# ---- scoreboard_entry_ctrl_flat ----
--- src/rtl/scoreboard_entry_ctrl_if.sv ---
// Insert-side bundle for scoreboard_entry_ctrl: game/button inputs and scoreboard insert outputs.
// slave is the controller's view; master is the driver/consumer side.
interface scoreboard_entry_ctrl_if #(
    parameter int LETTER_W = 5,
    parameter int KEY_W    = 16
);
    logic                  game_over;
    logic [KEY_W-1:0]      final_score;
    logic [KEY_W-1:0]      min_score;
    logic                  btn_up;
    logic                  btn_down;
    logic                  btn_confirm;
    logic                  btn_back;
    logic                  insert;
    logic [KEY_W-1:0]      key_insert;
    logic [3*LETTER_W-1:0] string_insert;
    logic [1:0]            cursor;
    logic                  busy;
    logic                  done;
    logic                  qualified;

    modport slave (
        input  game_over, final_score, min_score,
        input  btn_up, btn_down, btn_confirm, btn_back,
        output insert, key_insert, string_insert, cursor, busy, done, qualified
    );

    modport master (
        output game_over, final_score, min_score,
        output btn_up, btn_down, btn_confirm, btn_back,
        input  insert, key_insert, string_insert, cursor, busy, done, qualified
    );
endinterface

--- src/rtl/scoreboard_entry_ctrl.sv ---
// High-score entry sequencer: qualify score, three-letter name entry, single insert strobe, settle.
// Optional idle auto-commit in ENTRY is built only when ENTRY_TIMEOUT_EN is defined.
module scoreboard_entry_ctrl #(
    parameter int LETTER_W       = 5,
    parameter int KEY_W          = 16,
    parameter int LETTER_MAX     = 25,
    parameter int SETTLE_CYCLES  = 2,
    parameter int TIMEOUT_CYCLES = 100_000_000
) (
    input  logic                     clk,
    input  logic                     rst,
    scoreboard_entry_ctrl_if.slave   bus
);
    localparam int SW = $clog2(SETTLE_CYCLES + 1);

    typedef enum logic [2:0] {
        S_IDLE,
        S_QUALIFY,
        S_ENTRY,
        S_COMMIT,
        S_SETTLE
    } state_e;

    state_e                state_q, state_d;
    logic [KEY_W-1:0]      key_q, key_d;
    logic [LETTER_W-1:0]   letter_q [3];
    logic [LETTER_W-1:0]   letter_d [3];
    logic [1:0]            cursor_q, cursor_d;
    logic [SW-1:0]         settle_q, settle_d;
    logic                  qualifies;
    logic                  settle_last;

    if (SETTLE_CYCLES < 1 || TIMEOUT_CYCLES < 1) begin : g_param_check
        $error("SETTLE_CYCLES and TIMEOUT_CYCLES must be at least 1");
    end

    assign qualifies   = key_q > bus.min_score;
    assign settle_last = settle_q == SW'(SETTLE_CYCLES - 1);

`ifdef ENTRY_TIMEOUT_EN
    localparam int TW = $clog2(TIMEOUT_CYCLES + 1);
    logic [TW-1:0] to_q, to_d;
    logic          any_btn;
    logic          timed_out;

    assign any_btn   = bus.btn_up | bus.btn_down | bus.btn_confirm | bus.btn_back;
    assign timed_out = !any_btn && (to_q == TW'(TIMEOUT_CYCLES - 1));

    // Counter only advances in ENTRY and restarts on any button or outside ENTRY.
    always_comb begin
        to_d = '0;
        if (state_q == S_ENTRY && !any_btn)
            to_d = to_q + TW'(1);
    end

    always_ff @(posedge clk or posedge rst) begin
        if (rst) to_q <= '0;
        else     to_q <= to_d;
    end
`endif

    always_ff @(posedge clk or posedge rst) begin
        if (rst) state_q <= S_IDLE;
        else     state_q <= state_d;
    end

    always_comb begin
        state_d = state_q;
        case (state_q)
            S_IDLE:    if (bus.game_over) state_d = S_QUALIFY;
            S_QUALIFY: state_d = qualifies ? S_ENTRY : S_IDLE;
            S_ENTRY: begin
                if (bus.btn_confirm && cursor_q == 2'd2)
                    state_d = S_COMMIT;
`ifdef ENTRY_TIMEOUT_EN
                else if (timed_out)
                    state_d = S_COMMIT;
`endif
            end
            S_COMMIT:  state_d = S_SETTLE;
            S_SETTLE:  if (settle_last) state_d = S_IDLE;
            default:   state_d = S_IDLE;
        endcase
    end

    always_comb begin
        bus.busy      = state_q != S_IDLE;
        bus.insert    = state_q == S_COMMIT;
        bus.qualified = (state_q == S_SETTLE) && settle_last;
        bus.done      = ((state_q == S_QUALIFY) && !qualifies) ||
                        ((state_q == S_SETTLE) && settle_last);
    end

    // Datapath: only the highest-priority button (confirm > back > up > down) acts.
    always_comb begin
        key_d    = key_q;
        letter_d = letter_q;
        cursor_d = cursor_q;
        settle_d = '0;
        case (state_q)
            S_IDLE: begin
                if (bus.game_over) begin
                    key_d    = bus.final_score;
                    cursor_d = '0;
                    for (int unsigned i = 0; i < 3; i++) letter_d[i] = '0;
                end
            end
            S_ENTRY: begin
                if (bus.btn_confirm) begin
                    if (cursor_q != 2'd2) cursor_d = cursor_q + 2'd1;
                end else if (bus.btn_back) begin
                    if (cursor_q != 2'd0) cursor_d = cursor_q - 2'd1;
                end else if (bus.btn_up || bus.btn_down) begin
                    for (int unsigned i = 0; i < 3; i++) begin
                        if (cursor_q == 2'(i)) begin
                            if (bus.btn_up)
                                letter_d[i] = (letter_q[i] == LETTER_W'(LETTER_MAX)) ?
                                              '0 : letter_q[i] + LETTER_W'(1);
                            else
                                letter_d[i] = (letter_q[i] == '0) ?
                                              LETTER_W'(LETTER_MAX) : letter_q[i] - LETTER_W'(1);
                        end
                    end
                end
            end
            S_SETTLE: settle_d = settle_q + SW'(1);
            default: ;
        endcase
    end

    always_ff @(posedge clk or posedge rst) begin
        if (rst) begin
            key_q    <= '0;
            cursor_q <= '0;
            settle_q <= '0;
            for (int unsigned i = 0; i < 3; i++) letter_q[i] <= '0;
        end else begin
            key_q    <= key_d;
            cursor_q <= cursor_d;
            settle_q <= settle_d;
            for (int unsigned i = 0; i < 3; i++) letter_q[i] <= letter_d[i];
        end
    end

    assign bus.key_insert    = key_q;
    assign bus.string_insert = {letter_q[0], letter_q[1], letter_q[2]};
    assign bus.cursor        = cursor_q;

endmodule

--- src/flat_wrapper.sv ---
// flat-port wrapper written by rule: the top's interface ports become plain ports
module scoreboard_entry_ctrl_flat 
#(
    parameter int LETTER_W       = 5,
    parameter int KEY_W          = 16,
    parameter int LETTER_MAX     = 25,
    parameter int SETTLE_CYCLES  = 2,
    parameter int TIMEOUT_CYCLES = 100_000_000
)
  (clk, rst, bus_game_over, bus_final_score, bus_min_score, bus_btn_up, bus_btn_down, bus_btn_confirm, bus_btn_back, bus_insert, bus_key_insert, bus_string_insert, bus_cursor, bus_busy, bus_done, bus_qualified);
  scoreboard_entry_ctrl_if #(.LETTER_W(LETTER_W), .KEY_W(KEY_W)) bus_i ();
  input  logic clk;
  input  logic rst;
  input wire logic [$bits(bus_i.game_over)-1:0] bus_game_over;
  input wire logic [$bits(bus_i.final_score)-1:0] bus_final_score;
  input wire logic [$bits(bus_i.min_score)-1:0] bus_min_score;
  input wire logic [$bits(bus_i.btn_up)-1:0] bus_btn_up;
  input wire logic [$bits(bus_i.btn_down)-1:0] bus_btn_down;
  input wire logic [$bits(bus_i.btn_confirm)-1:0] bus_btn_confirm;
  input wire logic [$bits(bus_i.btn_back)-1:0] bus_btn_back;
  output wire logic [$bits(bus_i.insert)-1:0] bus_insert;
  output wire logic [$bits(bus_i.key_insert)-1:0] bus_key_insert;
  output wire logic [$bits(bus_i.string_insert)-1:0] bus_string_insert;
  output wire logic [$bits(bus_i.cursor)-1:0] bus_cursor;
  output wire logic [$bits(bus_i.busy)-1:0] bus_busy;
  output wire logic [$bits(bus_i.done)-1:0] bus_done;
  output wire logic [$bits(bus_i.qualified)-1:0] bus_qualified;
  assign bus_i.game_over = bus_game_over;
  assign bus_i.final_score = bus_final_score;
  assign bus_i.min_score = bus_min_score;
  assign bus_i.btn_up = bus_btn_up;
  assign bus_i.btn_down = bus_btn_down;
  assign bus_i.btn_confirm = bus_btn_confirm;
  assign bus_i.btn_back = bus_btn_back;
  assign bus_insert = bus_i.insert;
  assign bus_key_insert = bus_i.key_insert;
  assign bus_string_insert = bus_i.string_insert;
  assign bus_cursor = bus_i.cursor;
  assign bus_busy = bus_i.busy;
  assign bus_done = bus_i.done;
  assign bus_qualified = bus_i.qualified;
  scoreboard_entry_ctrl #(.LETTER_W(LETTER_W), .KEY_W(KEY_W), .LETTER_MAX(LETTER_MAX), .SETTLE_CYCLES(SETTLE_CYCLES), .TIMEOUT_CYCLES(TIMEOUT_CYCLES)) u_core (.clk(clk), .rst(rst), .bus(bus_i));
endmodule
--- config.mk ---
export PLATFORM = sky130hd
export DESIGN_NAME = scoreboard_entry_ctrl_flat
export DESIGN_NICKNAME = d
export VERILOG_FILES = /design/src/rtl/scoreboard_entry_ctrl_if.sv /design/src/rtl/scoreboard_entry_ctrl.sv /design/src/flat_wrapper.sv
export SDC_FILE = /design/constraint.sdc
export NUM_CORES = 1
export LEC_CHECK = 0
export ABC_AREA = 1
export CAP_MARGIN = 20
export CORE_ASPECT_RATIO = 0.7
export CORE_MARGIN = 10
export CORE_UTILIZATION = 40
export CTS_BUF_LIST = sky130_fd_sc_hd__clkbuf_16
export CTS_CLUSTER_DIAMETER = 120
export CTS_CLUSTER_SIZE = 14
export DETAILED_ROUTE_END_ITERATION = 10
export PLACE_DENSITY = 0.8
export SYNTH_ARGS = -nofsm -noshare
export SYNTH_HDL_FRONTEND = slang
export SYNTH_SLANG_ARGS = --single-unit
--- constraint.sdc ---
create_clock -name clk -period 2.05 [get_ports clk]
set_input_delay 0.41 -clock clk [delete_from_list [all_inputs] [get_ports clk]]
set_output_delay 0.41 -clock clk [all_outputs]
set_load 0.02 [all_outputs]
# ---- stopwatch_ctrl ----
$ cat src/rtl/stopwatch_pkg.sv
// Shared types for the stopwatch control front end: FSM states, BCD time word
// and digit field offsets inside that word.
package stopwatch_pkg;

  typedef enum logic [1:0] {
    ST_IDLE = 2'd0,
    ST_RUN  = 2'd1,
    ST_LAP  = 2'd2,
    ST_STOP = 2'd3
  } sw_state_e;

  // {MIN, TENSEC, SEC, DECISEC, CENTISEC}, one BCD nibble each
  typedef logic [19:0] bcd_time_t;

  localparam int unsigned DIGIT_W      = 4;
  localparam int unsigned CENTISEC_LSB = 0;
  localparam int unsigned DECISEC_LSB  = 4;
  localparam int unsigned SEC_LSB      = 8;
  localparam int unsigned TENSEC_LSB   = 12;
  localparam int unsigned MIN_LSB      = 16;

endpackage

$ cat src/rtl/btn_sync_edge.sv
// Raw button -> one-cycle press pulse: 2-flop synchronizer, optional debounce
// (compiled in with STOPWATCH_DEBOUNCE_EN), rising-edge detect.
module btn_sync_edge #(
  parameter int unsigned DEBOUNCE_CYCLES = 50000
) (
  input  logic clk,
  input  logic rst_n,
  input  logic btn_i,
  output logic press_o
);

  logic [1:0] sync_q;
  logic       level;
  logic       prev_q;

  // NOTE: sequential state uses <= so every flop samples pre-edge values.
  always_ff @(posedge clk or negedge rst_n) begin
    if (!rst_n) sync_q <= '0;
    else        sync_q <= {sync_q[0], btn_i};
  end

`ifdef STOPWATCH_DEBOUNCE_EN
  localparam int unsigned CNT_W = (DEBOUNCE_CYCLES > 1) ? $clog2(DEBOUNCE_CYCLES) : 1;
  localparam logic [CNT_W-1:0] CNT_LAST = CNT_W'(DEBOUNCE_CYCLES - 1);

  logic [CNT_W-1:0] cnt_q, cnt_d;
  logic             deb_q, deb_d;

  // Count consecutive cycles the synchronized level differs from the accepted one.
  always_comb begin
    cnt_d = '0;
    deb_d = deb_q;
    if (sync_q[1] != deb_q) begin
      if (cnt_q == CNT_LAST) deb_d = sync_q[1];
      else                   cnt_d = cnt_q + CNT_W'(1);
    end
  end

  always_ff @(posedge clk or negedge rst_n) begin
    if (!rst_n) begin
      cnt_q <= '0;
      deb_q <= 1'b0;
    end else begin
      cnt_q <= cnt_d;
      deb_q <= deb_d;
    end
  end

  assign level = deb_q;
`else
  logic unused_debounce;
  assign unused_debounce = (DEBOUNCE_CYCLES == 0);
  assign level           = sync_q[1];
`endif

  always_ff @(posedge clk or negedge rst_n) begin
    if (!rst_n) prev_q <= 1'b0;
    else        prev_q <= level;
  end

  assign press_o = level & ~prev_q;

endmodule

$ cat src/rtl/stopwatch_ctrl.sv
// Stopwatch control: button FSM, 10 ms tick prescaler and lap-freeze display.
// Define STOPWATCH_DEBOUNCE_EN to add button debouncing inside btn_sync_edge.
module stopwatch_ctrl
  import stopwatch_pkg::*;
#(
  parameter int unsigned TICK_DIV        = 100000,
  parameter int unsigned DEBOUNCE_CYCLES = 50000
) (
  input  logic      CLK,
  input  logic      RESET_N,
  input  logic      BTN_START,
  input  logic      BTN_LAP,
  input  bcd_time_t TIME,
  output logic      SW_ENABLE,
  output logic      SW_CLEAR,
  output bcd_time_t DISP_TIME,
  output logic      RUNNING,
  output logic      LAPPED
);

  localparam int unsigned PRE_W = (TICK_DIV > 1) ? $clog2(TICK_DIV) : 1;
  localparam logic [PRE_W-1:0] PRE_LAST = PRE_W'(TICK_DIV - 1);

  logic             start_p, lap_p, lap_go;
  sw_state_e        state_q, state_d;
  logic [PRE_W-1:0] pre_q, pre_d;
  bcd_time_t        lap_q, lap_d;
  logic             en_q, en_d;
  logic             clr_q, clr_d;
  logic             counting;

  btn_sync_edge #(.DEBOUNCE_CYCLES(DEBOUNCE_CYCLES)) u_start (
    .clk(CLK), .rst_n(RESET_N), .btn_i(BTN_START), .press_o(start_p)
  );

  btn_sync_edge #(.DEBOUNCE_CYCLES(DEBOUNCE_CYCLES)) u_lap (
    .clk(CLK), .rst_n(RESET_N), .btn_i(BTN_LAP), .press_o(lap_p)
  );

  // Start has priority: a lap press in the same cycle is dropped.
  assign lap_go   = lap_p & ~start_p;
  assign counting = (state_q == ST_RUN) || (state_q == ST_LAP);

  always_comb begin
    // NOTE: defaults first so no path leaves a signal unassigned (no latches).
    state_d = state_q;
    lap_d   = lap_q;
    clr_d   = 1'b0;
    unique case (state_q)
      ST_IDLE: begin
        if (start_p)     state_d = ST_RUN;
        else if (lap_go) clr_d   = 1'b1;
      end
      ST_RUN: begin
        if (start_p) state_d = ST_STOP;
        else if (lap_go) begin
          state_d = ST_LAP;
          lap_d   = TIME;
        end
      end
      ST_LAP: begin
        if (start_p)     state_d = ST_STOP;
        else if (lap_go) state_d = ST_RUN;
      end
      ST_STOP: begin
        if (start_p) state_d = ST_RUN;
        else if (lap_go) begin
          state_d = ST_IDLE;
          clr_d   = 1'b1;
        end
      end
      default: state_d = ST_IDLE;
    endcase
  end

  // STOP holds the prescaler so a pause keeps the sub-tick fraction.
  always_comb begin
    pre_d = pre_q;
    if (state_q == ST_IDLE) pre_d = '0;
    else if (counting)      pre_d = (pre_q == PRE_LAST) ? '0 : pre_q + PRE_W'(1);
  end

  assign en_d = counting && (pre_q == PRE_LAST);

  always_ff @(posedge CLK or negedge RESET_N) begin
    if (!RESET_N) begin
      state_q <= ST_IDLE;
      pre_q   <= '0;
      lap_q   <= '0;
      en_q    <= 1'b0;
      clr_q   <= 1'b1;
    end else begin
      state_q <= state_d;
      pre_q   <= pre_d;
      lap_q   <= lap_d;
      en_q    <= en_d;
      clr_q   <= clr_d;
    end
  end

  assign SW_ENABLE = en_q;
  assign SW_CLEAR  = clr_q;
  assign RUNNING   = counting;
  assign LAPPED    = (state_q == ST_LAP);
  assign DISP_TIME = (state_q == ST_LAP) ? lap_q : TIME;

endmodule

$ cat config.mk
export PLATFORM = sky130hd
export DESIGN_NAME = stopwatch_ctrl
export DESIGN_NICKNAME = d
export VERILOG_FILES = /design/src/rtl/stopwatch_pkg.sv /design/src/rtl/btn_sync_edge.sv /design/src/rtl/stopwatch_ctrl.sv
export SDC_FILE = /design/constraint.sdc
export NUM_CORES = 1
export LEC_CHECK = 0
export CAP_MARGIN = 10
export CORE_MARGIN = 1
export CORE_UTILIZATION = 35
export CTS_CLUSTER_DIAMETER = 30
export CTS_CLUSTER_SIZE = 25
export DETAILED_ROUTE_END_ITERATION = 10
export PLACE_DENSITY_LB_ADDON = 0.05
export SLEW_MARGIN = 0
export SYNTH_ARGS = -nofsm -noshare
export SYNTH_HDL_FRONTEND = slang
export SYNTH_SLANG_ARGS = --single-unit
$ cat constraint.sdc
create_clock -name CLK -period 3.8 [get_ports CLK]
set_clock_uncertainty 0.15 [all_clocks]
set_input_delay 0.76 -clock CLK [delete_from_list [all_inputs] [get_ports CLK]]
set_output_delay 0.76 -clock CLK [all_outputs]
set_load 0.005 [all_outputs]
==> stopwatch_ctrl/port_trees.png <==
The bar under the picture is 20 um long.
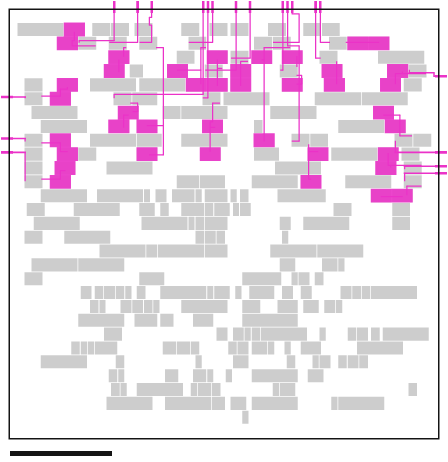
legend:
  `TIME`:
    color: magenta
    direction: input
    edge: 13 top, 4 right, 3 left
    end_cells: 40
    buffers: 20
    wire: 434 um

==> impl_metrics.yaml, stopwatch_ctrl <==
# physical design summary
die:
  core_area_um2: 6420
  die_width_um: 84.1
pwr:
  power_leader: "registers"
  power.density_nw_per_um2: 608
  pwr-share-comb_pct: 39.6
  switching_share_pct: 29.9
  powerSeq_mw: 0.730
  seqPwrFrac_pct: 39.9
synthesis:
  async_reset_ff_share_pct: 100
  synth.top_cells.by_area: "dfrtp_1 49%, mux2_2 19%, ha_1 3.7%"
  yosys.area_share.aoi_pct: 7.48
  edf_count: 0
  ys_sh_simple_pct: 14.5
layout:
  finalNonFillerCells: 329
  sh_comb_area_pct: 37.1
  design_area_um2: 3010
  lay_top_cells: "46 x dfrtp_1, 46 x clkdlybuf4s50_1, 40 x mux2_2, 14 x o21ai_0, 12 x nor2_1"
  logic_gate_count: 141
worst_setup_path:
  max_stage_delay_ns: 0.87
  start_kind: "flop"
run_status:
  status: "complete, but fails checks"
  violations: "design-rule violations"
final_timing:
  worst_slew_pin_slew_ns: 1.07
  setup-tns-final_ns: 0
global_route:
  use_met3_pct: 3.86
  grt_use_total_pct: 14.4
clocking:
  cts.reportedPaths.clkPinSlew_ns: 0.09
  postCtsSetupBuffers: 0
  post_cts_resized: 0
  cts_tree: "done"
drt:
  drc: 4
  wl_met1_um: 2210
  drt-pass1-iter-count: 9
  wl_met3_um: 192
job:
  warning_count: 31
hold_path:
  hold_class: "flop to flop"
## stopwatch_ctrl: worst paths after layout
path | startpoint | endpoint | depth (start not counted)
hold / removal | u_start.sync_q[0] | u_start.sync_q[1] | 0
max in group asynchronous | RESET_N | lap_q[2] | 2
setup / recovery | state_q[0] | DISP_TIME[2] | 4
hold reg to reg | u_start.sync_q[0] | u_start.sync_q[1] | 0
setup reg to reg | state_q[0] | state_q[0] | 6
min in group asynchronous | RESET_N | pre_q[8] | 1
## stopwatch_ctrl: sequential cells by signal (all words and copies together) (netlist names)
name / flops
lap_q: 20
SW_CLEAR: 1
u_start.prev_q: 1
SW_ENABLE: 1
pre_q: 17
state_q: 2
u_start.sync_q: 2
u_lap.sync_q: 2
u_lap.prev_q: 1
## stopwatch_ctrl: cell usage after synthesis (all sizes together), types with 2 or more instances
cell type	n
nor3	5
mux2	40
nand2b	3
ha	7
nand3	4
dfrtp	46
nor2	13
or3	6
buf	5
nand4bb	2
a21oi	5
nand3b	2
nand2	10
xnor2	7
inv	8
nand4	4
o21ai	14
nor4	4
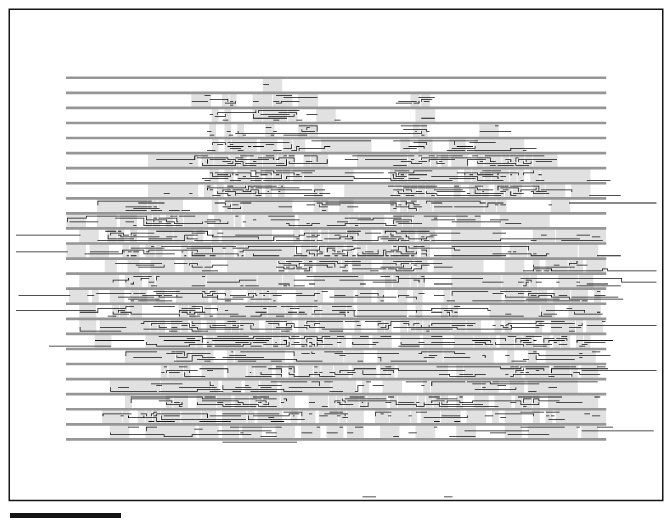
(scoreboard_entry_ctrl_flat/m1.png)
The bar under the picture is 20 um long. Supply wires on this layer in gray.
wire length on this layer: 3740 um
share of all routed wire: 44%
longest straight run: 33.6 um
nets with wire on the layer: 493
main direction: horizontal

==> impl_metrics.yaml, scoreboard_entry_ctrl_flat <==
# physical design summary
worst_setup_path:
  cp.buffers_inverters: 2
  critPathCaptureType: "primary output"
  endpoint: "bus_done"
  slowest_stage: "dfrtp_1"
drt:
  postRouteAntennaNets: 0
  via_per_inst: 4.93
synthesis:
  ys_seq_share_pct: 35.6
  synthDistinctLibCells: 30
  yosys-top-cells-count: "106 x nand2_1, 51 x inv_1, 38 x dfrtp_1"
  netlist_area_um2: 2670
  yosysCellCount: 359
pwr:
  power.density_nw_per_um2: 1150
layout:
  area.combinational_um2: 1620
  layout_top_cell: "nand2_1"
  layout-drive-gt1-share_pct: 16.5
run_status:
  violations: "negative setup slack"
  status: "complete, but fails checks"
final_timing:
  worst_slack_ns: -0.280
  setup_viol: 1
clocking:
  cts.reportedPaths.clkPinSlew_ns: 0.06
-- scoreboard_entry_ctrl_flat: layer usage --
metal / GRT usage [%] / wire (um) / vias to the layer above
li1: - / - / 1370
met4: 4.92 / 131 / 0
met1: 18.9 / 3740 / 1289
met2: 30.1 / 4260 / 78
met5: 0 / 0 / -
met3: 3.82 / 407 / 10
-- scoreboard_entry_ctrl_flat: per-stage QoR --
stage | util (%) | total power [mW] | TNS, ns | instance area, um^2 | setup WS, ns
after floorplan | - | 2.46 | 0 | 2670 | 0.180
after global placement | 58.3 | 3.52 | -0.927 | 3710 | -0.874
after detailed placement | 58.3 | 3.61 | -1.14 | 3710 | -0.977
after CTS | 63.1 | 4.55 | -0.310 | 4010 | -0.182
after global routing | 62.9 | 4.91 | -0.364 | 4000 | -0.364
final | 62.9 | 4.62 | -0.280 | 4000 | -0.280
-- scoreboard_entry_ctrl_flat: state kept, by name, indices dropped and copies added, names as in the netlist --
name,cells
u_core.bus.key_insert,16
u_core.bus.string_insert,15
u_core.state_q,3
u_core.bus.cursor,2
u_core.settle_q,2

# ---- voxel_ram_sched ----
## src/rtl/voxel_ram_sched.sv

```systemverilog
// rtl/voxel_ram_sched.sv - mode sequencer and arbiter owning the single voxel occupancy RAM port
// Multiplexes the clear engine, host load writes and raycast reads; RAM strobes are registered.
module voxel_ram_sched #(
  parameter int unsigned ADDR_W    = 15,
  parameter int unsigned RD_LAT    = 1,
  parameter logic        CLEAR_VAL = 1'b0
) (
  input  logic              clock,
  input  logic              reset,
  input  logic              cmd_clear,
  input  logic              cmd_load,
  input  logic              cmd_run,
  input  logic              cmd_stop,
  input  logic              ld_valid,
  output logic              ld_ready,
  input  logic [ADDR_W-1:0] ld_addr,
  input  logic              ld_data,
  input  logic              rd_valid,
  output logic              rd_ready,
  input  logic [ADDR_W-1:0] rd_addr,
  output logic              rsp_valid,
  output logic              rsp_data,
  output logic              ram_en,
  output logic              ram_we,
  output logic [ADDR_W-1:0] ram_addr,
  output logic              ram_wdata,
  input  logic              ram_rdata,
  output logic [2:0]        state_o,
  output logic              clear_done,
  output logic              scene_ready,
  output logic [ADDR_W:0]   load_count,
  output logic              err_sticky
);

  typedef enum logic [2:0] {
    S_IDLE  = 3'd0,
    S_CLEAR = 3'd1,
    S_LOAD  = 3'd2,
    S_RUN   = 3'd3,
    S_DRAIN = 3'd4
  } state_t;

  localparam logic [ADDR_W:0]   LC_MAX    = {1'b1, {ADDR_W{1'b0}}};
  // Every pipe stage except the last still owes a future response.
  localparam logic [RD_LAT-1:0] PEND_MASK = {RD_LAT{1'b1}} >> 1;

  state_t              r_state;
  logic [ADDR_W-1:0]   r_clr_addr;
  logic [RD_LAT-1:0]   r_pipe;
  logic                r_ram_en;
  logic                r_ram_we;
  logic [ADDR_W-1:0]   r_ram_addr;
  logic                r_ram_wdata;
  logic                r_clear_done;
  logic                r_scene_ready;
  logic [ADDR_W:0]     r_load_count;
  logic                r_err;

  logic w_rd_strobe;
  logic w_pending;

  assign w_rd_strobe = r_ram_en & ~r_ram_we;
  assign w_pending   = w_rd_strobe | (|(r_pipe & PEND_MASK));

  always_ff @(posedge clock) begin
    if (reset) begin
      r_state       <= S_IDLE;
      r_clr_addr    <= '0;
      r_pipe        <= '0;
      r_ram_en      <= 1'b0;
      r_ram_we      <= 1'b0;
      r_ram_addr    <= '0;
      r_ram_wdata   <= 1'b0;
      r_clear_done  <= 1'b0;
      r_scene_ready <= 1'b0;
      r_load_count  <= '0;
      r_err         <= 1'b0;
    end else begin
      r_ram_en     <= 1'b0;
      r_ram_we     <= 1'b0;
      r_clear_done <= 1'b0;

      r_pipe[0] <= w_rd_strobe;
      for (int i = 1; i < int'(RD_LAT); i++) begin
        r_pipe[i] <= r_pipe[i-1];
      end

      if (ld_valid && r_state != S_LOAD) begin
        r_err <= 1'b1;
      end

      case (r_state)
        S_IDLE: begin
          if (cmd_clear) begin
            r_state       <= S_CLEAR;
            r_clr_addr    <= '0;
            r_scene_ready <= 1'b0;
          end else if (cmd_load) begin
            r_state       <= S_LOAD;
            r_load_count  <= '0;
            r_scene_ready <= 1'b0;
          end else if (cmd_run) begin
            r_state <= S_RUN;
          end
        end

        S_CLEAR: begin
          r_ram_en    <= 1'b1;
          r_ram_we    <= 1'b1;
          r_ram_addr  <= r_clr_addr;
          r_ram_wdata <= CLEAR_VAL;
          r_clr_addr  <= r_clr_addr + 1'b1;
          if (&r_clr_addr) begin
            r_clear_done <= 1'b1;
            r_state      <= S_IDLE;
          end
        end

        S_LOAD: begin
          if (ld_valid) begin
            r_ram_en    <= 1'b1;
            r_ram_we    <= 1'b1;
            r_ram_addr  <= ld_addr;
            r_ram_wdata <= ld_data;
            if (r_load_count != LC_MAX) begin
              r_load_count <= r_load_count + 1'b1;
            end
          end
          if (cmd_stop) begin
            r_state       <= S_IDLE;
            r_scene_ready <= 1'b1;
          end
        end

        S_RUN: begin
          if (rd_valid) begin
            r_ram_en    <= 1'b1;
            r_ram_we    <= 1'b0;
            r_ram_addr  <= rd_addr;
            r_ram_wdata <= 1'b0;
          end
          if (cmd_stop) begin
            r_state <= (rd_valid || w_pending) ? S_DRAIN : S_IDLE;
          end
        end

        S_DRAIN: begin
          // The last outstanding response may be on rsp_valid right now.
          if (!w_pending) begin
            r_state <= S_IDLE;
          end
        end

        default: r_state <= S_IDLE;
      endcase
    end
  end

  assign ld_ready    = (r_state == S_LOAD);
  assign rd_ready    = (r_state == S_RUN);
  assign rsp_valid   = r_pipe[RD_LAT-1];
  assign rsp_data    = r_pipe[RD_LAT-1] & ram_rdata;
  assign ram_en      = r_ram_en;
  assign ram_we      = r_ram_we;
  assign ram_addr    = r_ram_addr;
  assign ram_wdata   = r_ram_wdata;
  assign state_o     = r_state;
  assign clear_done  = r_clear_done;
  assign scene_ready = r_scene_ready;
  assign load_count  = r_load_count;
  assign err_sticky  = r_err;

endmodule

```

## config.mk

```make
export PLATFORM = sky130hd
export DESIGN_NAME = voxel_ram_sched
export DESIGN_NICKNAME = d
export VERILOG_FILES = /design/src/rtl/voxel_ram_sched.sv
export SDC_FILE = /design/constraint.sdc
export NUM_CORES = 1
export LEC_CHECK = 0
export ABC_AREA = 1
export CORE_MARGIN = 3
export CORE_UTILIZATION = 44
export CTS_CLUSTER_DIAMETER = 60
export CTS_CLUSTER_SIZE = 25
export DETAILED_ROUTE_END_ITERATION = 6
export PLACE_DENSITY = 0.79
export REMOVE_ABC_BUFFERS = 1
export SYNTH_ARGS = -nofsm -noshare
export SYNTH_HDL_FRONTEND = slang
export SYNTH_SLANG_ARGS = --single-unit
```

## constraint.sdc

```tcl
create_clock -name clock -period 1.29 [get_ports clock]
set_input_delay 0.258 -clock clock [delete_from_list [all_inputs] [get_ports clock]]
set_output_delay 0.258 -clock clock [all_outputs]
set_load 0.005 [all_outputs]
```

# ---- wb_trace_buffer ----
[src/rtl/wb_trace_buffer.sv]
// Writeback commit-trace FIFO: records every register-writing commit with a cycle stamp.
// Optional macro WB_TRACE_HILO_EN adds HI/LO capture per entry; otherwise TraceHi/TraceLo are 0.
module wb_trace_buffer #(
    parameter int DEPTH   = 16,
    parameter int ADDR_W  = 4,
    parameter int STAMP_W = 16
) (
    input  logic                Clk,
    input  logic                Reset,
    input  logic                MEMWB_RegWrite,
    input  logic [31:0]         MEMWB_DataResult,
    input  logic [31:0]         PCResult,
    input  logic [31:0]         ALUhi,
    input  logic [31:0]         ALUlo,
    input  logic                TraceReady,
    output logic                TraceValid,
    output logic [31:0]         TracePC,
    output logic [31:0]         TraceData,
    output logic [31:0]         TraceHi,
    output logic [31:0]         TraceLo,
    output logic [STAMP_W-1:0]  TraceStamp,
    output logic [ADDR_W:0]     TraceCount,
    output logic                Overflow,
    output logic [7:0]          DropCount
);

    localparam logic [ADDR_W:0]   FULL_CNT = (ADDR_W+1)'(DEPTH);
    localparam logic [ADDR_W:0]   CNT_ONE  = (ADDR_W+1)'(1);
    localparam logic [ADDR_W-1:0] PTR_ONE  = ADDR_W'(1);

    logic [ADDR_W-1:0]  wr_ptr_q, wr_ptr_d;
    logic [ADDR_W-1:0]  rd_ptr_q, rd_ptr_d;
    logic [ADDR_W:0]    count_q, count_d;
    logic [STAMP_W-1:0] stamp_q;
    logic               overflow_q, overflow_d;
    logic [7:0]         drop_q, drop_d;

    logic [31:0]        pc_mem    [DEPTH];
    logic [31:0]        data_mem  [DEPTH];
    logic [STAMP_W-1:0] stamp_mem [DEPTH];

    logic valid, full, push, pop, drop;

    // Handshake: an entry transfers on any edge where TraceValid && TraceReady;
    // while TraceValid is high and TraceReady low the head is held unchanged.
    assign valid = (count_q != '0);
    assign full  = (count_q == FULL_CNT);
    assign pop   = valid & TraceReady;
    assign push  = MEMWB_RegWrite & (~full | pop);
    assign drop  = MEMWB_RegWrite & full & ~pop;

    always_comb begin
        wr_ptr_d   = wr_ptr_q;
        rd_ptr_d   = rd_ptr_q;
        count_d    = count_q;
        overflow_d = overflow_q | drop;
        drop_d     = drop_q;
        if (push) wr_ptr_d = wr_ptr_q + PTR_ONE;
        if (pop)  rd_ptr_d = rd_ptr_q + PTR_ONE;
        if (push && !pop) count_d = count_q + CNT_ONE;
        if (pop && !push) count_d = count_q - CNT_ONE;
        if (drop && drop_q != 8'hFF) drop_d = drop_q + 8'd1;
    end

    always_ff @(posedge Clk) begin
        if (Reset) begin
            wr_ptr_q   <= '0;
            rd_ptr_q   <= '0;
            count_q    <= '0;
            stamp_q    <= '0;
            overflow_q <= 1'b0;
            drop_q     <= '0;
        end else begin
            wr_ptr_q   <= wr_ptr_d;
            rd_ptr_q   <= rd_ptr_d;
            count_q    <= count_d;
            stamp_q    <= stamp_q + STAMP_W'(1);
            overflow_q <= overflow_d;
            drop_q     <= drop_d;
        end
    end

    // Storage is not reset; outputs are gated by TraceValid so stale contents never show.
    always_ff @(posedge Clk) begin
        if (push && !Reset) begin
            pc_mem[wr_ptr_q]    <= PCResult;
            data_mem[wr_ptr_q]  <= MEMWB_DataResult;
            stamp_mem[wr_ptr_q] <= stamp_q;
        end
    end

    assign TraceValid = valid;
    assign TracePC    = valid ? pc_mem[rd_ptr_q]    : '0;
    assign TraceData  = valid ? data_mem[rd_ptr_q]  : '0;
    assign TraceStamp = valid ? stamp_mem[rd_ptr_q] : '0;
    assign TraceCount = count_q;
    assign Overflow   = overflow_q;
    assign DropCount  = drop_q;

`ifdef WB_TRACE_HILO_EN
    logic [31:0] hi_mem [DEPTH];
    logic [31:0] lo_mem [DEPTH];

    always_ff @(posedge Clk) begin
        if (push && !Reset) begin
            hi_mem[wr_ptr_q] <= ALUhi;
            lo_mem[wr_ptr_q] <= ALUlo;
        end
    end

    assign TraceHi = valid ? hi_mem[rd_ptr_q] : '0;
    assign TraceLo = valid ? lo_mem[rd_ptr_q] : '0;
`else
    logic unused_hilo;
    assign unused_hilo = ^{ALUhi, ALUlo};
    assign TraceHi = '0;
    assign TraceLo = '0;
`endif

endmodule

[config.mk]
export PLATFORM = sky130hd
export DESIGN_NAME = wb_trace_buffer
export DESIGN_NICKNAME = d
export VERILOG_FILES = /design/src/rtl/wb_trace_buffer.sv
export SDC_FILE = /design/constraint.sdc
export NUM_CORES = 1
export LEC_CHECK = 0
export CELL_PAD_IN_SITES_DETAIL_PLACEMENT = 1
export CELL_PAD_IN_SITES_GLOBAL_PLACEMENT = 1
export CORE_MARGIN = 2
export CORE_UTILIZATION = 45
export CTS_CLUSTER_DIAMETER = 50
export CTS_CLUSTER_SIZE = 10
export DETAILED_ROUTE_END_ITERATION = 16
export MAX_ROUTING_LAYER = met4
export PLACE_DENSITY = 0.67
export SETUP_SLACK_MARGIN = 0.4
export SLEW_MARGIN = 20
export SYNTH_ARGS = -nofsm -noshare
export SYNTH_HDL_FRONTEND = slang
export SYNTH_SLANG_ARGS = --single-unit
[constraint.sdc]
create_clock -name Clk -period 16.2 [get_ports Clk]
set_clock_uncertainty 0.1 [all_clocks]
set_input_delay 1.62 -clock Clk [delete_from_list [all_inputs] [get_ports Clk]]
set_output_delay 1.62 -clock Clk [all_outputs]
set_load 0.02 [all_outputs]
# ---- det_rr_sched ----
$ cat config.mk
export PLATFORM = sky130hd
export DESIGN_NAME = det_rr_sched
export DESIGN_NICKNAME = d
export VERILOG_FILES = /design/src/rtl/det_rr_sched_pkg.sv /design/src/rtl/det_rr_sched_det_core.sv /design/src/rtl/det_rr_sched.sv
export SDC_FILE = /design/constraint.sdc
export NUM_CORES = 1
export LEC_CHECK = 0
export CORE_MARGIN = 2
export CORE_UTILIZATION = 30
export CTS_CLUSTER_SIZE = 30
export DETAILED_ROUTE_END_ITERATION = 8
export SLEW_MARGIN = 20
export SYNTH_ARGS = -nofsm -noshare
export SYNTH_HDL_FRONTEND = slang
export SYNTH_SLANG_ARGS = --single-unit
$ cat constraint.sdc
create_clock -name clk -period 2.3 [get_ports clk]
set_input_delay 0.345 -clock clk [delete_from_list [all_inputs] [get_ports clk]]
set_output_delay 0.345 -clock clk [all_outputs]
set_load 0.01 [all_outputs]
$ cat src/rtl/det_rr_sched_pkg.sv
// Shared encodings and detector next-state helper for the round-robin
// "1-1-0" detector scheduler.
package det_rr_sched_pkg;

  typedef enum logic [1:0] {
    ST_IDLE   = 2'd0,
    ST_RUN    = 2'd1,
    ST_REPORT = 2'd2
  } state_t;

  typedef enum logic [1:0] {
    D_S0  = 2'd0,
    D_S1  = 2'd1,
    D_S11 = 2'd2
  } det_state_t;

  // Trailing 1s keep the detector in S11 so overlapping patterns are caught.
  function automatic det_state_t det_next(input det_state_t cur, input logic din);
    case (cur)
      D_S0:    det_next = din ? D_S1  : D_S0;
      D_S1:    det_next = din ? D_S11 : D_S0;
      D_S11:   det_next = din ? D_S11 : D_S0;
      default: det_next = D_S0;
    endcase
  endfunction

endpackage

$ cat src/rtl/det_rr_sched_det_core.sv
// Bit-serial "1-1-0" sequence detector; hit is combinational with the
// consumed bit so the caller can count it in the same cycle.
module det_core
  import det_rr_sched_pkg::*;
(
  input  logic clk,
  input  logic rst,
  input  logic clr,
  input  logic vld,
  input  logic din,
  output logic hit
);

  det_state_t state_r;

  assign hit = vld & (state_r == D_S11) & ~din;

  // Detector state: cleared between frames, advanced on each consumed bit.
  always_ff @(posedge clk or negedge rst) begin
    if (!rst) begin
      state_r <= D_S0;
    end else if (clr) begin
      state_r <= D_S0;
    end else if (vld) begin
      state_r <= det_next(state_r, din);
    end
  end

endmodule

$ cat src/rtl/det_rr_sched.sv
// Round-robin scheduler sharing one "1-1-0" detector among NREQ serial
// requesters; reports per-frame hit counts with the requester ID.
module det_rr_sched
  import det_rr_sched_pkg::*;
#(
  parameter int NREQ      = 4,
  parameter int FRAME_LEN = 16,
  parameter int CNT_W     = 5,
  parameter int ID_W      = 2
) (
  input  logic             clk,
  input  logic             rst,
  input  logic [NREQ-1:0]  req,
  input  logic [NREQ-1:0]  bit_in,
  input  logic [NREQ-1:0]  bit_vld,
  output logic [NREQ-1:0]  gnt,
  output logic             busy,
  output logic             done,
  output logic [ID_W-1:0]  done_id,
  output logic [CNT_W-1:0] match_cnt
);

  localparam int               BC_W     = $clog2(FRAME_LEN + 1);
  localparam logic [CNT_W-1:0] CNT_MAX  = {CNT_W{1'b1}};
  localparam logic [ID_W-1:0]  LAST_ID  = ID_W'(NREQ - 1);
  localparam logic [BC_W-1:0]  LAST_BIT = BC_W'(FRAME_LEN - 1);
  localparam logic [NREQ-1:0]  ONE_HOT0 = {{(NREQ-1){1'b0}}, 1'b1};

  state_t           state_r;
  logic [ID_W-1:0]  ptr_r;
  logic [ID_W-1:0]  win_r;
  logic [BC_W-1:0]  bit_cnt_r;
  logic [CNT_W-1:0] hit_cnt_r;

  logic [ID_W-1:0]  pick_s;
  logic             run_s;
  logic             abort_s;
  logic             take_s;
  logic             last_s;
  logic             clr_s;
  logic             hit_s;
  logic [CNT_W-1:0] hit_next_s;
  logic [ID_W-1:0]  nxt_ptr_s;

  function automatic logic [ID_W-1:0] rr_idx(input logic [ID_W-1:0] base, input int off);
    return ID_W'((int'(base) + off) % NREQ);
  endfunction

  // Winner search: scanning downward lets the lowest offset from ptr win.
  always_comb begin
    pick_s = {ID_W{1'b0}};
    for (int i = NREQ - 1; i >= 0; i--) begin
      pick_s = req[rr_idx(ptr_r, i)] ? rr_idx(ptr_r, i) : pick_s;
    end
  end

  // Per-cycle frame control; abort masks consumption so it wins over frame end.
  always_comb begin
    run_s      = (state_r == ST_RUN);
    abort_s    = run_s & ~req[win_r];
    take_s     = run_s & ~abort_s & bit_vld[win_r];
    last_s     = take_s & (bit_cnt_r == LAST_BIT);
    clr_s      = ~run_s;
    hit_next_s = (hit_s && (hit_cnt_r != CNT_MAX)) ? hit_cnt_r + CNT_W'(1) : hit_cnt_r;
    nxt_ptr_s  = (win_r == LAST_ID) ? {ID_W{1'b0}} : win_r + ID_W'(1);
  end

  det_core u_det_core (
    .clk (clk),
    .rst (rst),
    .clr (clr_s),
    .vld (take_s),
    .din (bit_in[win_r]),
    .hit (hit_s)
  );

  // Scheduler FSM with registered grant, status and result outputs.
  always_ff @(posedge clk or negedge rst) begin
    if (!rst) begin
      state_r   <= ST_IDLE;
      ptr_r     <= {ID_W{1'b0}};
      win_r     <= {ID_W{1'b0}};
      bit_cnt_r <= {BC_W{1'b0}};
      hit_cnt_r <= {CNT_W{1'b0}};
      gnt       <= {NREQ{1'b0}};
      busy      <= 1'b0;
      done      <= 1'b0;
      done_id   <= {ID_W{1'b0}};
      match_cnt <= {CNT_W{1'b0}};
    end else begin
      done <= 1'b0;
      case (state_r)
        ST_IDLE: begin
          if (|req) begin
            gnt       <= ONE_HOT0 << pick_s;
            win_r     <= pick_s;
            busy      <= 1'b1;
            bit_cnt_r <= {BC_W{1'b0}};
            hit_cnt_r <= {CNT_W{1'b0}};
            state_r   <= ST_RUN;
          end
        end
        ST_RUN: begin
          if (abort_s) begin
            gnt     <= {NREQ{1'b0}};
            busy    <= 1'b0;
            ptr_r   <= nxt_ptr_s;
            state_r <= ST_IDLE;
          end else if (take_s) begin
            bit_cnt_r <= bit_cnt_r + BC_W'(1);
            hit_cnt_r <= hit_next_s;
            if (last_s) begin
              gnt       <= {NREQ{1'b0}};
              done      <= 1'b1;
              done_id   <= win_r;
              match_cnt <= hit_next_s;
              ptr_r     <= nxt_ptr_s;
              state_r   <= ST_REPORT;
            end
          end
        end
        ST_REPORT: begin
          busy    <= 1'b0;
          state_r <= ST_IDLE;
        end
        default: begin
          gnt     <= {NREQ{1'b0}};
          busy    <= 1'b0;
          state_r <= ST_IDLE;
        end
      endcase
    end
  end

endmodule
==> det_rr_sched/m1.png <==
The bar under the picture is 20 um long. Supply wires on this layer in gray.
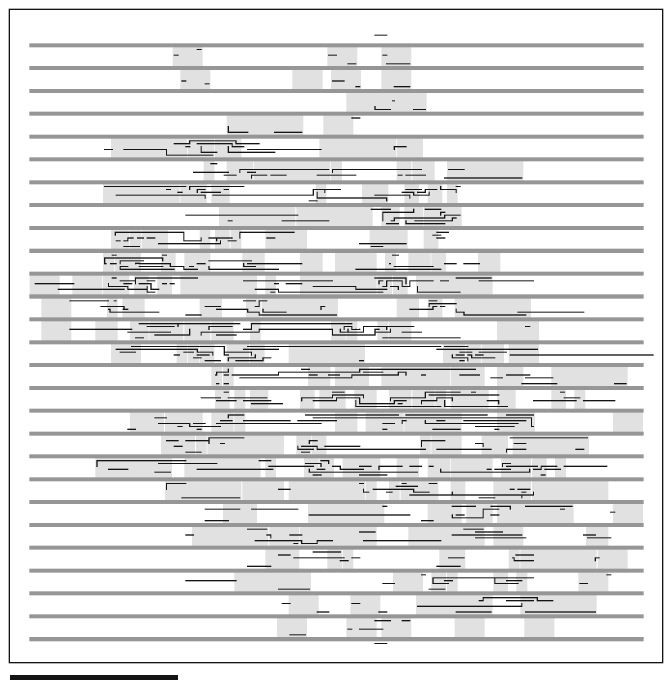
main direction: horizontal
longest straight run: 26.0 um
nets with wire on the layer: 195
wire length on this layer: 1460 um
share of all routed wire: 46%

==> impl_metrics.yaml, det_rr_sched <==
# physical design summary
run_status:
  status: "complete, no violations"
final_timing:
  setup-tns-final_ns: 0
  holdWs_ns: 0.460
layout:
  finalNonFillerCells: 263
  area.combinational_um2: 769
  area_share_clock_buf_inv_pct: 4.00
  n_all_buffers: 40
  fin_util_pct: 41.1
  logic_gate_count: 103
  diodes: 0
  clock_buffers: 6
clocking:
  root_buffer: "clkbuf_8"
  cts_buffers: 5
synthesis:
  synthDistinctLibCells: 35
  synthesis.nets: 171
  edf_count: 0
  avgSynthCellArea_um2: 10.9
  async_reset_ff_share_pct: 100
  muxShareOfSynthArea_pct: 11.0
hold_path:
  hold_class: "primary input to asynchronous set/reset pin"
pwr:
  leakage_nw: 1.00
  p_clk_mw: 0.413
  switching_share_pct: 34.8
  powerSeq_mw: 0.755
  power_switching_mw: 0.667
  power_leader: "registers"
worst_setup_path:
  critPathCaptureType: "flop"
  slowest_stage: "dfrtp_1"
  reg2reg_from: "hit_cnt_r[0]"
  endpoint: "hit_cnt_r[3]"
  crit_chain: "ha_1 -> and3_1 -> ha_1 -> nor3b_4 -> nand4_2 -> mux2_2 -> a21o_1"
  cp.buffers_inverters: 0
  r2r-end: "hit_cnt_r[3]"
  start_kind: "flop"
global_route:
  grt_pass1_wl_um: 5460
  use_met3_pct: 4.53
die:
  num_tap_cells: 70
drt:
  drt-pass1-iter-count: 4
==> det_rr_sched: layout by cell type (no fill, tap or decap), types with 2 or more instances in the layout <==
| master | Yosys | routed |
|---|---|---|
| dfrtp_1 | 31 | 31 |
| clkdlybuf4s50_1 | 0 | 26 |
| nand2_1 | 14 | 14 |
| buf_4 | 0 | 14 |
| o21ai_0 | 13 | 13 |
| inv_1 | 11 | 11 |
| nand3_1 | 9 | 9 |
| mux2_2 | 8 | 8 |
| ha_1 | 8 | 8 |
| a22o_1 | 6 | 6 |
| nor2_1 | 6 | 6 |
| clkbuf_8 | 1 | 5 |
| mux2i_1 | 4 | 4 |
| xor2_1 | 4 | 4 |
| and3_1 | 3 | 3 |
| nor3_1 | 3 | 3 |
| a21oi_1 | 3 | 3 |
| nand3b_1 | 2 | 2 |
| o2bb2ai_1 | 2 | 2 |
| a221oi_1 | 2 | 2 |
| a21o_1 | 2 | 2 |
==> det_rr_sched: metrics by stage <==
step	worst slack, ns	total power [mW]
final	0.251	1.92
after global routing	0.138	2.08
after CTS	0.249	1.95
after detailed placement	0.0147	1.53
after global placement	0.0509	1.52
after floorplan	0.234	1.25
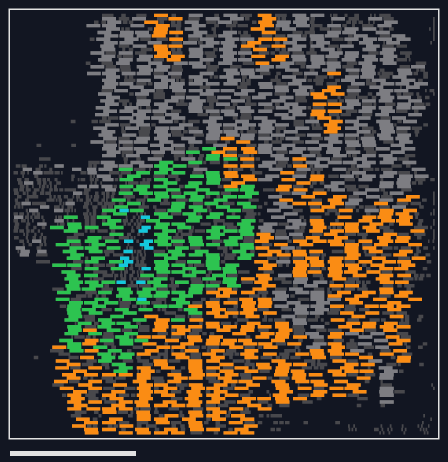
(wb_trace_buffer/ff_map.png)
The bar under the picture is 100 um long. Other sequential cells in the stronger gray, the rest of the logic in the fainter gray.
legend:
  `data_mem`:
    color: orange
    placed_flops: 512
  `stamp_q`:
    color: cyan
    placed_flops: 16
  `stamp_mem`:
    color: green
    placed_flops: 256

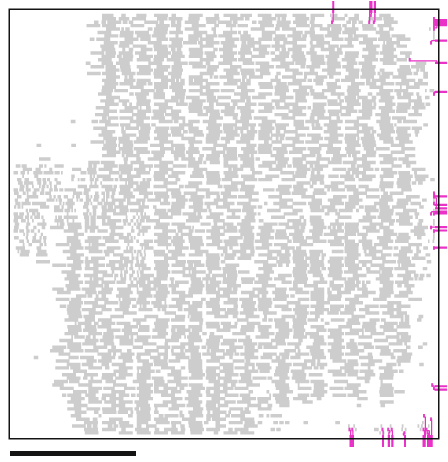
(wb_trace_buffer/port_trees.png)
The bar under the picture is 100 um long.
legend:
  `TraceLo`:
    color: magenta
    direction: output
    edge: 17 right, 11 bottom, 4 top
    end_cells: 32
    buffers: 0
    wire: 212 um
Ports: 291
buffers added on ports: 162

==> impl_metrics.yaml, wb_trace_buffer <==
# physical design summary
clocking:
  cts_tree: "done"
  cts.reportedPaths.clkPinSlew_ns: 0.05
synthesis:
  netlist_area_um2: 50900
  async_reset_ff_share_pct: 0
  synth-area-yosys_um2: 50900
  yosysWarnings: 0
  ys_seq_share_pct: 77.2
  ys.flop_type: "edfxtp_1"
  yosys-top-cells-count: "1280 x edfxtp_1, 320 x mux4_2, 164 x mux2i_1"
global_route:
  use_met3_pct: 3.81
  use_met1_pct: 28.6
  grt_use_total_pct: 21.7
  grt.overflow.total: 0
layout:
  diodes: 6
  finalNonFillerCells: 4067
drt:
  via_per_inst: 5.84
  drtIter0Drc: 2269
  wl_per_cell_um: 29.6
  drc: 0
pwr:
  seqPwrFrac_pct: 42.7
  peakVddDrop_v: 0.000167
  power.density_nw_per_um2: 154
job:
  drv_cap: 0
die:
  die_h_um: 340
  num_tap_cells: 1500
  core.rowCount: 123
worst_setup_path:
  cp.buffers_inverters: 3
  slowest_stage: "buf_4"
  cp_max_fo: 68
placed_design:
  dp_hpwl_um: 59200
  dp_cells: 3849
  gp_congestion: 0.710
run_status:
  status: "complete, no violations"
==> wb_trace_buffer: layer usage <==
metal	routed length, um	vias up
met5	0	-
met4	2770	0
met3	6390	183
met2	60500	774
met1	50500	12900
li1	-	9863
==> wb_trace_buffer: power groups by stage <==
stage	registers [mW]	logic (mW)	clock network (mW)
2_1_floorplan	3.89	1.29	0
3_5_place_dp	3.93	2.04	0
3_3_place_gp	3.92	2.01	0
4_1_cts	3.86	2.04	3.25
5_1_grt	3.86	2.13	3.37
6_report	3.86	2.00	3.18
==> wb_trace_buffer: worst paths after layout <==
kind              cells after the start             end          start  slack, ns
setup / recovery                      6   TraceStamp[9]           flop       9.19
hold / removal                        2        Overflow       Overflow       0.38
setup reg to reg                      6  data_mem[6][3]  TraceCount[1]      11.87
hold reg to reg                       2        Overflow       Overflow       0.38
==> wb_trace_buffer: kinds of logic after synthesis <==
group           share of synthesized area [%]
compound gates                           1.43
xor+xnor                                0.293
fa+ha+maj                               0.221
buf+inv                                  2.05
flops                                    77.2
mux                                      17.5
other cells                           0.00737
simple gates                             1.23
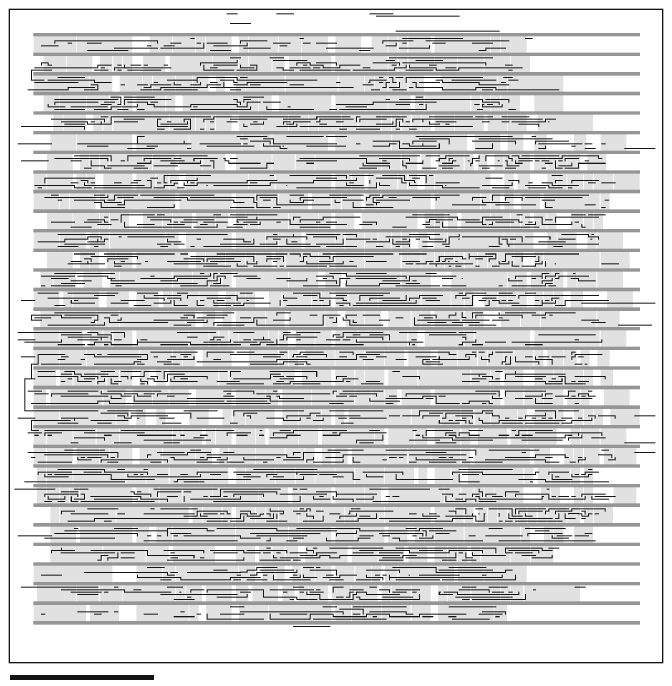
(voxel_ram_sched/m1.png)
The bar under the picture is 20 um long. Supply wires on this layer in gray.
wire length on this layer: 5740 um
nets with wire on the layer: 706
main direction: horizontal
met1 usage in global routing: 35.7%
drt total wl: 17300 um
Vias: 4789

==> impl_metrics.yaml, voxel_ram_sched <==
# physical design summary
pwr:
  p_int_mw: 5.67
  seqPwrFrac_pct: 24.6
  powerSeq_mw: 2.47
  finalPower_mw: 10.0
  p_comb_mw: 6.35
synthesis:
  avgSynthCellArea_um2: 6.22
  yosysWarnings: 0
  ys_sh_simple_pct: 39.1
  synth.top_cells.by_area: "dfxtp_1 36%, nand2_1 20%, nor2_1 8.4%"
  synth-area-yosys_um2: 3140
job:
  drv_cap: 0
final_timing:
  fin_crit_ns: 1.65
  worst_slack_ns: -0.360
  setup_viol: 56
  rsz0062_at_grt: "true"
  setup-tns-final_ns: -12.88
layout:
  sh_comb_area_pct: 39.5
  syn2layout_area_growth_pct: 88.5
  layout_top_cell: "nand2_1"
  seq_area_um2: 1180
  finalNonFillerCells: 803
  buffer_area_share_pct: 32.5
  flops: 56
  clock_buffers: 5
clocking:
  cts.reportedPaths.clkPinSlew_ns: 0.11
  cts_buffer_depth: 2
  post_cts_resized: 241
  clkLatencyLatePin_ns: 0.33
die:
  die_width_um: 90.5
  dieArea_um2: 8180
hold_path:
  hold_class: "flop to flop"
  holdPathEnd: "scene_ready"
worst_setup_path:
  critical_path_class: "flop to flop"
  reg2reg_from: "r_clr_addr[11]"
  start_kind: "flop"
  cp-startpoint: "r_clr_addr[11]"
drt:
  drtIter0Drc: 422
  drc: 0
run_status:
  violations: "negative setup slack"
  status: "complete, but fails checks"
global_route:
  use_met3_pct: 6.67
placed_design:
  dp_cells: 765
voxel_ram_sched: cells in the mapped netlist:
| cell type | count |
|---|---|
| inv_1 | 51 |
| nand2_2 | 3 |
| buf_1 | 1 |
| nand4_1 | 4 |
| a22oi_1 | 5 |
| inv_2 | 4 |
| nand2_4 | 2 |
| nand2_1 | 164 |
| dfxtp_1 | 56 |
| o21bai_1 | 1 |
| a21boi_0 | 2 |
| nor4_1 | 1 |
| nor2_1 | 70 |
| nand3_2 | 2 |
| nor3_1 | 5 |
| clkbuf_1 | 5 |
| o21ai_0 | 34 |
| buf_4 | 2 |
| nand3b_1 | 1 |
| a21oi_1 | 40 |
| nand3_1 | 28 |
| nor2_2 | 3 |
| nor2_4 | 5 |
| buf_2 | 2 |
| o21ai_1 | 6 |
| ha_1 | 3 |
| nor3_2 | 1 |
| buf_6 | 2 |
| o211ai_1 | 2 |
voxel_ram_sched: worst max-delay path: stages, from the launching register on:
cell,delay (ns)
dfxtp_1,0.39
nand2_1,0.09
inv_1,0.09
nand3_1,0.22
nor2_1,0.24
nand2_2,0.10
nand2_4,0.13
nand3_1,0.12
nand2_1,0.12
nor2_1,0.05

==> notes/layouts.md <==
Pictures saved along the way, in no particular order.

Routed metal, one color a layer.
Only two layers are drawn.
Plate I
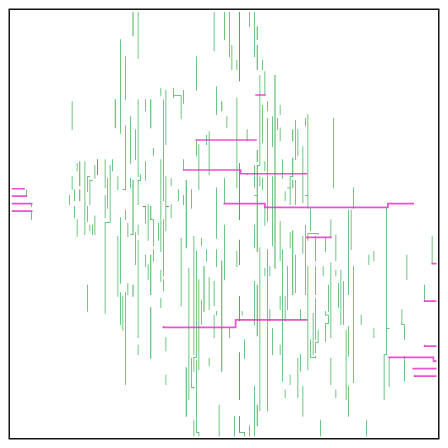
Plate II
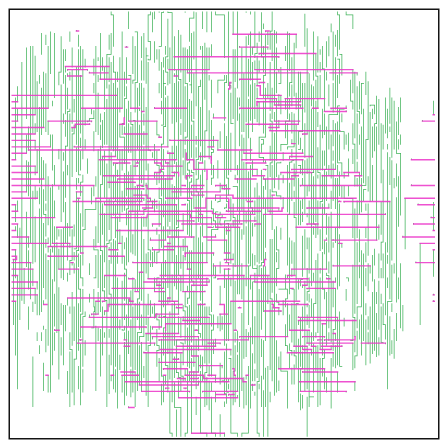
Plate III
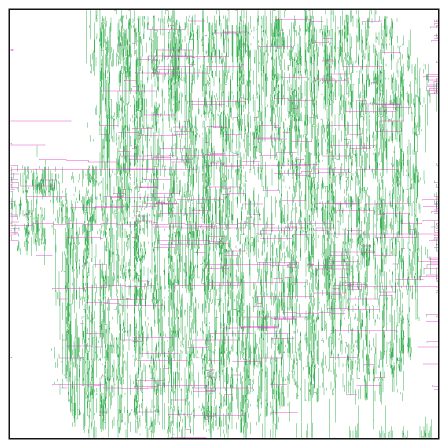
For wb_trace_buffer, see Plate III.
For voxel_ram_sched, see Plate II.
For det_rr_sched, see Plate I.
The one with the least wire is Plate I.
The one with the most wire is Plate III.


# ---- fetch_prefetch_unit ----
==> fetch_prefetch_unit/m1.png <==
The bar under the picture is 50 um long. Supply wires on this layer in gray.
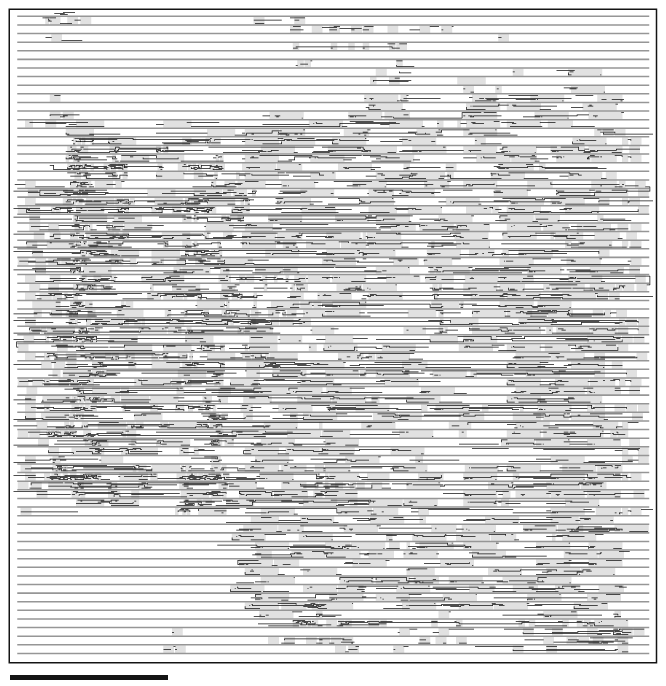

## src/rtl/fetch_prefetch_unit.sv

```systemverilog
// Instruction fetch stage: in-order imem requests, prefetch FIFO, decode handshake, flush/redirect.
// Define FETCH_STATIC_BPRED_EN to enable static prediction (JAL and backward branches taken).
module fetch_prefetch_unit #(
  parameter logic [31:0] RESET_PC   = 32'h0000_0000,
  parameter int          FIFO_DEPTH = 4,
  parameter int          MAX_OUT    = 2
) (
  input  logic        CLK,
  input  logic        RSTN,
  output logic        imem_req,
  output logic [31:0] imem_addr,
  input  logic        imem_gnt,
  input  logic        imem_rvld,
  input  logic [31:0] imem_rdata,
  input  logic        dec_stall,
  input  logic        alu_flush,
  input  logic [31:0] redirect_pc,
  output logic [31:0] inst,
  output logic [31:0] inst_pc,
  output logic        inst_taken,
  output logic        inst_vld
);

  localparam int PW = (FIFO_DEPTH > 1) ? $clog2(FIFO_DEPTH) : 1;
  localparam int CW = $clog2(FIFO_DEPTH) + 1;
  localparam int OW = $clog2(MAX_OUT + 1);
  localparam logic [0:0]  ST_IDLE = 1'b0;
  localparam logic [0:0]  ST_RUN  = 1'b1;
  localparam logic [31:0] NOP     = 32'h0000_0013;

  logic [0:0]    state_q, state_d;
  logic [31:0]   fetch_pc_q, fetch_pc_d;
  logic [31:0]   resp_pc_q, resp_pc_d;
  logic [OW-1:0] out_q, out_d;
  logic [OW-1:0] drop_q, drop_d;
  logic [PW-1:0] wptr_q, wptr_d, rptr_q, rptr_d;
  logic [CW-1:0] cnt_q, cnt_d;

  logic [31:0] mem_data [FIFO_DEPTH];
  logic [31:0] mem_pc   [FIFO_DEPTH];

  logic fifo_empty, fifo_full, push, pop, accept, can_issue, pred_taken, pred_redirect;

  assign fifo_empty = (cnt_q == '0);
  assign fifo_full  = (cnt_q == CW'(FIFO_DEPTH));
  // A response is only kept when it is not a leftover from a discarded request stream.
  assign push       = imem_rvld & (drop_q == '0) & ~alu_flush;

`ifdef FETCH_STATIC_BPRED_EN
  logic [6:0]  opc;
  logic [31:0] j_imm, b_imm, pred_target;
  logic        mem_tkn [FIFO_DEPTH];

  assign opc         = imem_rdata[6:0];
  assign j_imm       = {{12{imem_rdata[31]}}, imem_rdata[19:12], imem_rdata[20], imem_rdata[30:21], 1'b0};
  assign b_imm       = {{20{imem_rdata[31]}}, imem_rdata[7], imem_rdata[30:25], imem_rdata[11:8], 1'b0};
  assign pred_taken  = (opc == 7'b1101111) | ((opc == 7'b1100011) & imem_rdata[31]);
  assign pred_target = resp_pc_q + ((opc == 7'b1101111) ? j_imm : b_imm);
  assign inst_taken  = fifo_empty ? 1'b0 : mem_tkn[rptr_q];

  always_ff @(posedge CLK) begin
    if (push) mem_tkn[wptr_q] <= pred_taken;
  end
`else
  assign pred_taken = 1'b0;
  assign inst_taken = 1'b0;
`endif

  assign pred_redirect = push & pred_taken;

  assign can_issue = (state_q == ST_RUN)
                   && ((32'(cnt_q) + 32'(out_q)) < 32'(FIFO_DEPTH))
                   && (32'(out_q) < 32'(MAX_OUT));
  assign imem_req  = can_issue & ~alu_flush & ~pred_redirect;
  assign imem_addr = fetch_pc_q;
  assign accept    = imem_req & imem_gnt;

  assign inst_vld = ~fifo_empty & ~alu_flush;
  assign pop      = inst_vld & ~dec_stall;
  assign inst     = fifo_empty ? NOP   : mem_data[rptr_q];
  assign inst_pc  = fifo_empty ? '0    : mem_pc[rptr_q];

  assign out_d = out_q + OW'(accept) - OW'(imem_rvld);

  always_comb begin
    state_d    = ST_RUN;
    fetch_pc_d = fetch_pc_q;
    resp_pc_d  = resp_pc_q;
    drop_d     = drop_q;
    wptr_d     = wptr_q;
    rptr_d     = rptr_q;
    cnt_d      = cnt_q;
    if (alu_flush) begin
      // Everything still in flight after this cycle belongs to the wrong path.
      fetch_pc_d = redirect_pc;
      resp_pc_d  = redirect_pc;
      drop_d     = out_d;
      wptr_d     = '0;
      rptr_d     = '0;
      cnt_d      = '0;
    end else begin
      if (accept) fetch_pc_d = fetch_pc_q + 32'd4;
      if (imem_rvld && (drop_q != '0)) drop_d = drop_q - OW'(1);
      if (push) begin
        wptr_d    = wptr_q + PW'(1);
        resp_pc_d = resp_pc_q + 32'd4;
      end
      if (pop) rptr_d = rptr_q + PW'(1);
      cnt_d = cnt_q + CW'(push) - CW'(pop);
`ifdef FETCH_STATIC_BPRED_EN
      if (pred_redirect) begin
        fetch_pc_d = pred_target;
        resp_pc_d  = pred_target;
        drop_d     = out_d;
      end
`endif
    end
  end

  always_ff @(posedge CLK) begin
    if (push) begin
      mem_data[wptr_q] <= imem_rdata;
      mem_pc[wptr_q]   <= resp_pc_q;
    end
  end

  always_ff @(posedge CLK or negedge RSTN) begin
    if (!RSTN) begin
      state_q    <= ST_IDLE;
      fetch_pc_q <= RESET_PC;
      resp_pc_q  <= RESET_PC;
      out_q      <= '0;
      drop_q     <= '0;
      wptr_q     <= '0;
      rptr_q     <= '0;
      cnt_q      <= '0;
    end else begin
      assert (!(push && fifo_full && !pop));
      state_q    <= state_d;
      fetch_pc_q <= fetch_pc_d;
      resp_pc_q  <= resp_pc_d;
      out_q      <= out_d;
      drop_q     <= drop_d;
      wptr_q     <= wptr_d;
      rptr_q     <= rptr_d;
      cnt_q      <= cnt_d;
    end
  end

endmodule
```

## config.mk

```make
export PLATFORM = sky130hd
export DESIGN_NAME = fetch_prefetch_unit
export DESIGN_NICKNAME = d
export VERILOG_FILES = /design/src/rtl/fetch_prefetch_unit.sv
export SDC_FILE = /design/constraint.sdc
export NUM_CORES = 1
export LEC_CHECK = 0
export CORE_AREA = 2 2 202 204
export CTS_CLUSTER_DIAMETER = 100
export CTS_CLUSTER_SIZE = 28
export DETAILED_ROUTE_END_ITERATION = 6
export DIE_AREA = 0 0 204 206
export GPL_ROUTABILITY_DRIVEN = 1
export PLACE_DENSITY = 0.57
export SKIP_LAST_GASP = 1
export SLEW_MARGIN = 5
export SYNTH_ARGS = -nofsm -noshare
export SYNTH_HDL_FRONTEND = slang
export SYNTH_SLANG_ARGS = --single-unit
```

## constraint.sdc

```tcl
create_clock -name CLK -period 3.9 [get_ports CLK]
set_input_delay 0.78 -clock CLK [delete_from_list [all_inputs] [get_ports CLK]]
set_output_delay 0.78 -clock CLK [all_outputs]
set_load 0.05 [all_outputs]
```

# ---- multicycle_ctrl ----
$ cat config.mk
export PLATFORM = sky130hd
export DESIGN_NAME = multicycle_ctrl
export DESIGN_NICKNAME = d
export VERILOG_FILES = /design/src/rtl/multicycle_ctrl.sv
export SDC_FILE = /design/constraint.sdc
export NUM_CORES = 1
export LEC_CHECK = 0
export ABC_AREA = 1
export CORE_ASPECT_RATIO = 0.9
export CORE_MARGIN = 3
export CORE_UTILIZATION = 35
export CTS_BUF_LIST = sky130_fd_sc_hd__clkbuf_8
export CTS_CLUSTER_SIZE = 25
export DETAILED_ROUTE_END_ITERATION = 16
export GPL_TIMING_DRIVEN = 0
export PLACE_DENSITY = 0.56
export SLEW_MARGIN = 20
export SYNTH_ARGS = -nofsm -noshare
export SYNTH_HDL_FRONTEND = slang
export SYNTH_SLANG_ARGS = --single-unit
$ cat constraint.sdc
create_clock -name clk -period 1.6 [get_ports clk]
set_input_delay 0.32 -clock clk [delete_from_list [all_inputs] [get_ports clk]]
set_output_delay 0.32 -clock clk [all_outputs]
set_load 0.03 [all_outputs]
$ cat src/rtl/multicycle_ctrl.sv
// Multi-cycle instruction sequencer: FETCH/DECODE/EXEC/MEM/WB with memory handshakes,
// access timeouts, trap handling and a retired-instruction counter.
module multicycle_ctrl #(
  parameter int unsigned MEM_TIMEOUT = 255
) (
  input  logic        clk,
  input  logic        rst_n,
  input  logic        run,
  output logic        imem_req,
  input  logic        imem_ack,
  output logic        ir_we,
  input  logic        mem_read,
  input  logic        mem_write,
  input  logic        reg_write,
  input  logic        jump,
  input  logic        branch,
  input  logic        branch_inv_cond,
  input  logic        invalid_bit,
  input  logic        exception_bit,
  input  logic        cond_raw,
  output logic        dmem_req,
  output logic        dmem_we,
  input  logic        dmem_ack,
  output logic        rf_we,
  output logic        pc_we,
  output logic        pc_take,
  output logic        halted,
  output logic [1:0]  trap_cause,
  output logic [2:0]  state,
  output logic [31:0] instret
);

  localparam int unsigned CntW = $clog2(MEM_TIMEOUT + 1);
  // Count value seen during the last request cycle allowed before timing out.
  localparam logic [CntW-1:0] LastWait = CntW'(MEM_TIMEOUT - 1);

  typedef enum logic [2:0] {
    StIdle   = 3'd0,
    StFetch  = 3'd1,
    StDecode = 3'd2,
    StExec   = 3'd3,
    StMem    = 3'd4,
    StWb     = 3'd5,
    StTrap   = 3'd6
  } state_e;

  typedef enum logic [1:0] {
    CauseNone    = 2'd0,
    CauseInvalid = 2'd1,
    CauseEcall   = 2'd2,
    CauseTimeout = 2'd3
  } cause_e;

  state_e          state_q, state_d;
  cause_e          trap_cause_q, trap_cause_d;
  logic [31:0]     instret_q, instret_d;
  logic [CntW-1:0] wait_cnt_q, wait_cnt_d;
  logic            timed_out;

  assign timed_out = (wait_cnt_q == LastWait);

  always_ff @(posedge clk or negedge rst_n) begin
    if (!rst_n) begin
      state_q      <= StIdle;
      trap_cause_q <= CauseNone;
      instret_q    <= '0;
      wait_cnt_q   <= '0;
    end else begin
      state_q      <= state_d;
      trap_cause_q <= trap_cause_d;
      instret_q    <= instret_d;
      wait_cnt_q   <= wait_cnt_d;
    end
  end

  always_comb begin
    state_d      = state_q;
    trap_cause_d = trap_cause_q;
    instret_d    = instret_q;
    wait_cnt_d   = wait_cnt_q;
    imem_req     = 1'b0;
    ir_we        = 1'b0;
    dmem_req     = 1'b0;
    dmem_we      = 1'b0;
    rf_we        = 1'b0;
    pc_we        = 1'b0;
    pc_take      = 1'b0;
    halted       = 1'b0;

    case (state_q)
      StIdle: begin
        if (run) begin
          state_d    = StFetch;
          wait_cnt_d = '0;
        end
      end
      StFetch: begin
        imem_req = 1'b1;
        ir_we    = imem_ack;
        // An ack in the final allowed cycle still wins over the timeout.
        if (imem_ack) begin
          state_d = StDecode;
        end else if (timed_out) begin
          state_d      = StTrap;
          trap_cause_d = CauseTimeout;
        end else begin
          wait_cnt_d = wait_cnt_q + 1'b1;
        end
      end
      StDecode: begin
        if (invalid_bit) begin
          state_d      = StTrap;
          trap_cause_d = CauseInvalid;
        end else if (exception_bit) begin
          state_d      = StTrap;
          trap_cause_d = CauseEcall;
        end else begin
          state_d = StExec;
        end
      end
      StExec: begin
        if (mem_read || mem_write) begin
          state_d    = StMem;
          wait_cnt_d = '0;
        end else begin
          state_d = StWb;
        end
      end
      StMem: begin
        dmem_req = 1'b1;
        dmem_we  = mem_write;
        if (dmem_ack) begin
          state_d = StWb;
        end else if (timed_out) begin
          state_d      = StTrap;
          trap_cause_d = CauseTimeout;
        end else begin
          wait_cnt_d = wait_cnt_q + 1'b1;
        end
      end
      StWb: begin
        rf_we     = reg_write;
        pc_we     = 1'b1;
        pc_take   = jump | (branch & (cond_raw ^ branch_inv_cond));
        instret_d = instret_q + 32'd1;
        if (run) begin
          state_d    = StFetch;
          wait_cnt_d = '0;
        end else begin
          state_d = StIdle;
        end
      end
      StTrap: begin
        halted = 1'b1;
      end
      default: begin
        state_d = StIdle;
      end
    endcase
  end

  assign state      = state_q;
  assign trap_cause = trap_cause_q;
  assign instret    = instret_q;

endmodule

## Gallery

Track usage over the die.
(a)
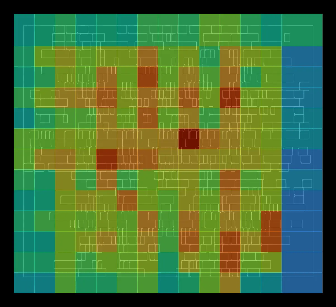
(b)
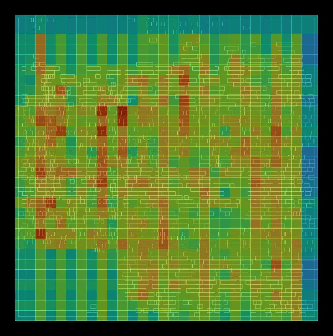
For fetch_prefetch_unit, see (b).
For multicycle_ctrl, see (a).
Of these, most wire per cell: (b)
Of these, highest track usage: (a)

==> multicycle_ctrl/m1.png <==
The bar under the picture is 20 um long. Supply wires on this layer in gray.
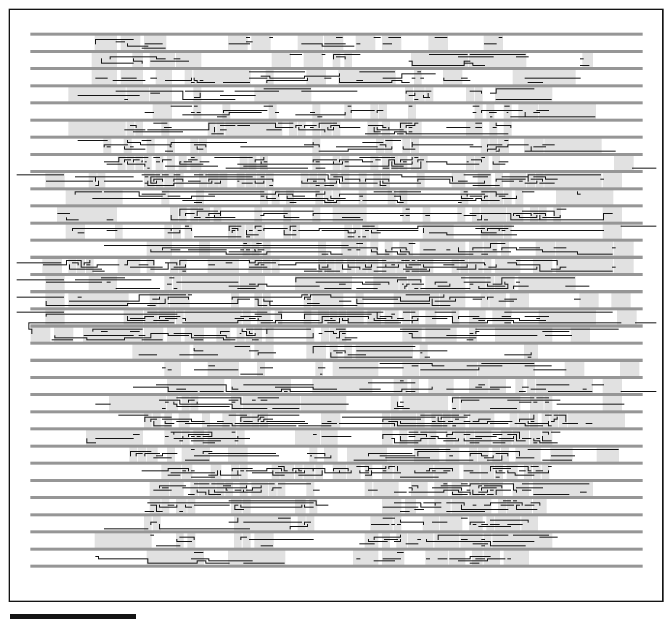
main direction: horizontal
wire length on this layer: 4230 um
share of all routed wire: 51%
drt total wl: 8320 um
met1 usage in global routing: 26.8%
Vias: 2976

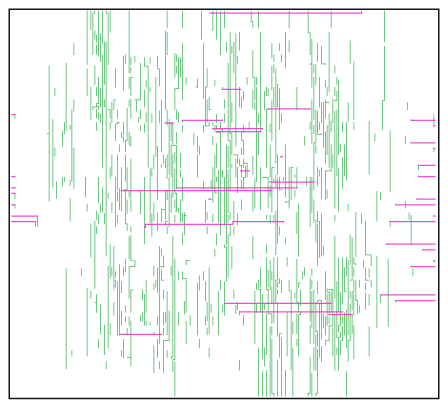
(multicycle_ctrl/layers.png)
Only two layers are drawn.
legend:
  M3:
    color: magenta
    wire_length: 368 um
  M2:
    color: green
    wire_length: 3640 um

==> impl_metrics.yaml, multicycle_ctrl <==
# physical design summary
pwr:
  power_leader: "registers"
  power.density_nw_per_um2: 457
  powerSeq_mw: 1.14
  leakage_nw: 2.08
job:
  drv_cap: 0
clocking:
  cts.reportedPaths.clkPinSlew_ns: 0.09
  clkLatencyLatePin_ns: 0.30
drt:
  wl_met2_um: 3640
worst_setup_path:
  start_kind: "flop"
  critical_path_class: "flop to primary output"
  crit_arrival_ns: 1.33
  crit_chain: "inv_4 -> nand3_4 -> buf_12 -> nor2_4 -> buf_6"
global_route:
  antenna_found_initial: 0
  grt_pass1_wl_um: 13500
  grt_max_degree: 25
  first_global_vias: 2752
layout:
  finalNonFillerCells: 648
  fin_util_pct: 50.9
  nFillCells: 835
  layout-drive-gt1-share_pct: 21.4
  nets: 549
die:
  die_h_um: 93.6
  fp-utilization_pct: 36.5
  dieArea_um2: 9670
final_timing:
  setup_viol: 4
  worst_slack_ns: -0.0541
synthesis:
  synth.top_cells.by_area: "dfrtp_1 38%, nand2_1 23%, nor2_1 8.4%"
  ys_sh_simple_pct: 46.4
placed_design:
  dpl_worst_slack_ns: -0.561
hold_path:
  hold_class: "primary input to asynchronous set/reset pin"
run_status:
  status: "complete, but fails checks"
  violations: "negative setup slack"
## multicycle_ctrl: layout by cell type, fill, tap and decap left out, types with 11 or more instances in the layout
cell type / count
buf_4: 22
buf_6: 13
clkdlybuf4s50_1: 12
dfrtp_1: 37
dlygate4sd2_1: 35
inv_1: 38
nand2_1: 173
nand3_1: 31
nor2_1: 47
nor2_2: 19
nor2_4: 11
xor2_1: 14
## multicycle_ctrl: path summary, 6_finish.rpt
kind | to | cells after the start | from
hold / removal | instret[15] | 1 | rst_n
setup reg to reg | instret[31] | 8 | state[1]
max in group asynchronous | instret[1] | 2 | rst_n
hold reg to reg | trap_cause[1] | 2 | trap_cause[1]
min in group clk | trap_cause[1] | 2 | trap_cause[1]
setup / recovery | pc_take | 5 | state[1]
## multicycle_ctrl: flip-flops by register name (all words and copies together) (netlist names)
name        cells
instret        32
trap_cause      2
wait_cnt_q      8
state           3
## multicycle_ctrl: final cells by class
class,instances,area (um^2),share of cell area (%)
buffer,3,46.3,1.11
clock buffer,5,68.8,1.65
clock inverter,3,13.8,0.330
inverter,44,173,4.14
multi-input combinational,345,1790,42.9
sequential,45,1140,27.3
tap,115,144,3.45
timing repair buffer,88,800,19.2
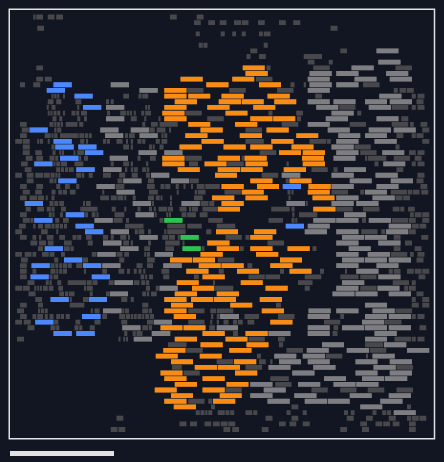
(fetch_prefetch_unit/ff_map.png)
The bar under the picture is 50 um long. Other sequential cells in the stronger gray, the rest of the logic in the fainter gray.
legend:
  `imem_addr`:
    color: blue
    placed_flops: 32
  `cnt_q`:
    color: green
    placed_flops: 3
  `mem_pc`:
    color: orange
    placed_flops: 128
sequential portion of the cell area: 56.9%
Sequential cell area: 9590 um^2
Final Core Density: 42.0%

## Picture notes: fetch_prefetch_unit/m1.png
share of all routed wire: 48%
wire length on this layer: 14700 um
main direction: horizontal
longest straight run: 61.6 um
drt total wl: 30800 um
met1 usage in global routing: 21.7%
Vias: 7771

==> impl_metrics.yaml, fetch_prefetch_unit <==
# physical design summary
synthesis:
  top_area_share_pct: 55.6
  yosys.area_share.aoi_pct: 3.45
  avgSynthCellArea_um2: 16.1
  ys_sh_simple_pct: 10.2
  muxShareOfSynthArea_pct: 11.1
  yosysWarnings: 0
  ys.flop_type: "edfxtp_1"
  synthXorXnorAreaFrac_pct: 2.98
  top_area_cell: "edfxtp_1"
worst_setup_path:
  cp_max_fo: 12
  slowest_stage: "clkdlybuf4s50_1"
  max_stage_delay_ns: 0.88
  critical_path_class: "flop to primary output"
  cp-startpoint: "rptr_q[0]"
  cp.buffers_inverters: 2
  start_kind: "flop"
  rr_worst_depth: 11
  regToRegSetupSlack_ns: 1.13
  reg2reg_from: "cnt_q[1]"
run_status:
  status: "complete, no violations"
final_timing:
  worst_slack_ns: 0.293
  slew_violations: 0
  setup_viol: 0
  setup-tns-final_ns: 0
  holdWs_ns: 0.390
  rsz0062_at_grt: "false"
placed_design:
  gp_congestion: 0.749
  dpl_worst_slack_ns: 0.661
  dp_cells: 1544
pwr:
  seqPwrFrac_pct: 42.5
  p_clk_mw: 1.98
  peakVddDrop_v: 0.000377
global_route:
  grt-busiest-layer: "met2"
clocking:
  postCtsSetupBuffers: 0
  post_cts_resized: 0
  cts_buffers: 16
layout:
  layout_top_cell: "edfxtp_1"
drt:
  dr.max_layer_used: "met4"
  postRouteAntennaNets: 0
  drtIter0Drc: 421
job:
  drv_cap: 0
  warning_count: 29
## fetch_prefetch_unit: synth_stat cells (2+ instances only)
cell      instances
a21boi_0         11
a21oi_1           9
a31oi_1           4
and2_1            7
and3_1           12
and4_1            4
buf_1             5
buf_2             6
clkbuf_1         27
conb_1            2
dfrtp_1          76
edfxtp_1        256
ha_1             12
inv_1            19
mux2_2            7
mux4_2           64
nand2_1          53
nand2b_1          8
nand3_1          26
nand3b_1          2
nand4_1          19
nor2_1           26
nor2b_1          62
nor3_1           13
nor4_1           11
o211ai_1          9
o21a_1            3
o21ai_0          33
o311ai_0          5
o31a_1            2
or2_2             3
or3_1             3
or4_1             4
xnor2_1          32
xor2_1           15
## fetch_prefetch_unit: sequential cells by signal, summed over array words and instances (netlist names)
register	flops
mem_data	128
drop_q	2
out_q	2
imem_addr	32
state_q	1
wptr_q	2
resp_pc_q	32
cnt_q	3
rptr_q	2
mem_pc	128
## fetch_prefetch_unit: final cells by class
class                           instances  area (um^2)
Timing Repair Buffer                  197         1990
Multi-Input combinational cell        468         4030
Tap cell                              532          666
Fill cell                            3701        23300
Inverter                               21         78.8
Clock inverter                          2         36.3
Clock buffer                           26          469
Sequential cell                       332         9590

# ---- sync_binary_counter_11 ----
==> sync_binary_counter_11/m1.png <==
The bar under the picture is 10 um long. Supply wires on this layer in gray.
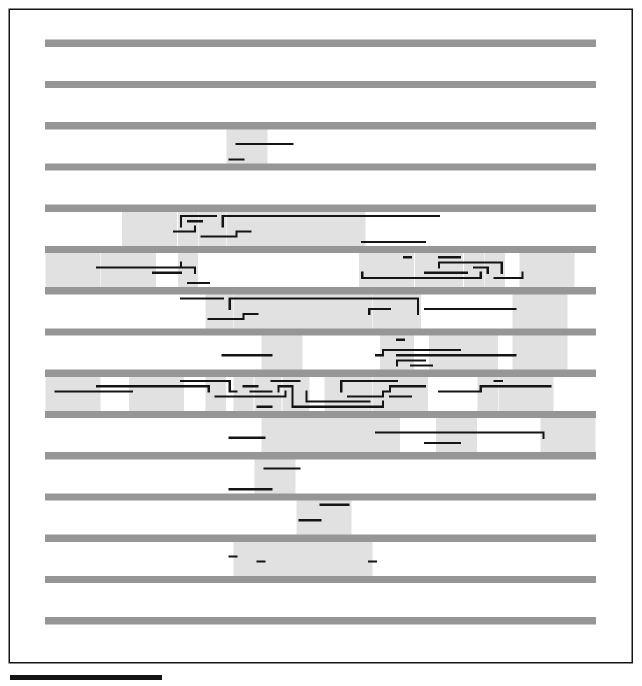

$ cat config.mk
export PLATFORM = sky130hd
export DESIGN_NAME = sync_binary_counter_11
export DESIGN_NICKNAME = d
export VERILOG_FILES = /design/src/rtl/sync_binary_counter_11.sv
export SDC_FILE = /design/constraint.sdc
export NUM_CORES = 1
export LEC_CHECK = 0
export CORE_AREA = 2 2 39 41
export CTS_CLUSTER_DIAMETER = 200
export DETAILED_ROUTE_END_ITERATION = 12
export DIE_AREA = 0 0 41 43
export HOLD_SLACK_MARGIN = 0.02
export SYNTH_ARGS = -nofsm -noshare
export SYNTH_HDL_FRONTEND = slang
export SYNTH_SLANG_ARGS = --single-unit
$ cat constraint.sdc
create_clock -name clk -period 2.1 [get_ports clk]
set_input_delay 0.42 -clock clk [delete_from_list [all_inputs] [get_ports clk]]
set_output_delay 0.42 -clock clk [all_outputs]
set_load 0.01 [all_outputs]
$ cat src/rtl/sync_binary_counter_11.sv
// Four-bit (parameterisable) synchronous up-counter in the 74x161 style: async clear,
// synchronous active-low parallel load, count enable, and combinational ripple carry.
module sync_binary_counter_11 #(
    parameter int WIDTH = 4
) (
    input  logic             clk,
    input  logic             mr,
    input  logic             load,
    input  logic             en,
    input  logic [WIDTH-1:0] d,
    output logic [WIDTH-1:0] q,
    output logic             co
);

    logic [WIDTH-1:0] q_q;
    logic [WIDTH-1:0] q_d;

    // Load beats count; with neither, the counter holds.
    always_comb begin
        // NOTE: assigning the default first keeps every path driven, so no latch is inferred.
        q_d = q_q;
        if (!load) begin
            q_d = d;
        end else if (en) begin
            q_d = q_q + WIDTH'(1);
        end
    end

    always_ff @(posedge clk or negedge mr) begin
        // NOTE: non-blocking assignments make all flops update together at the edge.
        if (!mr) begin
            q_q <= '0;
        end else begin
            q_q <= q_d;
        end
    end

    assign q  = q_q;
    // Ungated by load or mr so the next stage's enable sees it in the same cycle.
    assign co = en & (&q_q);

endmodule

# ---- uart_rx ----
==> src/rtl/uart_rx_pkg.sv <==
// Shared constants, widths and FSM state encoding for the UART receiver.
package uart_rx_pkg;

  localparam int unsigned BIT_SIZE_DEFAULT = 10415;
  localparam int unsigned WORDSIZE_DEFAULT = 8;
  localparam int unsigned CYC_W            = 32;
  localparam int unsigned BCNT_W           = 4;

  typedef enum logic [2:0] {
    IDLE      = 3'd0,
    START     = 3'd1,
    DATA      = 3'd2,
    STOP      = 3'd3,
    WAIT_HIGH = 3'd4
  } rx_state_t;

endpackage

==> src/rtl/uart_rx_sync.sv <==
// Two-flop synchroniser for the asynchronous serial line; resets to idle-high.
module uart_rx_sync (
  input  logic clk,
  input  logic rst,
  input  logic rx,
  output logic rx_s
);

  logic meta;

  always_ff @(posedge clk) begin
    if (rst) begin
      meta <= 1'b1;
      rx_s <= 1'b1;
    end else begin
      meta <= rx;
      rx_s <= meta;
    end
  end

endmodule

==> src/rtl/up_counter.sv <==
// Free-running up counter with synchronous clear (clear wins over enable).
module up_counter #(
  parameter int unsigned WIDTH = 8
) (
  input  logic             clk,
  input  logic             rst,
  input  logic             en,
  input  logic             clr,
  output logic [WIDTH-1:0] count
);

  always_ff @(posedge clk) begin
    if (rst || clr) begin
      count <= '0;
    end else if (en) begin
      count <= count + WIDTH'(1);
    end
  end

endmodule

==> src/rtl/uart_rx.sv <==
// 8N1 UART receiver: mid-bit sampling, one-cycle done / framing-error strobes.
module uart_rx
  import uart_rx_pkg::*;
#(
  parameter int unsigned BIT_SIZE = BIT_SIZE_DEFAULT,
  parameter int unsigned WORDSIZE = WORDSIZE_DEFAULT
) (
  input  logic                clk,
  input  logic                rst,
  input  logic                rx,
  output logic [WORDSIZE-1:0] data_out,
  output logic                rx_done,
  output logic                frame_err,
  output logic                busy
);

  localparam int unsigned HALF_BIT = BIT_SIZE / 2;

  rx_state_t           state;
  rx_state_t           state_nxt;
  logic                rx_s;
  logic [CYC_W-1:0]    cyc;
  logic [BCNT_W-1:0]   bcnt;
  logic [WORDSIZE-1:0] shreg;

  logic cyc_en_c;
  logic cyc_clr_c;
  logic bcnt_en_c;
  logic bcnt_clr_c;
  logic shift_c;
  logic done_c;
  logic ferr_c;
  logic half_hit_c;
  logic bit_hit_c;
  logic last_bit_c;

  uart_rx_sync u_sync (
    .clk  (clk),
    .rst  (rst),
    .rx   (rx),
    .rx_s (rx_s)
  );

  up_counter #(.WIDTH(CYC_W)) u_cyc (
    .clk   (clk),
    .rst   (rst),
    .en    (cyc_en_c),
    .clr   (cyc_clr_c),
    .count (cyc)
  );

  up_counter #(.WIDTH(BCNT_W)) u_bcnt (
    .clk   (clk),
    .rst   (rst),
    .en    (bcnt_en_c),
    .clr   (bcnt_clr_c),
    .count (bcnt)
  );

  // >= compares so a corrupted counter still terminates the current phase
  assign half_hit_c = (cyc >= CYC_W'(HALF_BIT - 1));
  assign bit_hit_c  = (cyc >= CYC_W'(BIT_SIZE - 1));
  assign last_bit_c = ((5'(bcnt) + 5'd1) >= 5'(WORDSIZE));

  always_ff @(posedge clk) begin
    if (rst) begin
      state <= IDLE;
    end else begin
      state <= state_nxt;
    end
  end

  always_comb begin
    state_nxt  = state;
    cyc_en_c   = 1'b0;
    cyc_clr_c  = 1'b0;
    bcnt_en_c  = 1'b0;
    bcnt_clr_c = 1'b0;
    shift_c    = 1'b0;
    done_c     = 1'b0;
    ferr_c     = 1'b0;
    case (state)
      IDLE: begin
        cyc_clr_c  = 1'b1;
        bcnt_clr_c = 1'b1;
        if (!rx_s) begin
          state_nxt = START;
        end
      end
      START: begin
        cyc_en_c = 1'b1;
        if (half_hit_c) begin
          cyc_clr_c = 1'b1;
          state_nxt = rx_s ? IDLE : DATA;
        end
      end
      DATA: begin
        cyc_en_c = 1'b1;
        if (bit_hit_c) begin
          cyc_clr_c = 1'b1;
          shift_c   = 1'b1;
          bcnt_en_c = 1'b1;
          if (last_bit_c) begin
            state_nxt = STOP;
          end
        end
      end
      STOP: begin
        cyc_en_c = 1'b1;
        // leaving at mid stop bit gives half a bit of slack for the next start edge
        if (bit_hit_c) begin
          cyc_clr_c = 1'b1;
          if (rx_s) begin
            done_c    = 1'b1;
            state_nxt = IDLE;
          end else begin
            ferr_c    = 1'b1;
            state_nxt = WAIT_HIGH;
          end
        end
      end
      WAIT_HIGH: begin
        cyc_clr_c = 1'b1;
        if (rx_s) begin
          state_nxt = IDLE;
        end
      end
      default: begin
        cyc_clr_c = 1'b1;
        state_nxt = IDLE;
      end
    endcase
  end

  // Shift register (LSB first) and registered strobes / status
  always_ff @(posedge clk) begin
    if (rst) begin
      shreg     <= '0;
      data_out  <= '0;
      rx_done   <= 1'b0;
      frame_err <= 1'b0;
      busy      <= 1'b0;
    end else begin
      rx_done   <= done_c;
      frame_err <= ferr_c;
      busy      <= (state_nxt != IDLE);
      if (shift_c) begin
        shreg <= {rx_s, shreg[WORDSIZE-1:1]};
      end
      if (done_c) begin
        data_out <= shreg;
      end
    end
  end

endmodule
==> config.mk <==
export PLATFORM = sky130hd
export DESIGN_NAME = uart_rx
export DESIGN_NICKNAME = d
export VERILOG_FILES = /design/src/rtl/uart_rx_pkg.sv /design/src/rtl/uart_rx_sync.sv /design/src/rtl/up_counter.sv /design/src/rtl/uart_rx.sv
export SDC_FILE = /design/constraint.sdc
export NUM_CORES = 1
export LEC_CHECK = 0
export ABC_AREA = 1
export ABC_CLOCK_PERIOD_IN_PS = 1600
export CAP_MARGIN = 20
export CORE_AREA = 4 4 120 122
export CTS_CLUSTER_DIAMETER = 60
export CTS_CLUSTER_SIZE = 24
export DETAILED_ROUTE_END_ITERATION = 7
export DIE_AREA = 0 0 124 126
export PLACE_DENSITY = 0.52
export SYNTH_ARGS = -nofsm -noshare
export SYNTH_HDL_FRONTEND = slang
export SYNTH_HIERARCHICAL = 1
export SYNTH_SLANG_ARGS = --single-unit
export TNS_END_PERCENT = 1
==> constraint.sdc <==
create_clock -name clk -period 1.6 [get_ports clk]
set_input_delay 0.4 -clock clk [delete_from_list [all_inputs] [get_ports clk]]
set_output_delay 0.4 -clock clk [all_outputs]
set_load 0.02 [all_outputs]
# ---- uc_seq ----
<file path="config.mk">
export PLATFORM = sky130hd
export DESIGN_NAME = uc_seq
export DESIGN_NICKNAME = d
export VERILOG_FILES = /design/src/rtl/uc_pkg.sv /design/src/rtl/uc_decode.sv /design/src/rtl/uc_seq.sv
export SDC_FILE = /design/constraint.sdc
export NUM_CORES = 1
export LEC_CHECK = 0
export CORE_AREA = 2 2 39 41
export CTS_BUF_LIST = sky130_fd_sc_hd__clkbuf_2
export CTS_CLUSTER_DIAMETER = 80
export DETAILED_ROUTE_END_ITERATION = 8
export DIE_AREA = 0 0 41 43
export PLACE_DENSITY = 0.8
export SETUP_SLACK_MARGIN = 0.05
export SYNTH_ARGS = -nofsm -noshare
export SYNTH_HDL_FRONTEND = slang
export SYNTH_SLANG_ARGS = --single-unit
</file>
<file path="constraint.sdc">
create_clock -name clk -period 2.05 [get_ports clk]
set_input_delay 0.41 -clock clk [delete_from_list [all_inputs] [get_ports clk]]
set_output_delay 0.41 -clock clk [all_outputs]
set_load 0.01 [all_outputs]
</file>
<file path="src/rtl/uc_pkg.sv">
// Shared types and constants for the microc sequencer.
// The retire counter is built only when UC_RETIRE_CNT_EN is defined.
package uc_pkg;

    typedef enum logic [1:0] {
        S_FETCH = 2'd0,
        S_EXEC  = 2'd1,
        S_HALT  = 2'd2
    } state_t;

    localparam logic [5:0] ALU_MASK = 6'b100000;
    localparam logic [3:0] OP_LI    = 4'b1000;
    localparam logic [3:0] OP_J     = 4'b1001;
    localparam logic [3:0] OP_JZ    = 4'b1010;
    localparam logic [3:0] OP_JNZ   = 4'b1011;
    localparam logic [5:0] OP_HALT  = 6'b111111;

    typedef struct packed {
        logic       instr_req;
        logic       pc_en;
        logic       s_inc;
        logic       s_inm;
        logic       we;
        logic       wez;
        logic [2:0] alu_op;
        logic       halted;
    } ctrl_t;

    localparam ctrl_t CTRL_FETCH = 10'b1010000000;
    localparam ctrl_t CTRL_HALT  = 10'b0000000001;
    localparam ctrl_t CTRL_NOP   = 10'b0110000000;

    function automatic logic is_alu(input logic [5:0] op);
        return (op & ALU_MASK) == 6'b000000;
    endfunction

endpackage

</file>
<file path="src/rtl/uc_decode.sv">
// EXEC-cycle decode: latched opcode plus zero flag to control word.
// Purely combinational; the top selects it only while in EXEC.
module uc_decode
    import uc_pkg::*;
(
    input  logic [5:0] i_op,
    input  logic       i_zero,
    output ctrl_t      o_ctrl
);

    always_comb begin
        o_ctrl = CTRL_NOP;
        unique case (1'b1)
            is_alu(i_op): begin
                o_ctrl.we     = 1'b1;
                o_ctrl.wez    = 1'b1;
                o_ctrl.alu_op = i_op[4:2];
            end
            (i_op == OP_HALT): begin
                o_ctrl.pc_en = 1'b0;
                o_ctrl.s_inc = 1'b0;
            end
            (i_op[5:2] == OP_LI): begin
                o_ctrl.s_inm = 1'b1;
                o_ctrl.we    = 1'b1;
            end
            (i_op[5:2] == OP_J): begin
                o_ctrl.s_inc = 1'b0;
            end
            // s_inc low selects the jump target
            (i_op[5:2] == OP_JZ): begin
                o_ctrl.s_inc = ~i_zero;
            end
            (i_op[5:2] == OP_JNZ): begin
                o_ctrl.s_inc = i_zero;
            end
            default: begin
                o_ctrl = CTRL_NOP;
            end
        endcase
    end

endmodule

</file>
<file path="src/rtl/uc_seq.sv">
// Fetch/exec sequencer for the microc core; two cycles per instruction.
// Define UC_RETIRE_CNT_EN to add the 16-bit retired counter output.
module uc_seq
    import uc_pkg::*;
(
    input  logic        clk,
    input  logic        reset,
    input  logic [5:0]  Opcode,
    input  logic        zero,
    input  logic        instr_valid,
    output logic        instr_req,
    output logic        pc_en,
    output logic        s_inc,
    output logic        s_inm,
    output logic        we,
    output logic        wez,
    output logic [2:0]  AluOP,
    output logic        halted
`ifdef UC_RETIRE_CNT_EN
    ,
    output logic [15:0] retired
`endif
);

    state_t     r_state;
    state_t     w_next;
    logic [5:0] r_op;
    ctrl_t      w_dec;
    ctrl_t      w_out;

    always_ff @(posedge clk or posedge reset) begin
        if (reset) begin
            r_state <= S_FETCH;
            r_op    <= 6'b000000;
        end else begin
            r_state <= w_next;
            if (r_state == S_FETCH && instr_valid)
                r_op <= Opcode;
        end
    end

    always_comb begin
        w_next = r_state;
        case (r_state)
            S_FETCH: if (instr_valid) w_next = S_EXEC;
            S_EXEC:  w_next = (r_op == OP_HALT) ? S_HALT : S_FETCH;
            S_HALT:  w_next = S_HALT;
            default: w_next = S_FETCH;
        endcase
    end

    uc_decode u_decode (
        .i_op   (r_op),
        .i_zero (zero),
        .o_ctrl (w_dec)
    );

    always_comb begin
        w_out = CTRL_FETCH;
        case (r_state)
            S_EXEC:  w_out = w_dec;
            S_HALT:  w_out = CTRL_HALT;
            default: w_out = CTRL_FETCH;
        endcase
    end

    assign instr_req = w_out.instr_req;
    assign pc_en     = w_out.pc_en;
    assign s_inc     = w_out.s_inc;
    assign s_inm     = w_out.s_inm;
    assign we        = w_out.we;
    assign wez       = w_out.wez;
    assign AluOP     = w_out.alu_op;
    assign halted    = w_out.halted;

`ifdef UC_RETIRE_CNT_EN
    logic [15:0] r_retired;

    always_ff @(posedge clk or posedge reset) begin
        if (reset)
            r_retired <= 16'd0;
        else if (r_state == S_EXEC)
            r_retired <= r_retired + 16'd1;
    end

    assign retired = r_retired;
`endif

endmodule

</file>
# ---- pipe_stage_reg ----
$ cat config.mk
export PLATFORM = sky130hd
export DESIGN_NAME = pipe_stage_reg
export DESIGN_NICKNAME = d
export VERILOG_FILES = /design/src/rtl/pipe_pkg.sv /design/src/rtl/pipe_sat_cnt.sv /design/src/rtl/pipe_stage_reg.sv
export SDC_FILE = /design/constraint.sdc
export NUM_CORES = 1
export LEC_CHECK = 0
export CORE_MARGIN = 2
export CORE_UTILIZATION = 36
export CTS_BUF_LIST = sky130_fd_sc_hd__clkbuf_8
export DETAILED_ROUTE_END_ITERATION = 10
export GPL_TIMING_DRIVEN = 0
export PLACE_DENSITY = 0.83
export SLEW_MARGIN = 20
export SYNTH_ARGS = -nofsm -noshare
export SYNTH_HDL_FRONTEND = slang
export SYNTH_SLANG_ARGS = --single-unit
$ cat constraint.sdc
create_clock -name CLK -period 1.6 [get_ports CLK]
set_input_delay 0.16 -clock CLK [delete_from_list [all_inputs] [get_ports CLK]]
set_output_delay 0.16 -clock CLK [all_outputs]
set_load 0.02 [all_outputs]
$ cat src/rtl/pipe_pkg.sv
// pipe_pkg: stage-register state encoding and per-stage payload structs used to size DATA_W.
package pipe_pkg;
    typedef enum logic [1:0] {PS_EMPTY, PS_FULL, PS_SKID} pipe_state_t;

    typedef struct packed {
        logic [31:0] pc;
        logic [31:0] instr;
    } ifid_t;

    typedef struct packed {
        logic [31:0] pc;
        logic [31:0] rs1_val;
        logic [31:0] rs2_val;
        logic [31:0] imm;
        logic [31:0] ctrl;
    } idex_t;

    typedef struct packed {
        logic [31:0] alu_res;
        logic [31:0] rs2_val;
        logic [4:0]  rd;
        logic [26:0] ctrl;
    } exmem_t;

    typedef struct packed {
        logic [31:0] wb_val;
        logic [4:0]  rd;
        logic        wb_en;
    } memwb_t;

    // Widest stage payload sets the default register width.
    localparam int PIPE_DATA_W = $bits(idex_t);
endpackage

$ cat src/rtl/pipe_sat_cnt.sv
// pipe_sat_cnt: W-bit up-counter with synchronous clear that sticks at its maximum value.
module pipe_sat_cnt #(
    parameter int W = 16
) (
    input  logic         clk,
    input  logic         i_clr,
    input  logic         i_inc,
    output logic [W-1:0] o_cnt
);
    always_ff @(posedge clk)
        o_cnt <= i_clr ? '0 : (i_inc && !(&o_cnt)) ? o_cnt + 1'b1 : o_cnt;
endmodule

$ cat src/rtl/pipe_stage_reg.sv
// pipe_stage_reg: valid/ready pipeline stage register with flush-to-bubble and stall counter.
// Define PIPE_SKID_EN to add a second skid entry that removes the out_ready -> in_ready path.
module pipe_stage_reg
    import pipe_pkg::*;
#(
    parameter int                DATA_W    = PIPE_DATA_W,
    parameter logic [DATA_W-1:0] RESET_VAL = '0,
    parameter int                CNT_W     = 16
) (
    input  logic              CLK,
    input  logic              RST,
    input  logic              in_valid,
    output logic              in_ready,
    input  logic [DATA_W-1:0] in_data,
    input  logic              flush,
    output logic              out_valid,
    input  logic              out_ready,
    output logic [DATA_W-1:0] out_data,
    output logic [CNT_W-1:0]  stall_cnt
);
    pipe_state_t       r_state;
    logic [DATA_W-1:0] r_head;
    logic              w_in_xfer;
    logic              w_out_xfer;
    logic              w_stall;

    assign out_valid  = r_state != PS_EMPTY;
    assign out_data   = r_head;
    assign w_in_xfer  = in_valid && in_ready;
    assign w_out_xfer = out_valid && out_ready;
    assign w_stall    = out_valid && !out_ready && !flush;

`ifdef PIPE_SKID_EN
    logic [DATA_W-1:0] r_skid;

    assign in_ready = r_state != PS_SKID;

    always_ff @(posedge CLK) begin
        if (RST || flush) begin
            r_state <= PS_EMPTY;
            r_head  <= RESET_VAL;
            r_skid  <= RESET_VAL;
        end else begin
            case (r_state)
                PS_EMPTY: if (w_in_xfer) begin
                    r_head  <= in_data;
                    r_state <= PS_FULL;
                end
                PS_FULL: if (w_in_xfer && w_out_xfer) begin
                    r_head <= in_data;
                end else if (w_in_xfer) begin
                    r_skid  <= in_data;
                    r_state <= PS_SKID;
                end else if (w_out_xfer) begin
                    r_state <= PS_EMPTY;
                end
                PS_SKID: if (w_out_xfer) begin
                    r_head  <= r_skid;
                    r_state <= PS_FULL;
                end
                default: r_state <= PS_EMPTY;
            endcase
        end
    end
`else
    assign in_ready = !out_valid || out_ready;

    // The head keeps its last payload after draining; only reset and flush restore RESET_VAL.
    always_ff @(posedge CLK) begin
        if (RST || flush) begin
            r_state <= PS_EMPTY;
            r_head  <= RESET_VAL;
        end else if (w_in_xfer) begin
            r_head  <= in_data;
            r_state <= PS_FULL;
        end else if (w_out_xfer) begin
            r_state <= PS_EMPTY;
        end
    end
`endif

    pipe_sat_cnt #(.W(CNT_W)) u_stall_cnt (
        .clk   (CLK),
        .i_clr (RST),
        .i_inc (w_stall),
        .o_cnt (stall_cnt)
    );
endmodule


## Gallery

Register map, names as in the netlist.
shot_01.png
The bar under the picture is 10 um long. Other cells in gray.
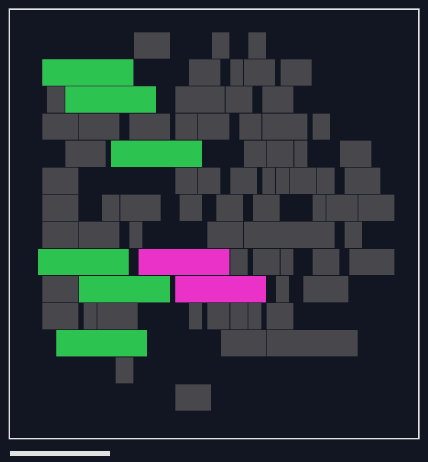
shot_02.png
The bar under the picture is 20 um long. Other sequential cells in the stronger gray, the rest of the logic in the fainter gray.
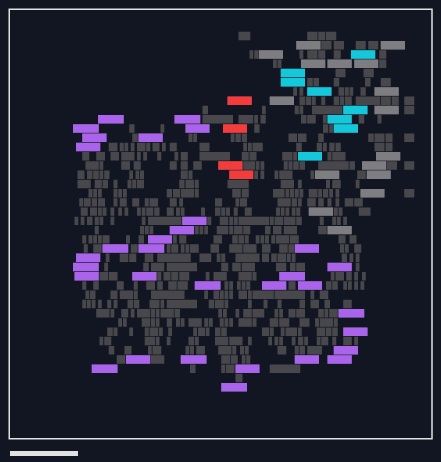
shot_03.png
The bar under the picture is 50 um long. Other sequential cells in the stronger gray, the rest of the logic in the fainter gray.
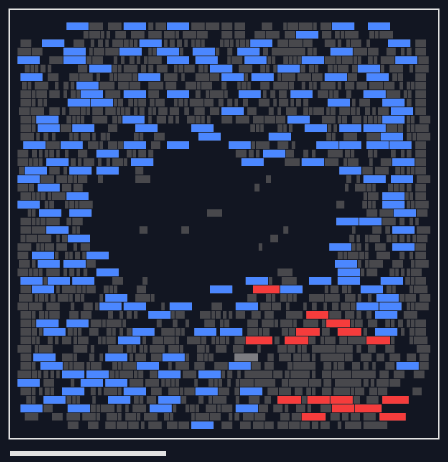
shot_03.png: pipe_stage_reg
shot_01.png: uc_seq
shot_02.png: uart_rx

Key to shot_02.png:
legend:
  `u_cyc/count`:
    color: purple
    placed_flops: 32
  `shreg`:
    color: cyan
    placed_flops: 8
    where: upper right
  `u_bcnt/count`:
    color: red
    placed_flops: 4
not colored: 16

==> uart_rx/port_trees.png <==
The bar under the picture is 20 um long.
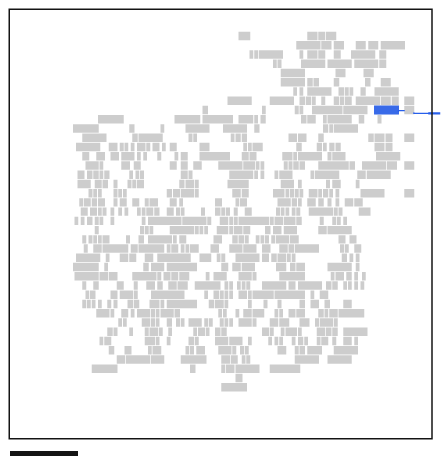
legend:
  `rx_done`:
    color: blue
    direction: output
    edge: right
    end_cells: 1
    buffers: 1
    wire: 7.20 um

==> impl_metrics.yaml, uart_rx <==
# physical design summary
run_status:
  status: "complete, but fails checks"
  violations: "negative setup slack"
layout:
  layout-drive-gt1-share_pct: 31.6
  regMostFlops: "u_cyc/count"
  largest_reg_flops: 32
final_timing:
  finalHoldViolCount: 0
  holdWs_ns: 0.407
  worst_slack_ns: -0.164
  setup_viol: 30
  slew_violations: 0
die:
  die_h_um: 126
  dieArea_um2: 15600
clocking:
  cts_buffers: 9
  cts_buffer_depth: 2
  clkLatencyLatePin_ns: 0.32
job:
  drv_cap: 0
global_route:
  antenna_found_initial: 0
  grt-busiest-layer: "met2"
  use_met3_pct: 2.42
synthesis:
  adder_share_pct: 0.762
  muxShareOfSynthArea_pct: 0
worst_setup_path:
  critPathCaptureType: "flop"
  regToRegSetupSlack_ns: -0.16
  crit_arrival_ns: 2.02
  endpoint: "u_cyc/count[8]"
drt:
  drt-pass1-iter-count: 4
  wl_met3_um: 217
placed_design:
  dpl_worst_slack_ns: -0.168
pwr:
  p_comb_mw: 0.119
  pwr-share-comb_pct: 3.5
[uart_rx: Yosys cell counts (all sizes together)]
cell type  number  area share (%)
and3            1            0.19
ha              2            0.76
a21oi          31             5.6
inv            72             8.5
nand3b          1            0.23
nand4          14             2.7
clkbuf          2            0.23
nand3          37             6.6
o21ai          20             3.0
nor2          109              15
dfxtp          60              37
xnor2           1            0.27
nand2         131              17
o21a            2            0.46
and3b           1            0.30
nor3b           2            0.46
nor3            6             1.1
a31o            1            0.27
buf             3            0.42
[uart_rx: final cells by class]
cell class	count	area [um^2]
repair buffers	73	654
fillers	1406	8590
clock buffers	9	225
flip-flops and latches	60	1220
multi-input cells	359	1950
well taps	176	220
clock inverters	7	51.3
inverters	72	285
[uart_rx: worst min path at each step]
stage	depth (start not counted)	slack (ns)	to	start
after floorplan	2	0.38	u_sync/rx_s	u_sync/meta
after global placement	2	0.40	u_sync/rx_s	u_sync/meta
after detailed placement	2	0.40	u_sync/rx_s	u_sync/meta
after CTS	2	0.42	u_sync/rx_s	u_sync/meta
after global routing	2	0.44	u_sync/rx_s	u_sync/meta
final	2	0.41	u_sync/rx_s	u_sync/meta
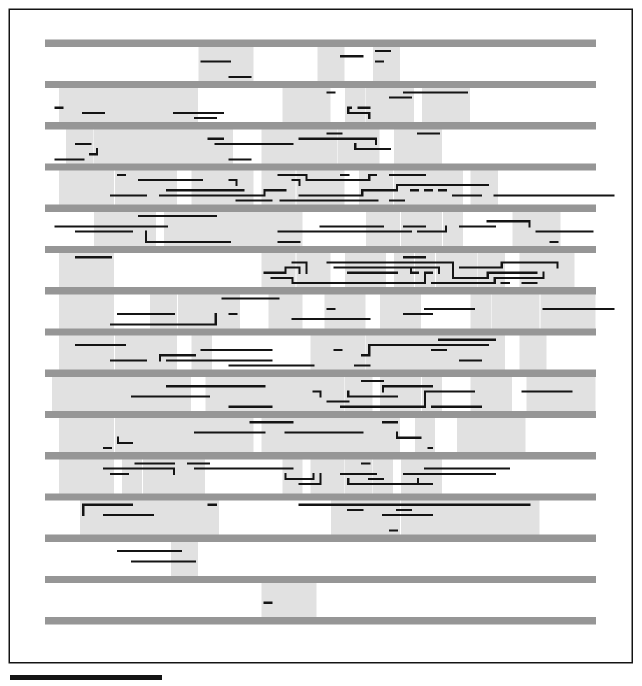
(uc_seq/m1.png)
The bar under the picture is 10 um long. Supply wires on this layer in gray.
wire length on this layer: 431 um
share of all routed wire: 45%

==> impl_metrics.yaml, uc_seq <==
# physical design summary
run_status:
  status: "complete, no violations"
layout:
  nets: 92
  fin_util_pct: 56.1
synthesis:
  synth_dominant_cell_count: "dfrtp_1"
  synthCells: 46
  synth-area-yosys_um2: 484
  yosysCellCount: 46
  top_area_share_pct: 41.3
  ys_sh_simple_pct: 18.9
  ys.flop_type: "dfrtp_1"
placed_design:
  io_buffers: 19
drt:
  drc: 0
  postRouteAntennaNets: 0
  via_per_inst: 4.70
worst_setup_path:
  cp_max_fo: 5
hold_path:
  hold_class: "primary input to asynchronous set/reset pin"
final_timing:
  finalHoldViolCount: 0
  setup-tns-final_ns: 0
  worst_slew_pin_slew_ns: 0.295
  skew_ns: 0.00167
  holdWs_ns: 0.412
clocking:
  cts.reportedPaths.clkPinSlew_ns: 0.07
  root_buffer: "clkbuf_2"
pwr:
  pwr-share-comb_pct: 7.8
  p_int_mw: 0.213
  p_clk_mw: 0.0906
global_route:
  grt_max_degree: 9
[uc_seq: flip-flops by register name, summed over array words and instances (netlist names)]
name,flops
r_op,6
r_state,2
[uc_seq: final timing paths]
kind	start	to	slack, ns
setup / recovery	r_state[0]	AluOP[0]	0.12
hold / removal	reset	r_op[0]	0.41
setup reg to reg	r_state[0]	r_op[3]	0.75
hold reg to reg	r_op[1]	r_op[1]	0.51
max in group asynchronous	reset	r_op[4]	1.41
min in group clk	r_op[1]	r_op[1]	0.51
[uc_seq: worst max-delay path: cells and delay by family (launching register included)]
family	cells	cell delay, ns
simple gates	2	0.31
fa+ha+maj	1	0.17
buf+inv	2	0.43
flops	1	0.39
[uc_seq: per-layer routing]
| metal | vias up | routed length (um) |
|---|---|---|
| met5 | - | 0 |
| met4 | 0 | 0 |
| met3 | 0 | 39 |
| met2 | 11 | 483 |
| met1 | 197 | 430 |
| li1 | 224 | - |
[uc_seq: cell type report]
type                    instances  area [um^2]
flip-flops and latches          8          200
multi-input cells              34          299
fillers                       130          608
inverters                       4         15.0
well taps                      16         20.0
repair buffers                 27          226
clock buffers                   3         15.0
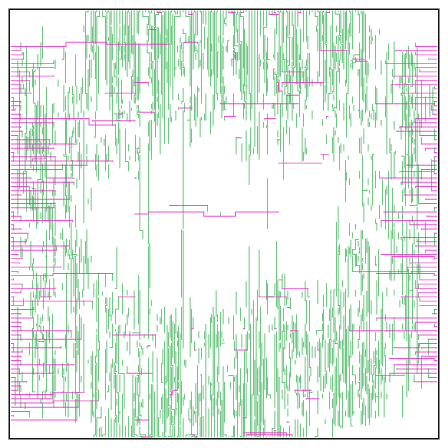
(pipe_stage_reg/layers.png)
Only two layers are drawn.
legend:
  M3:
    color: magenta
    wire_length: 1860 um
  M2:
    color: green
    wire_length: 10800 um
WL/cell: 15.5 um
GRT Total Usage: 21.2%

==> impl_metrics.yaml, pipe_stage_reg <==
# physical design summary
run_status:
  status: "complete, but fails checks"
  violations: "negative setup slack"
worst_setup_path:
  max_stage_delay_ns: 0.38
  cp-startpoint: "u_stall_cnt.o_cnt[1]"
  rr_worst_depth: 6
  crit_required_ns: 1.95
  reg2reg_from: "u_stall_cnt.o_cnt[1]"
layout:
  area_share_clock_buf_inv_pct: 3.29
  area.combinational_um2: 2770
  syn2layout_area_growth_pct: 70.6
  seq_area_um2: 3570
clocking:
  root_buffer: "clkbuf_8"
  cts_tree: "done"
  post_cts_resized: 87
  cts.reportedPaths.clkPinSlew_ns: 0.09
final_timing:
  setup_viol: 4
  worst_slack_ns: -0.0335
  worst_slew_pin_slew_ns: 0.555
placed_design:
  dpl_worst_slack_ns: -1.01
die:
  core.rowCount: 48
  fp-utilization_pct: 36.9
drt:
  via_per_inst: 4.74
  drt-pass1-iter-count: 4
global_route:
  first_global_vias: 6207
  antenna_found_initial: 0
synthesis:
  edf_count: 0
==> pipe_stage_reg: per-stage QoR <==
stage | hold slack [ns] | setup TNS (ns) | utilization (%)
floorplan | 0.282 | 0 | -
global placement | 0.440 | -115.40 | 58.4
detailed placement | 0.446 | -123.78 | 58.4
CTS | 0.220 | -0.131 | 60.4
global route | 0.238 | -0.624 | 62.9
finish | 0.253 | -0.0925 | 62.9
==> pipe_stage_reg: layout by cell type, fill, tap and decap left out, drive strengths merged, types with 4 or more instances in the layout <==
| cell type | instances |
|---|---|
| o31ai | 4 |
| nor4 | 4 |
| mux2 | 6 |
| clkdlybuf4s50 | 183 |
| nor2b | 6 |
| buf | 15 |
| dlygate4sd2 | 65 |
| dlymetal6s2s | 94 |
| dfxtp | 177 |
| nand3 | 8 |
| or4 | 4 |
| a21oi | 169 |
| nand2 | 330 |
| inv | 9 |
| nor2 | 6 |
| clkbuf | 63 |
==> pipe_stage_reg: logic make-up after synthesis <==
kind of cell,Yosys count,share of synthesized area [%]
AND/OR/NAND/NOR,374,24.5
flip-flops,177,55.5
adder cells (fa/ha/maj),1,0.196
buffers and inverters,60,3.78
AND-OR/OR-AND,182,14.8
multiplexers,7,1.22
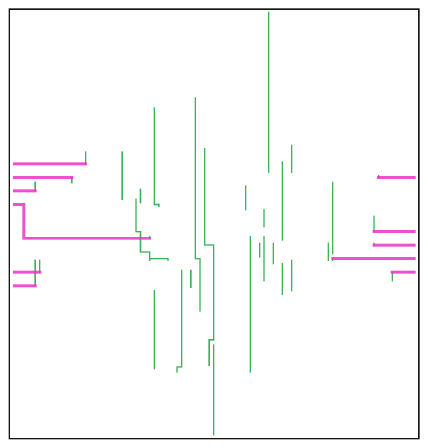
(sync_binary_counter_11/layers.png)
Only two layers are drawn.
legend:
  M3:
    color: magenta
    wire_length: 58.5 um
  M2:
    color: green
    wire_length: 177 um

About sync_binary_counter_11/m1.png:
longest straight run: 14.3 um
main direction: horizontal

==> impl_metrics.yaml, sync_binary_counter_11 <==
# physical design summary
final_timing:
  slew_violations: 0
  finalHoldViolCount: 0
  max_slew_margin_pct: 83.9
  skew_ns: 0.000765
synthesis:
  avgSynthCellArea_um2: 9.33
  netlist_area_um2: 205
  ys_seq_share_pct: 48.8
  ys_ff: 4
  yosysWarnings: 0
worst_setup_path:
  max_stage_delay_ns: 0.53
  crit_required_ns: 1.68
  cp-startpoint: "en"
  rr_worst_depth: 4
  critPathCaptureType: "primary output"
drt:
  dr.max_layer_used: "met3"
  wl_per_cell_um: 8.21
  wl_met3_um: 58
  drc: 0
  via_count: 184
clocking:
  postCtsHoldBufs: 0
  cts_sinks: 4
  cts_tree: "done"
  clkLatencyLatePin_ns: 0.23
  post_cts_resized: 0
layout:
  fin_util_pct: 26.9
  seq_share_pct: 26.9
  n_all_buffers: 13
  logic_gate_count: 17
  area.combinational_um2: 101
  area_share_clock_buf_inv_pct: 6.06
  diodes: 0
  largest_class: "non-clock buffers"
  flops: 4
  finalNonFillerCells: 53
global_route:
  antenna_found_initial: 0
  grt_max_degree: 9
  use_met1_pct: 6.49
  use_met3_pct: 3.66
placed_design:
  gp_congestion: 0.612
run_status:
  status: "complete, no violations"
hold_path:
  hold_class: "primary input to asynchronous set/reset pin"
-- sync_binary_counter_11: worst reg2reg max path, delay by kind of cell (launching register included) --
kind	cells	cell delay (ns)
xor+xnor	1	0.19
fa+ha+maj	1	0.21
flops	1	0.41
compound gates	1	0.09
simple gates	1	0.09
-- sync_binary_counter_11: stage by stage --
stage,instance area (um^2),power (mW)
final,372,0.267
after global routing,372,0.286
after CTS,372,0.273
after detailed placement,349,0.177
after global placement,349,0.176
after floorplan,205,0.131
-- sync_binary_counter_11: cell families (layout without fill, tap and decap cells) --
kind of cell	count (synthesis)	count (layout)	share of synthesized area, %
simple gates	8	8	15.9
xor+xnor	3	3	12.8
buf+inv	1	16	1.83
fa+ha+maj	1	1	6.10
mux	1	1	4.88
flops	4	4	48.8
compound gates	4	4	9.76
-- sync_binary_counter_11: Yosys cell counts (all sizes together) --
cell type	n
nor2	5
a21oi	4
xnor2	1
nand2	2
clkbuf	1
nand4	1
mux2i	1
ha	1
dfrtp	4
xor2	2
-- sync_binary_counter_11: worst max-delay path by stage --
stage	endpoint	slack [ns]	depth (start not counted)
global route	co	0.02	4
CTS	co	0.05	4
detailed placement	co	0.06	4
finish	co	0.06	4
global placement	co	0.07	4
floorplan	co	0.85	3

# ---- pc_unit ----
==> pc_unit/port_trees.png <==
The bar under the picture is 50 um long.
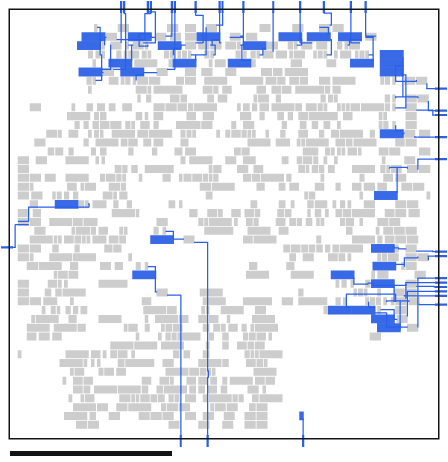
==> pc_unit/ff_map.png <==
The bar under the picture is 50 um long. Other sequential cells in the stronger gray, the rest of the logic in the fainter gray.
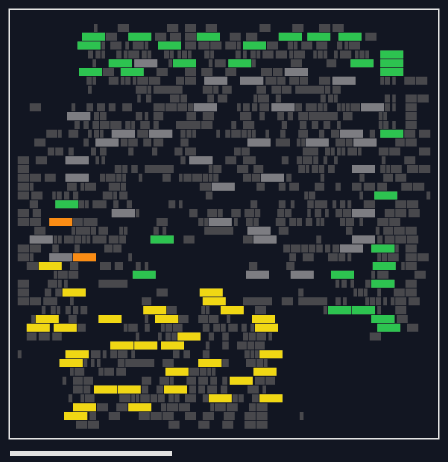
==> pc_unit/m1.png <==
The bar under the picture is 50 um long. Supply wires on this layer in gray.
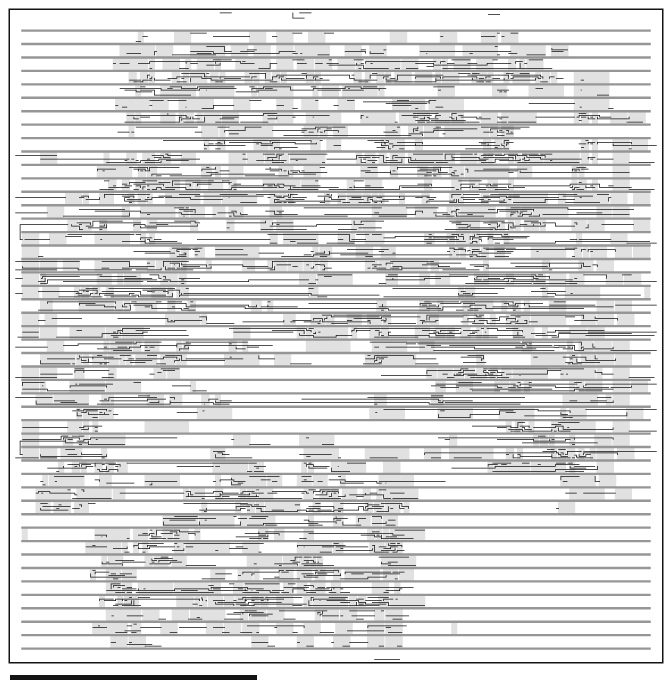
$ cat config.mk
export PLATFORM = sky130hd
export DESIGN_NAME = pc_unit
export DESIGN_NICKNAME = d
export VERILOG_FILES = /design/src/rtl/pc_unit.sv
export SDC_FILE = /design/constraint.sdc
export NUM_CORES = 1
export LEC_CHECK = 0
export CAP_MARGIN = 20
export CORE_MARGIN = 2
export CORE_UTILIZATION = 30
export DETAILED_ROUTE_END_ITERATION = 16
export MAX_ROUTING_LAYER = met4
export SYNTH_ARGS = -nofsm -noshare
export SYNTH_HDL_FRONTEND = slang
export SYNTH_SLANG_ARGS = --single-unit
$ cat constraint.sdc
create_clock -name clk -period 5.61 [get_ports clk]
set_input_delay 1.4025 -clock clk [delete_from_list [all_inputs] [get_ports clk]]
set_output_delay 1.4025 -clock clk [all_outputs]
set_load 0.02 [all_outputs]
$ cat src/rtl/pc_unit.sv
// Program-counter stage: registers the next PC, tracks run/halt/trap state,
// flags misaligned branch/jump targets and counts retired instructions.
module pc_unit #(
   parameter logic [31:0] RESET_PC         = 32'h0000_0000,
   parameter bit          TRAP_ON_MISALIGN = 1'b1
) (
   input  logic        clk,
   input  logic        rst,
   input  logic        NextPCSrc,
   input  logic [31:0] ALURes,
   input  logic        Stall,
   input  logic        Halt,
   output logic [31:0] PC,
   output logic [31:0] PCInc,
   output logic        Running,
   output logic        Trap,
   output logic [31:0] TrapPC,
   output logic [31:0] InstrCount
);

   typedef enum logic [1:0] {
      ST_RUN  = 2'b00,
      ST_HALT = 2'b01,
      ST_TRAP = 2'b10
   } state_t;

   // Bit 0 is always dropped (JALR rule); bit 1 is dropped only when misalignment does not trap.
   localparam logic [31:0] ALIGN_MASK = TRAP_ON_MISALIGN ? 32'hFFFF_FFFE : 32'hFFFF_FFFC;

   state_t      state_r;
   state_t      state_nxt_s;
   logic [31:0] pc_r;
   logic [31:0] pc_nxt_s;
   logic [31:0] pc_inc_s;
   logic [31:0] trap_pc_r;
   logic [31:0] trap_pc_nxt_s;
   logic [31:0] count_r;
   logic [31:0] count_nxt_s;
   logic        running_r;
   logic        trap_r;
   logic [31:0] target_s;
   logic        misaligned_s;

   assign pc_inc_s     = pc_r + 32'd4;
   assign target_s     = ALURes & ALIGN_MASK;
   assign misaligned_s = ALURes[1];

   // Next-state, next-PC and retire-count decision
   always_comb begin
      state_nxt_s   = state_r;
      pc_nxt_s      = pc_r;
      trap_pc_nxt_s = trap_pc_r;
      count_nxt_s   = count_r;
      case (state_r)
         ST_RUN: begin
            if (Stall) begin
               state_nxt_s = ST_RUN;
            end else if (Halt) begin
               count_nxt_s = count_r + 32'd1;
               state_nxt_s = ST_HALT;
            end else if (NextPCSrc && misaligned_s && TRAP_ON_MISALIGN) begin
               // The faulting instruction does not retire.
               trap_pc_nxt_s = pc_r;
               state_nxt_s   = ST_TRAP;
            end else if (NextPCSrc) begin
               pc_nxt_s    = target_s;
               count_nxt_s = count_r + 32'd1;
            end else begin
               pc_nxt_s    = pc_inc_s;
               count_nxt_s = count_r + 32'd1;
            end
         end
         ST_HALT: begin
            state_nxt_s = ST_HALT;
         end
         ST_TRAP: begin
            state_nxt_s = ST_TRAP;
         end
         default: begin
            state_nxt_s   = ST_TRAP;
            trap_pc_nxt_s = pc_r;
         end
      endcase
   end

   // State and output registers with synchronous reset
   always_ff @(posedge clk) begin
      if (rst) begin
         state_r   <= ST_RUN;
         pc_r      <= RESET_PC;
         trap_pc_r <= 32'h0000_0000;
         count_r   <= 32'h0000_0000;
         running_r <= 1'b1;
         trap_r    <= 1'b0;
      end else begin
         state_r   <= state_nxt_s;
         pc_r      <= pc_nxt_s;
         trap_pc_r <= trap_pc_nxt_s;
         count_r   <= count_nxt_s;
         running_r <= (state_nxt_s == ST_RUN);
         trap_r    <= (state_nxt_s == ST_TRAP);
      end
   end

   assign PC         = pc_r;
   assign PCInc      = pc_inc_s;
   assign Running    = running_r;
   assign Trap       = trap_r;
   assign TrapPC     = trap_pc_r;
   assign InstrCount = count_r;

endmodule
==> impl_metrics.yaml <==
# physical design summary
hold_path:
  hold_start: "TrapPC[16]"
pwr:
  power.share.clock_pct: 35.7
  p_int_mw: 1.14
synthesis:
  top_area_share_pct: 39.9
  muxShareOfSynthArea_pct: 0.407
  netlist_area_um2: 4920
  edf_count: 0
  yosys-top-cells-count: "98 x dfxtp_1, 87 x nand2_1, 62 x nor2_1"
layout:
  design_area_um2: 6960
global_route:
  grt_use_total_pct: 18.9
  antenna_found_initial: 0
final_timing:
  finalHoldViolCount: 0
  worst_slew_pin_slew_ns: 1.02
  period_used_pct: 84.4
  max_freq_ghz: 0.211
worst_setup_path:
  cp-startpoint: "PC[2]"
clocking:
  cts_buffer_depth: 2
  postCtsSetupBuffers: 0
run_status:
  status: "complete, no violations"
die:
  fp-utilization_pct: 30.8
drt:
  wl_um: 16200
## Picture notes: pc_unit/port_trees.png
legend:
  `TrapPC`:
    color: blue
    direction: output
    edge: 15 top, 13 right, 3 bottom, 1 left
    end_cells: 32
    buffers: 31
    wire: 798 um
buffers added on ports: 162
Ports: 167

## Picture notes: pc_unit/ff_map.png
legend:
  `TrapPC`:
    color: green
    placed_flops: 31
    where: spread over the die
  `state_r`:
    color: orange
    placed_flops: 2
  `InstrCount`:
    color: yellow
    placed_flops: 32
not colored: 33
Seq group: 0.750 mW
Sequential cell area: 1960 um^2

## Picture notes: pc_unit/m1.png
wire length on this layer: 7500 um
share of all routed wire: 46%
main direction: horizontal
longest straight run: 43.2 um
nets with wire on the layer: 701

-- registers in the layout, summed over array words and instances (netlist names) --
| name | cells |
|---|---|
| InstrCount | 32 |
| PC | 31 |
| Running | 1 |
| Trap | 1 |
| TrapPC | 31 |
| state_r | 2 |
-- final cells by class --
type	instances	area [um^2]	area share [%]
Clock buffer	11	243	3.49
Clock inverter	3	17.5	0.252
Inverter	12	45.0	0.648
Multi-Input combinational cell	466	2730	39.3
Sequential cell	98	1960	28.2
Tap cell	216	270	3.89
Timing Repair Buffer	171	1690	24.2
-- placed cells by master, fill, tap and decap left out, types with 3 or more instances in the layout --
cell type        instances
a21oi_1                 53
a221oi_1                 4
a22oi_1                  6
a311oi_1                 3
a31oi_1                  9
and2_1                   5
and3_1                  12
and4_1                   6
buf_4                   10
clkbuf_16                9
clkdlybuf4s50_1        161
conb_1                   3
dfxtp_1                 98
ha_1                     4
inv_1                   12
nand2_1                 87
nand3_1                 25
nand4_1                 29
nand4b_1                 3
nor2_1                  62
nor2b_1                  3
nor3_1                  12
nor3b_1                  4
nor4_1                   7
o211ai_1                 3
o21ai_0                 20
o2bb2ai_1                7
or2_2                    3
or3_1                    8
xnor2_1                 28
xor2_1                  29


==> layout pictures side by side <==
Register map, names as in the netlist.
The bar under the picture is 20 um long. Other sequential cells in the stronger gray, the rest of the logic in the fainter gray.
image #1
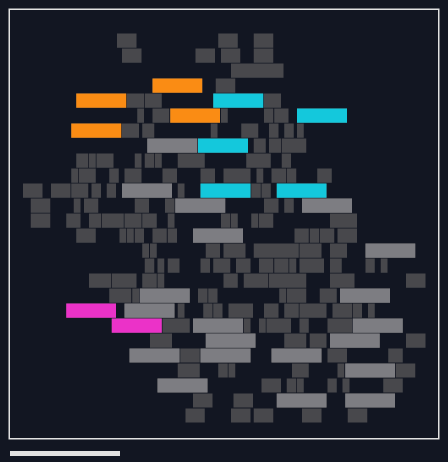
image #2
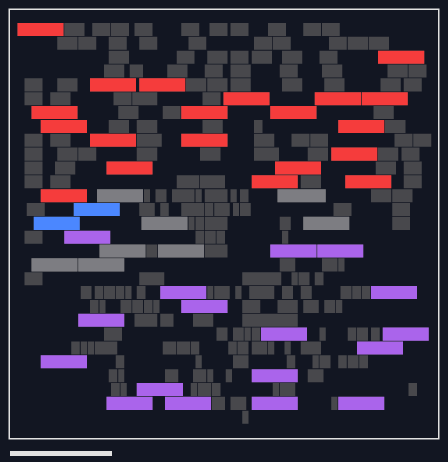
image #3
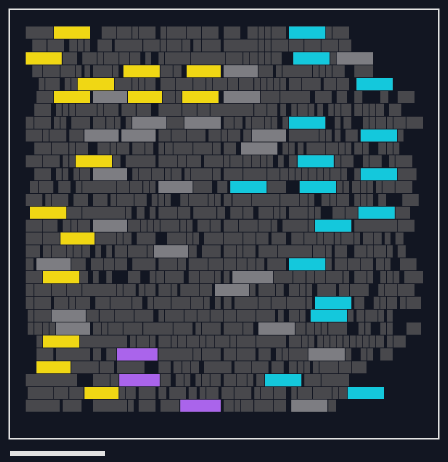
image #4
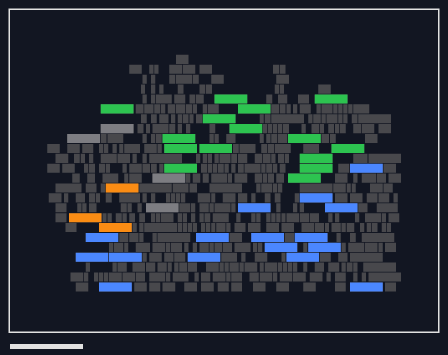
image #5
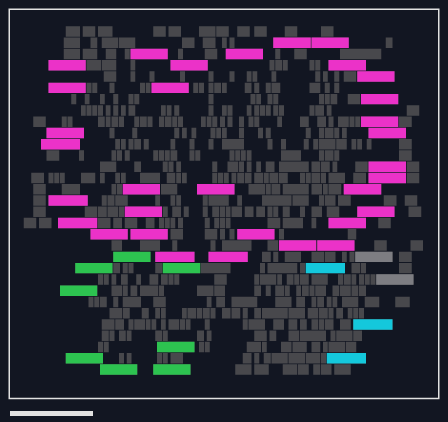
Image #3 comes from voxel_ram_sched.
Image #2 comes from stopwatch_ctrl.
Image #1 comes from det_rr_sched.
Image #4 comes from scoreboard_entry_ctrl_flat.
Image #5 comes from multicycle_ctrl.
Of these, fewest sequential cells: image #1
Of these, most cells: image #3

Key to image #2:
legend:
  `lap_q`:
    color: red
    placed_flops: 20
  `pre_q`:
    color: purple
    placed_flops: 17
  `u_start.sync_q`:
    color: blue
    placed_flops: 2


==> gallery <==
Track usage over the die.
picture 1
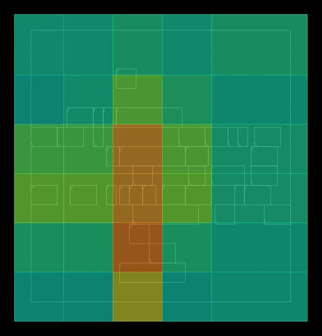
picture 2
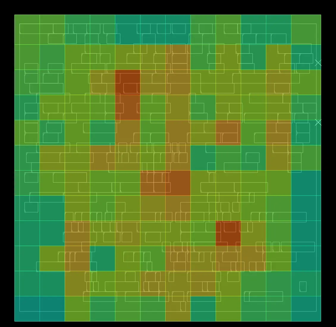
picture 3
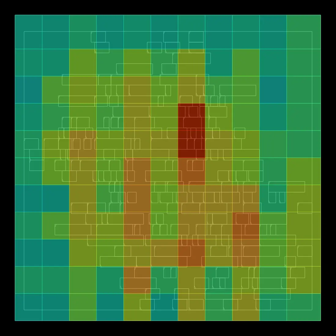
picture 4
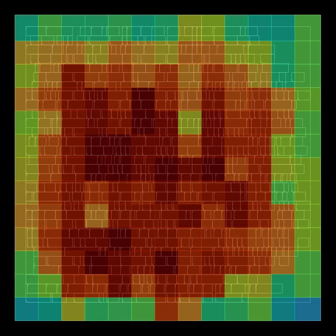
picture 5
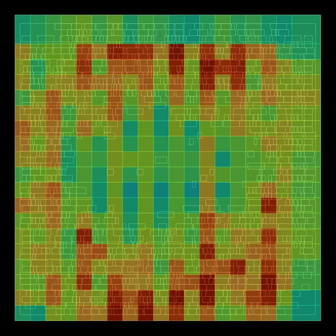
picture 6
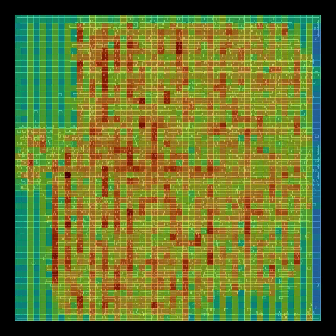
| picture | from |
|---|---|
| picture 1 | sync_binary_counter_11 |
| picture 2 | stopwatch_ctrl |
| picture 5 | pipe_stage_reg |
| picture 4 | voxel_ram_sched |
| picture 6 | wb_trace_buffer |
| picture 3 | det_rr_sched |
- lowest utilization: picture 1

Power and IR drop assume default switching activity.
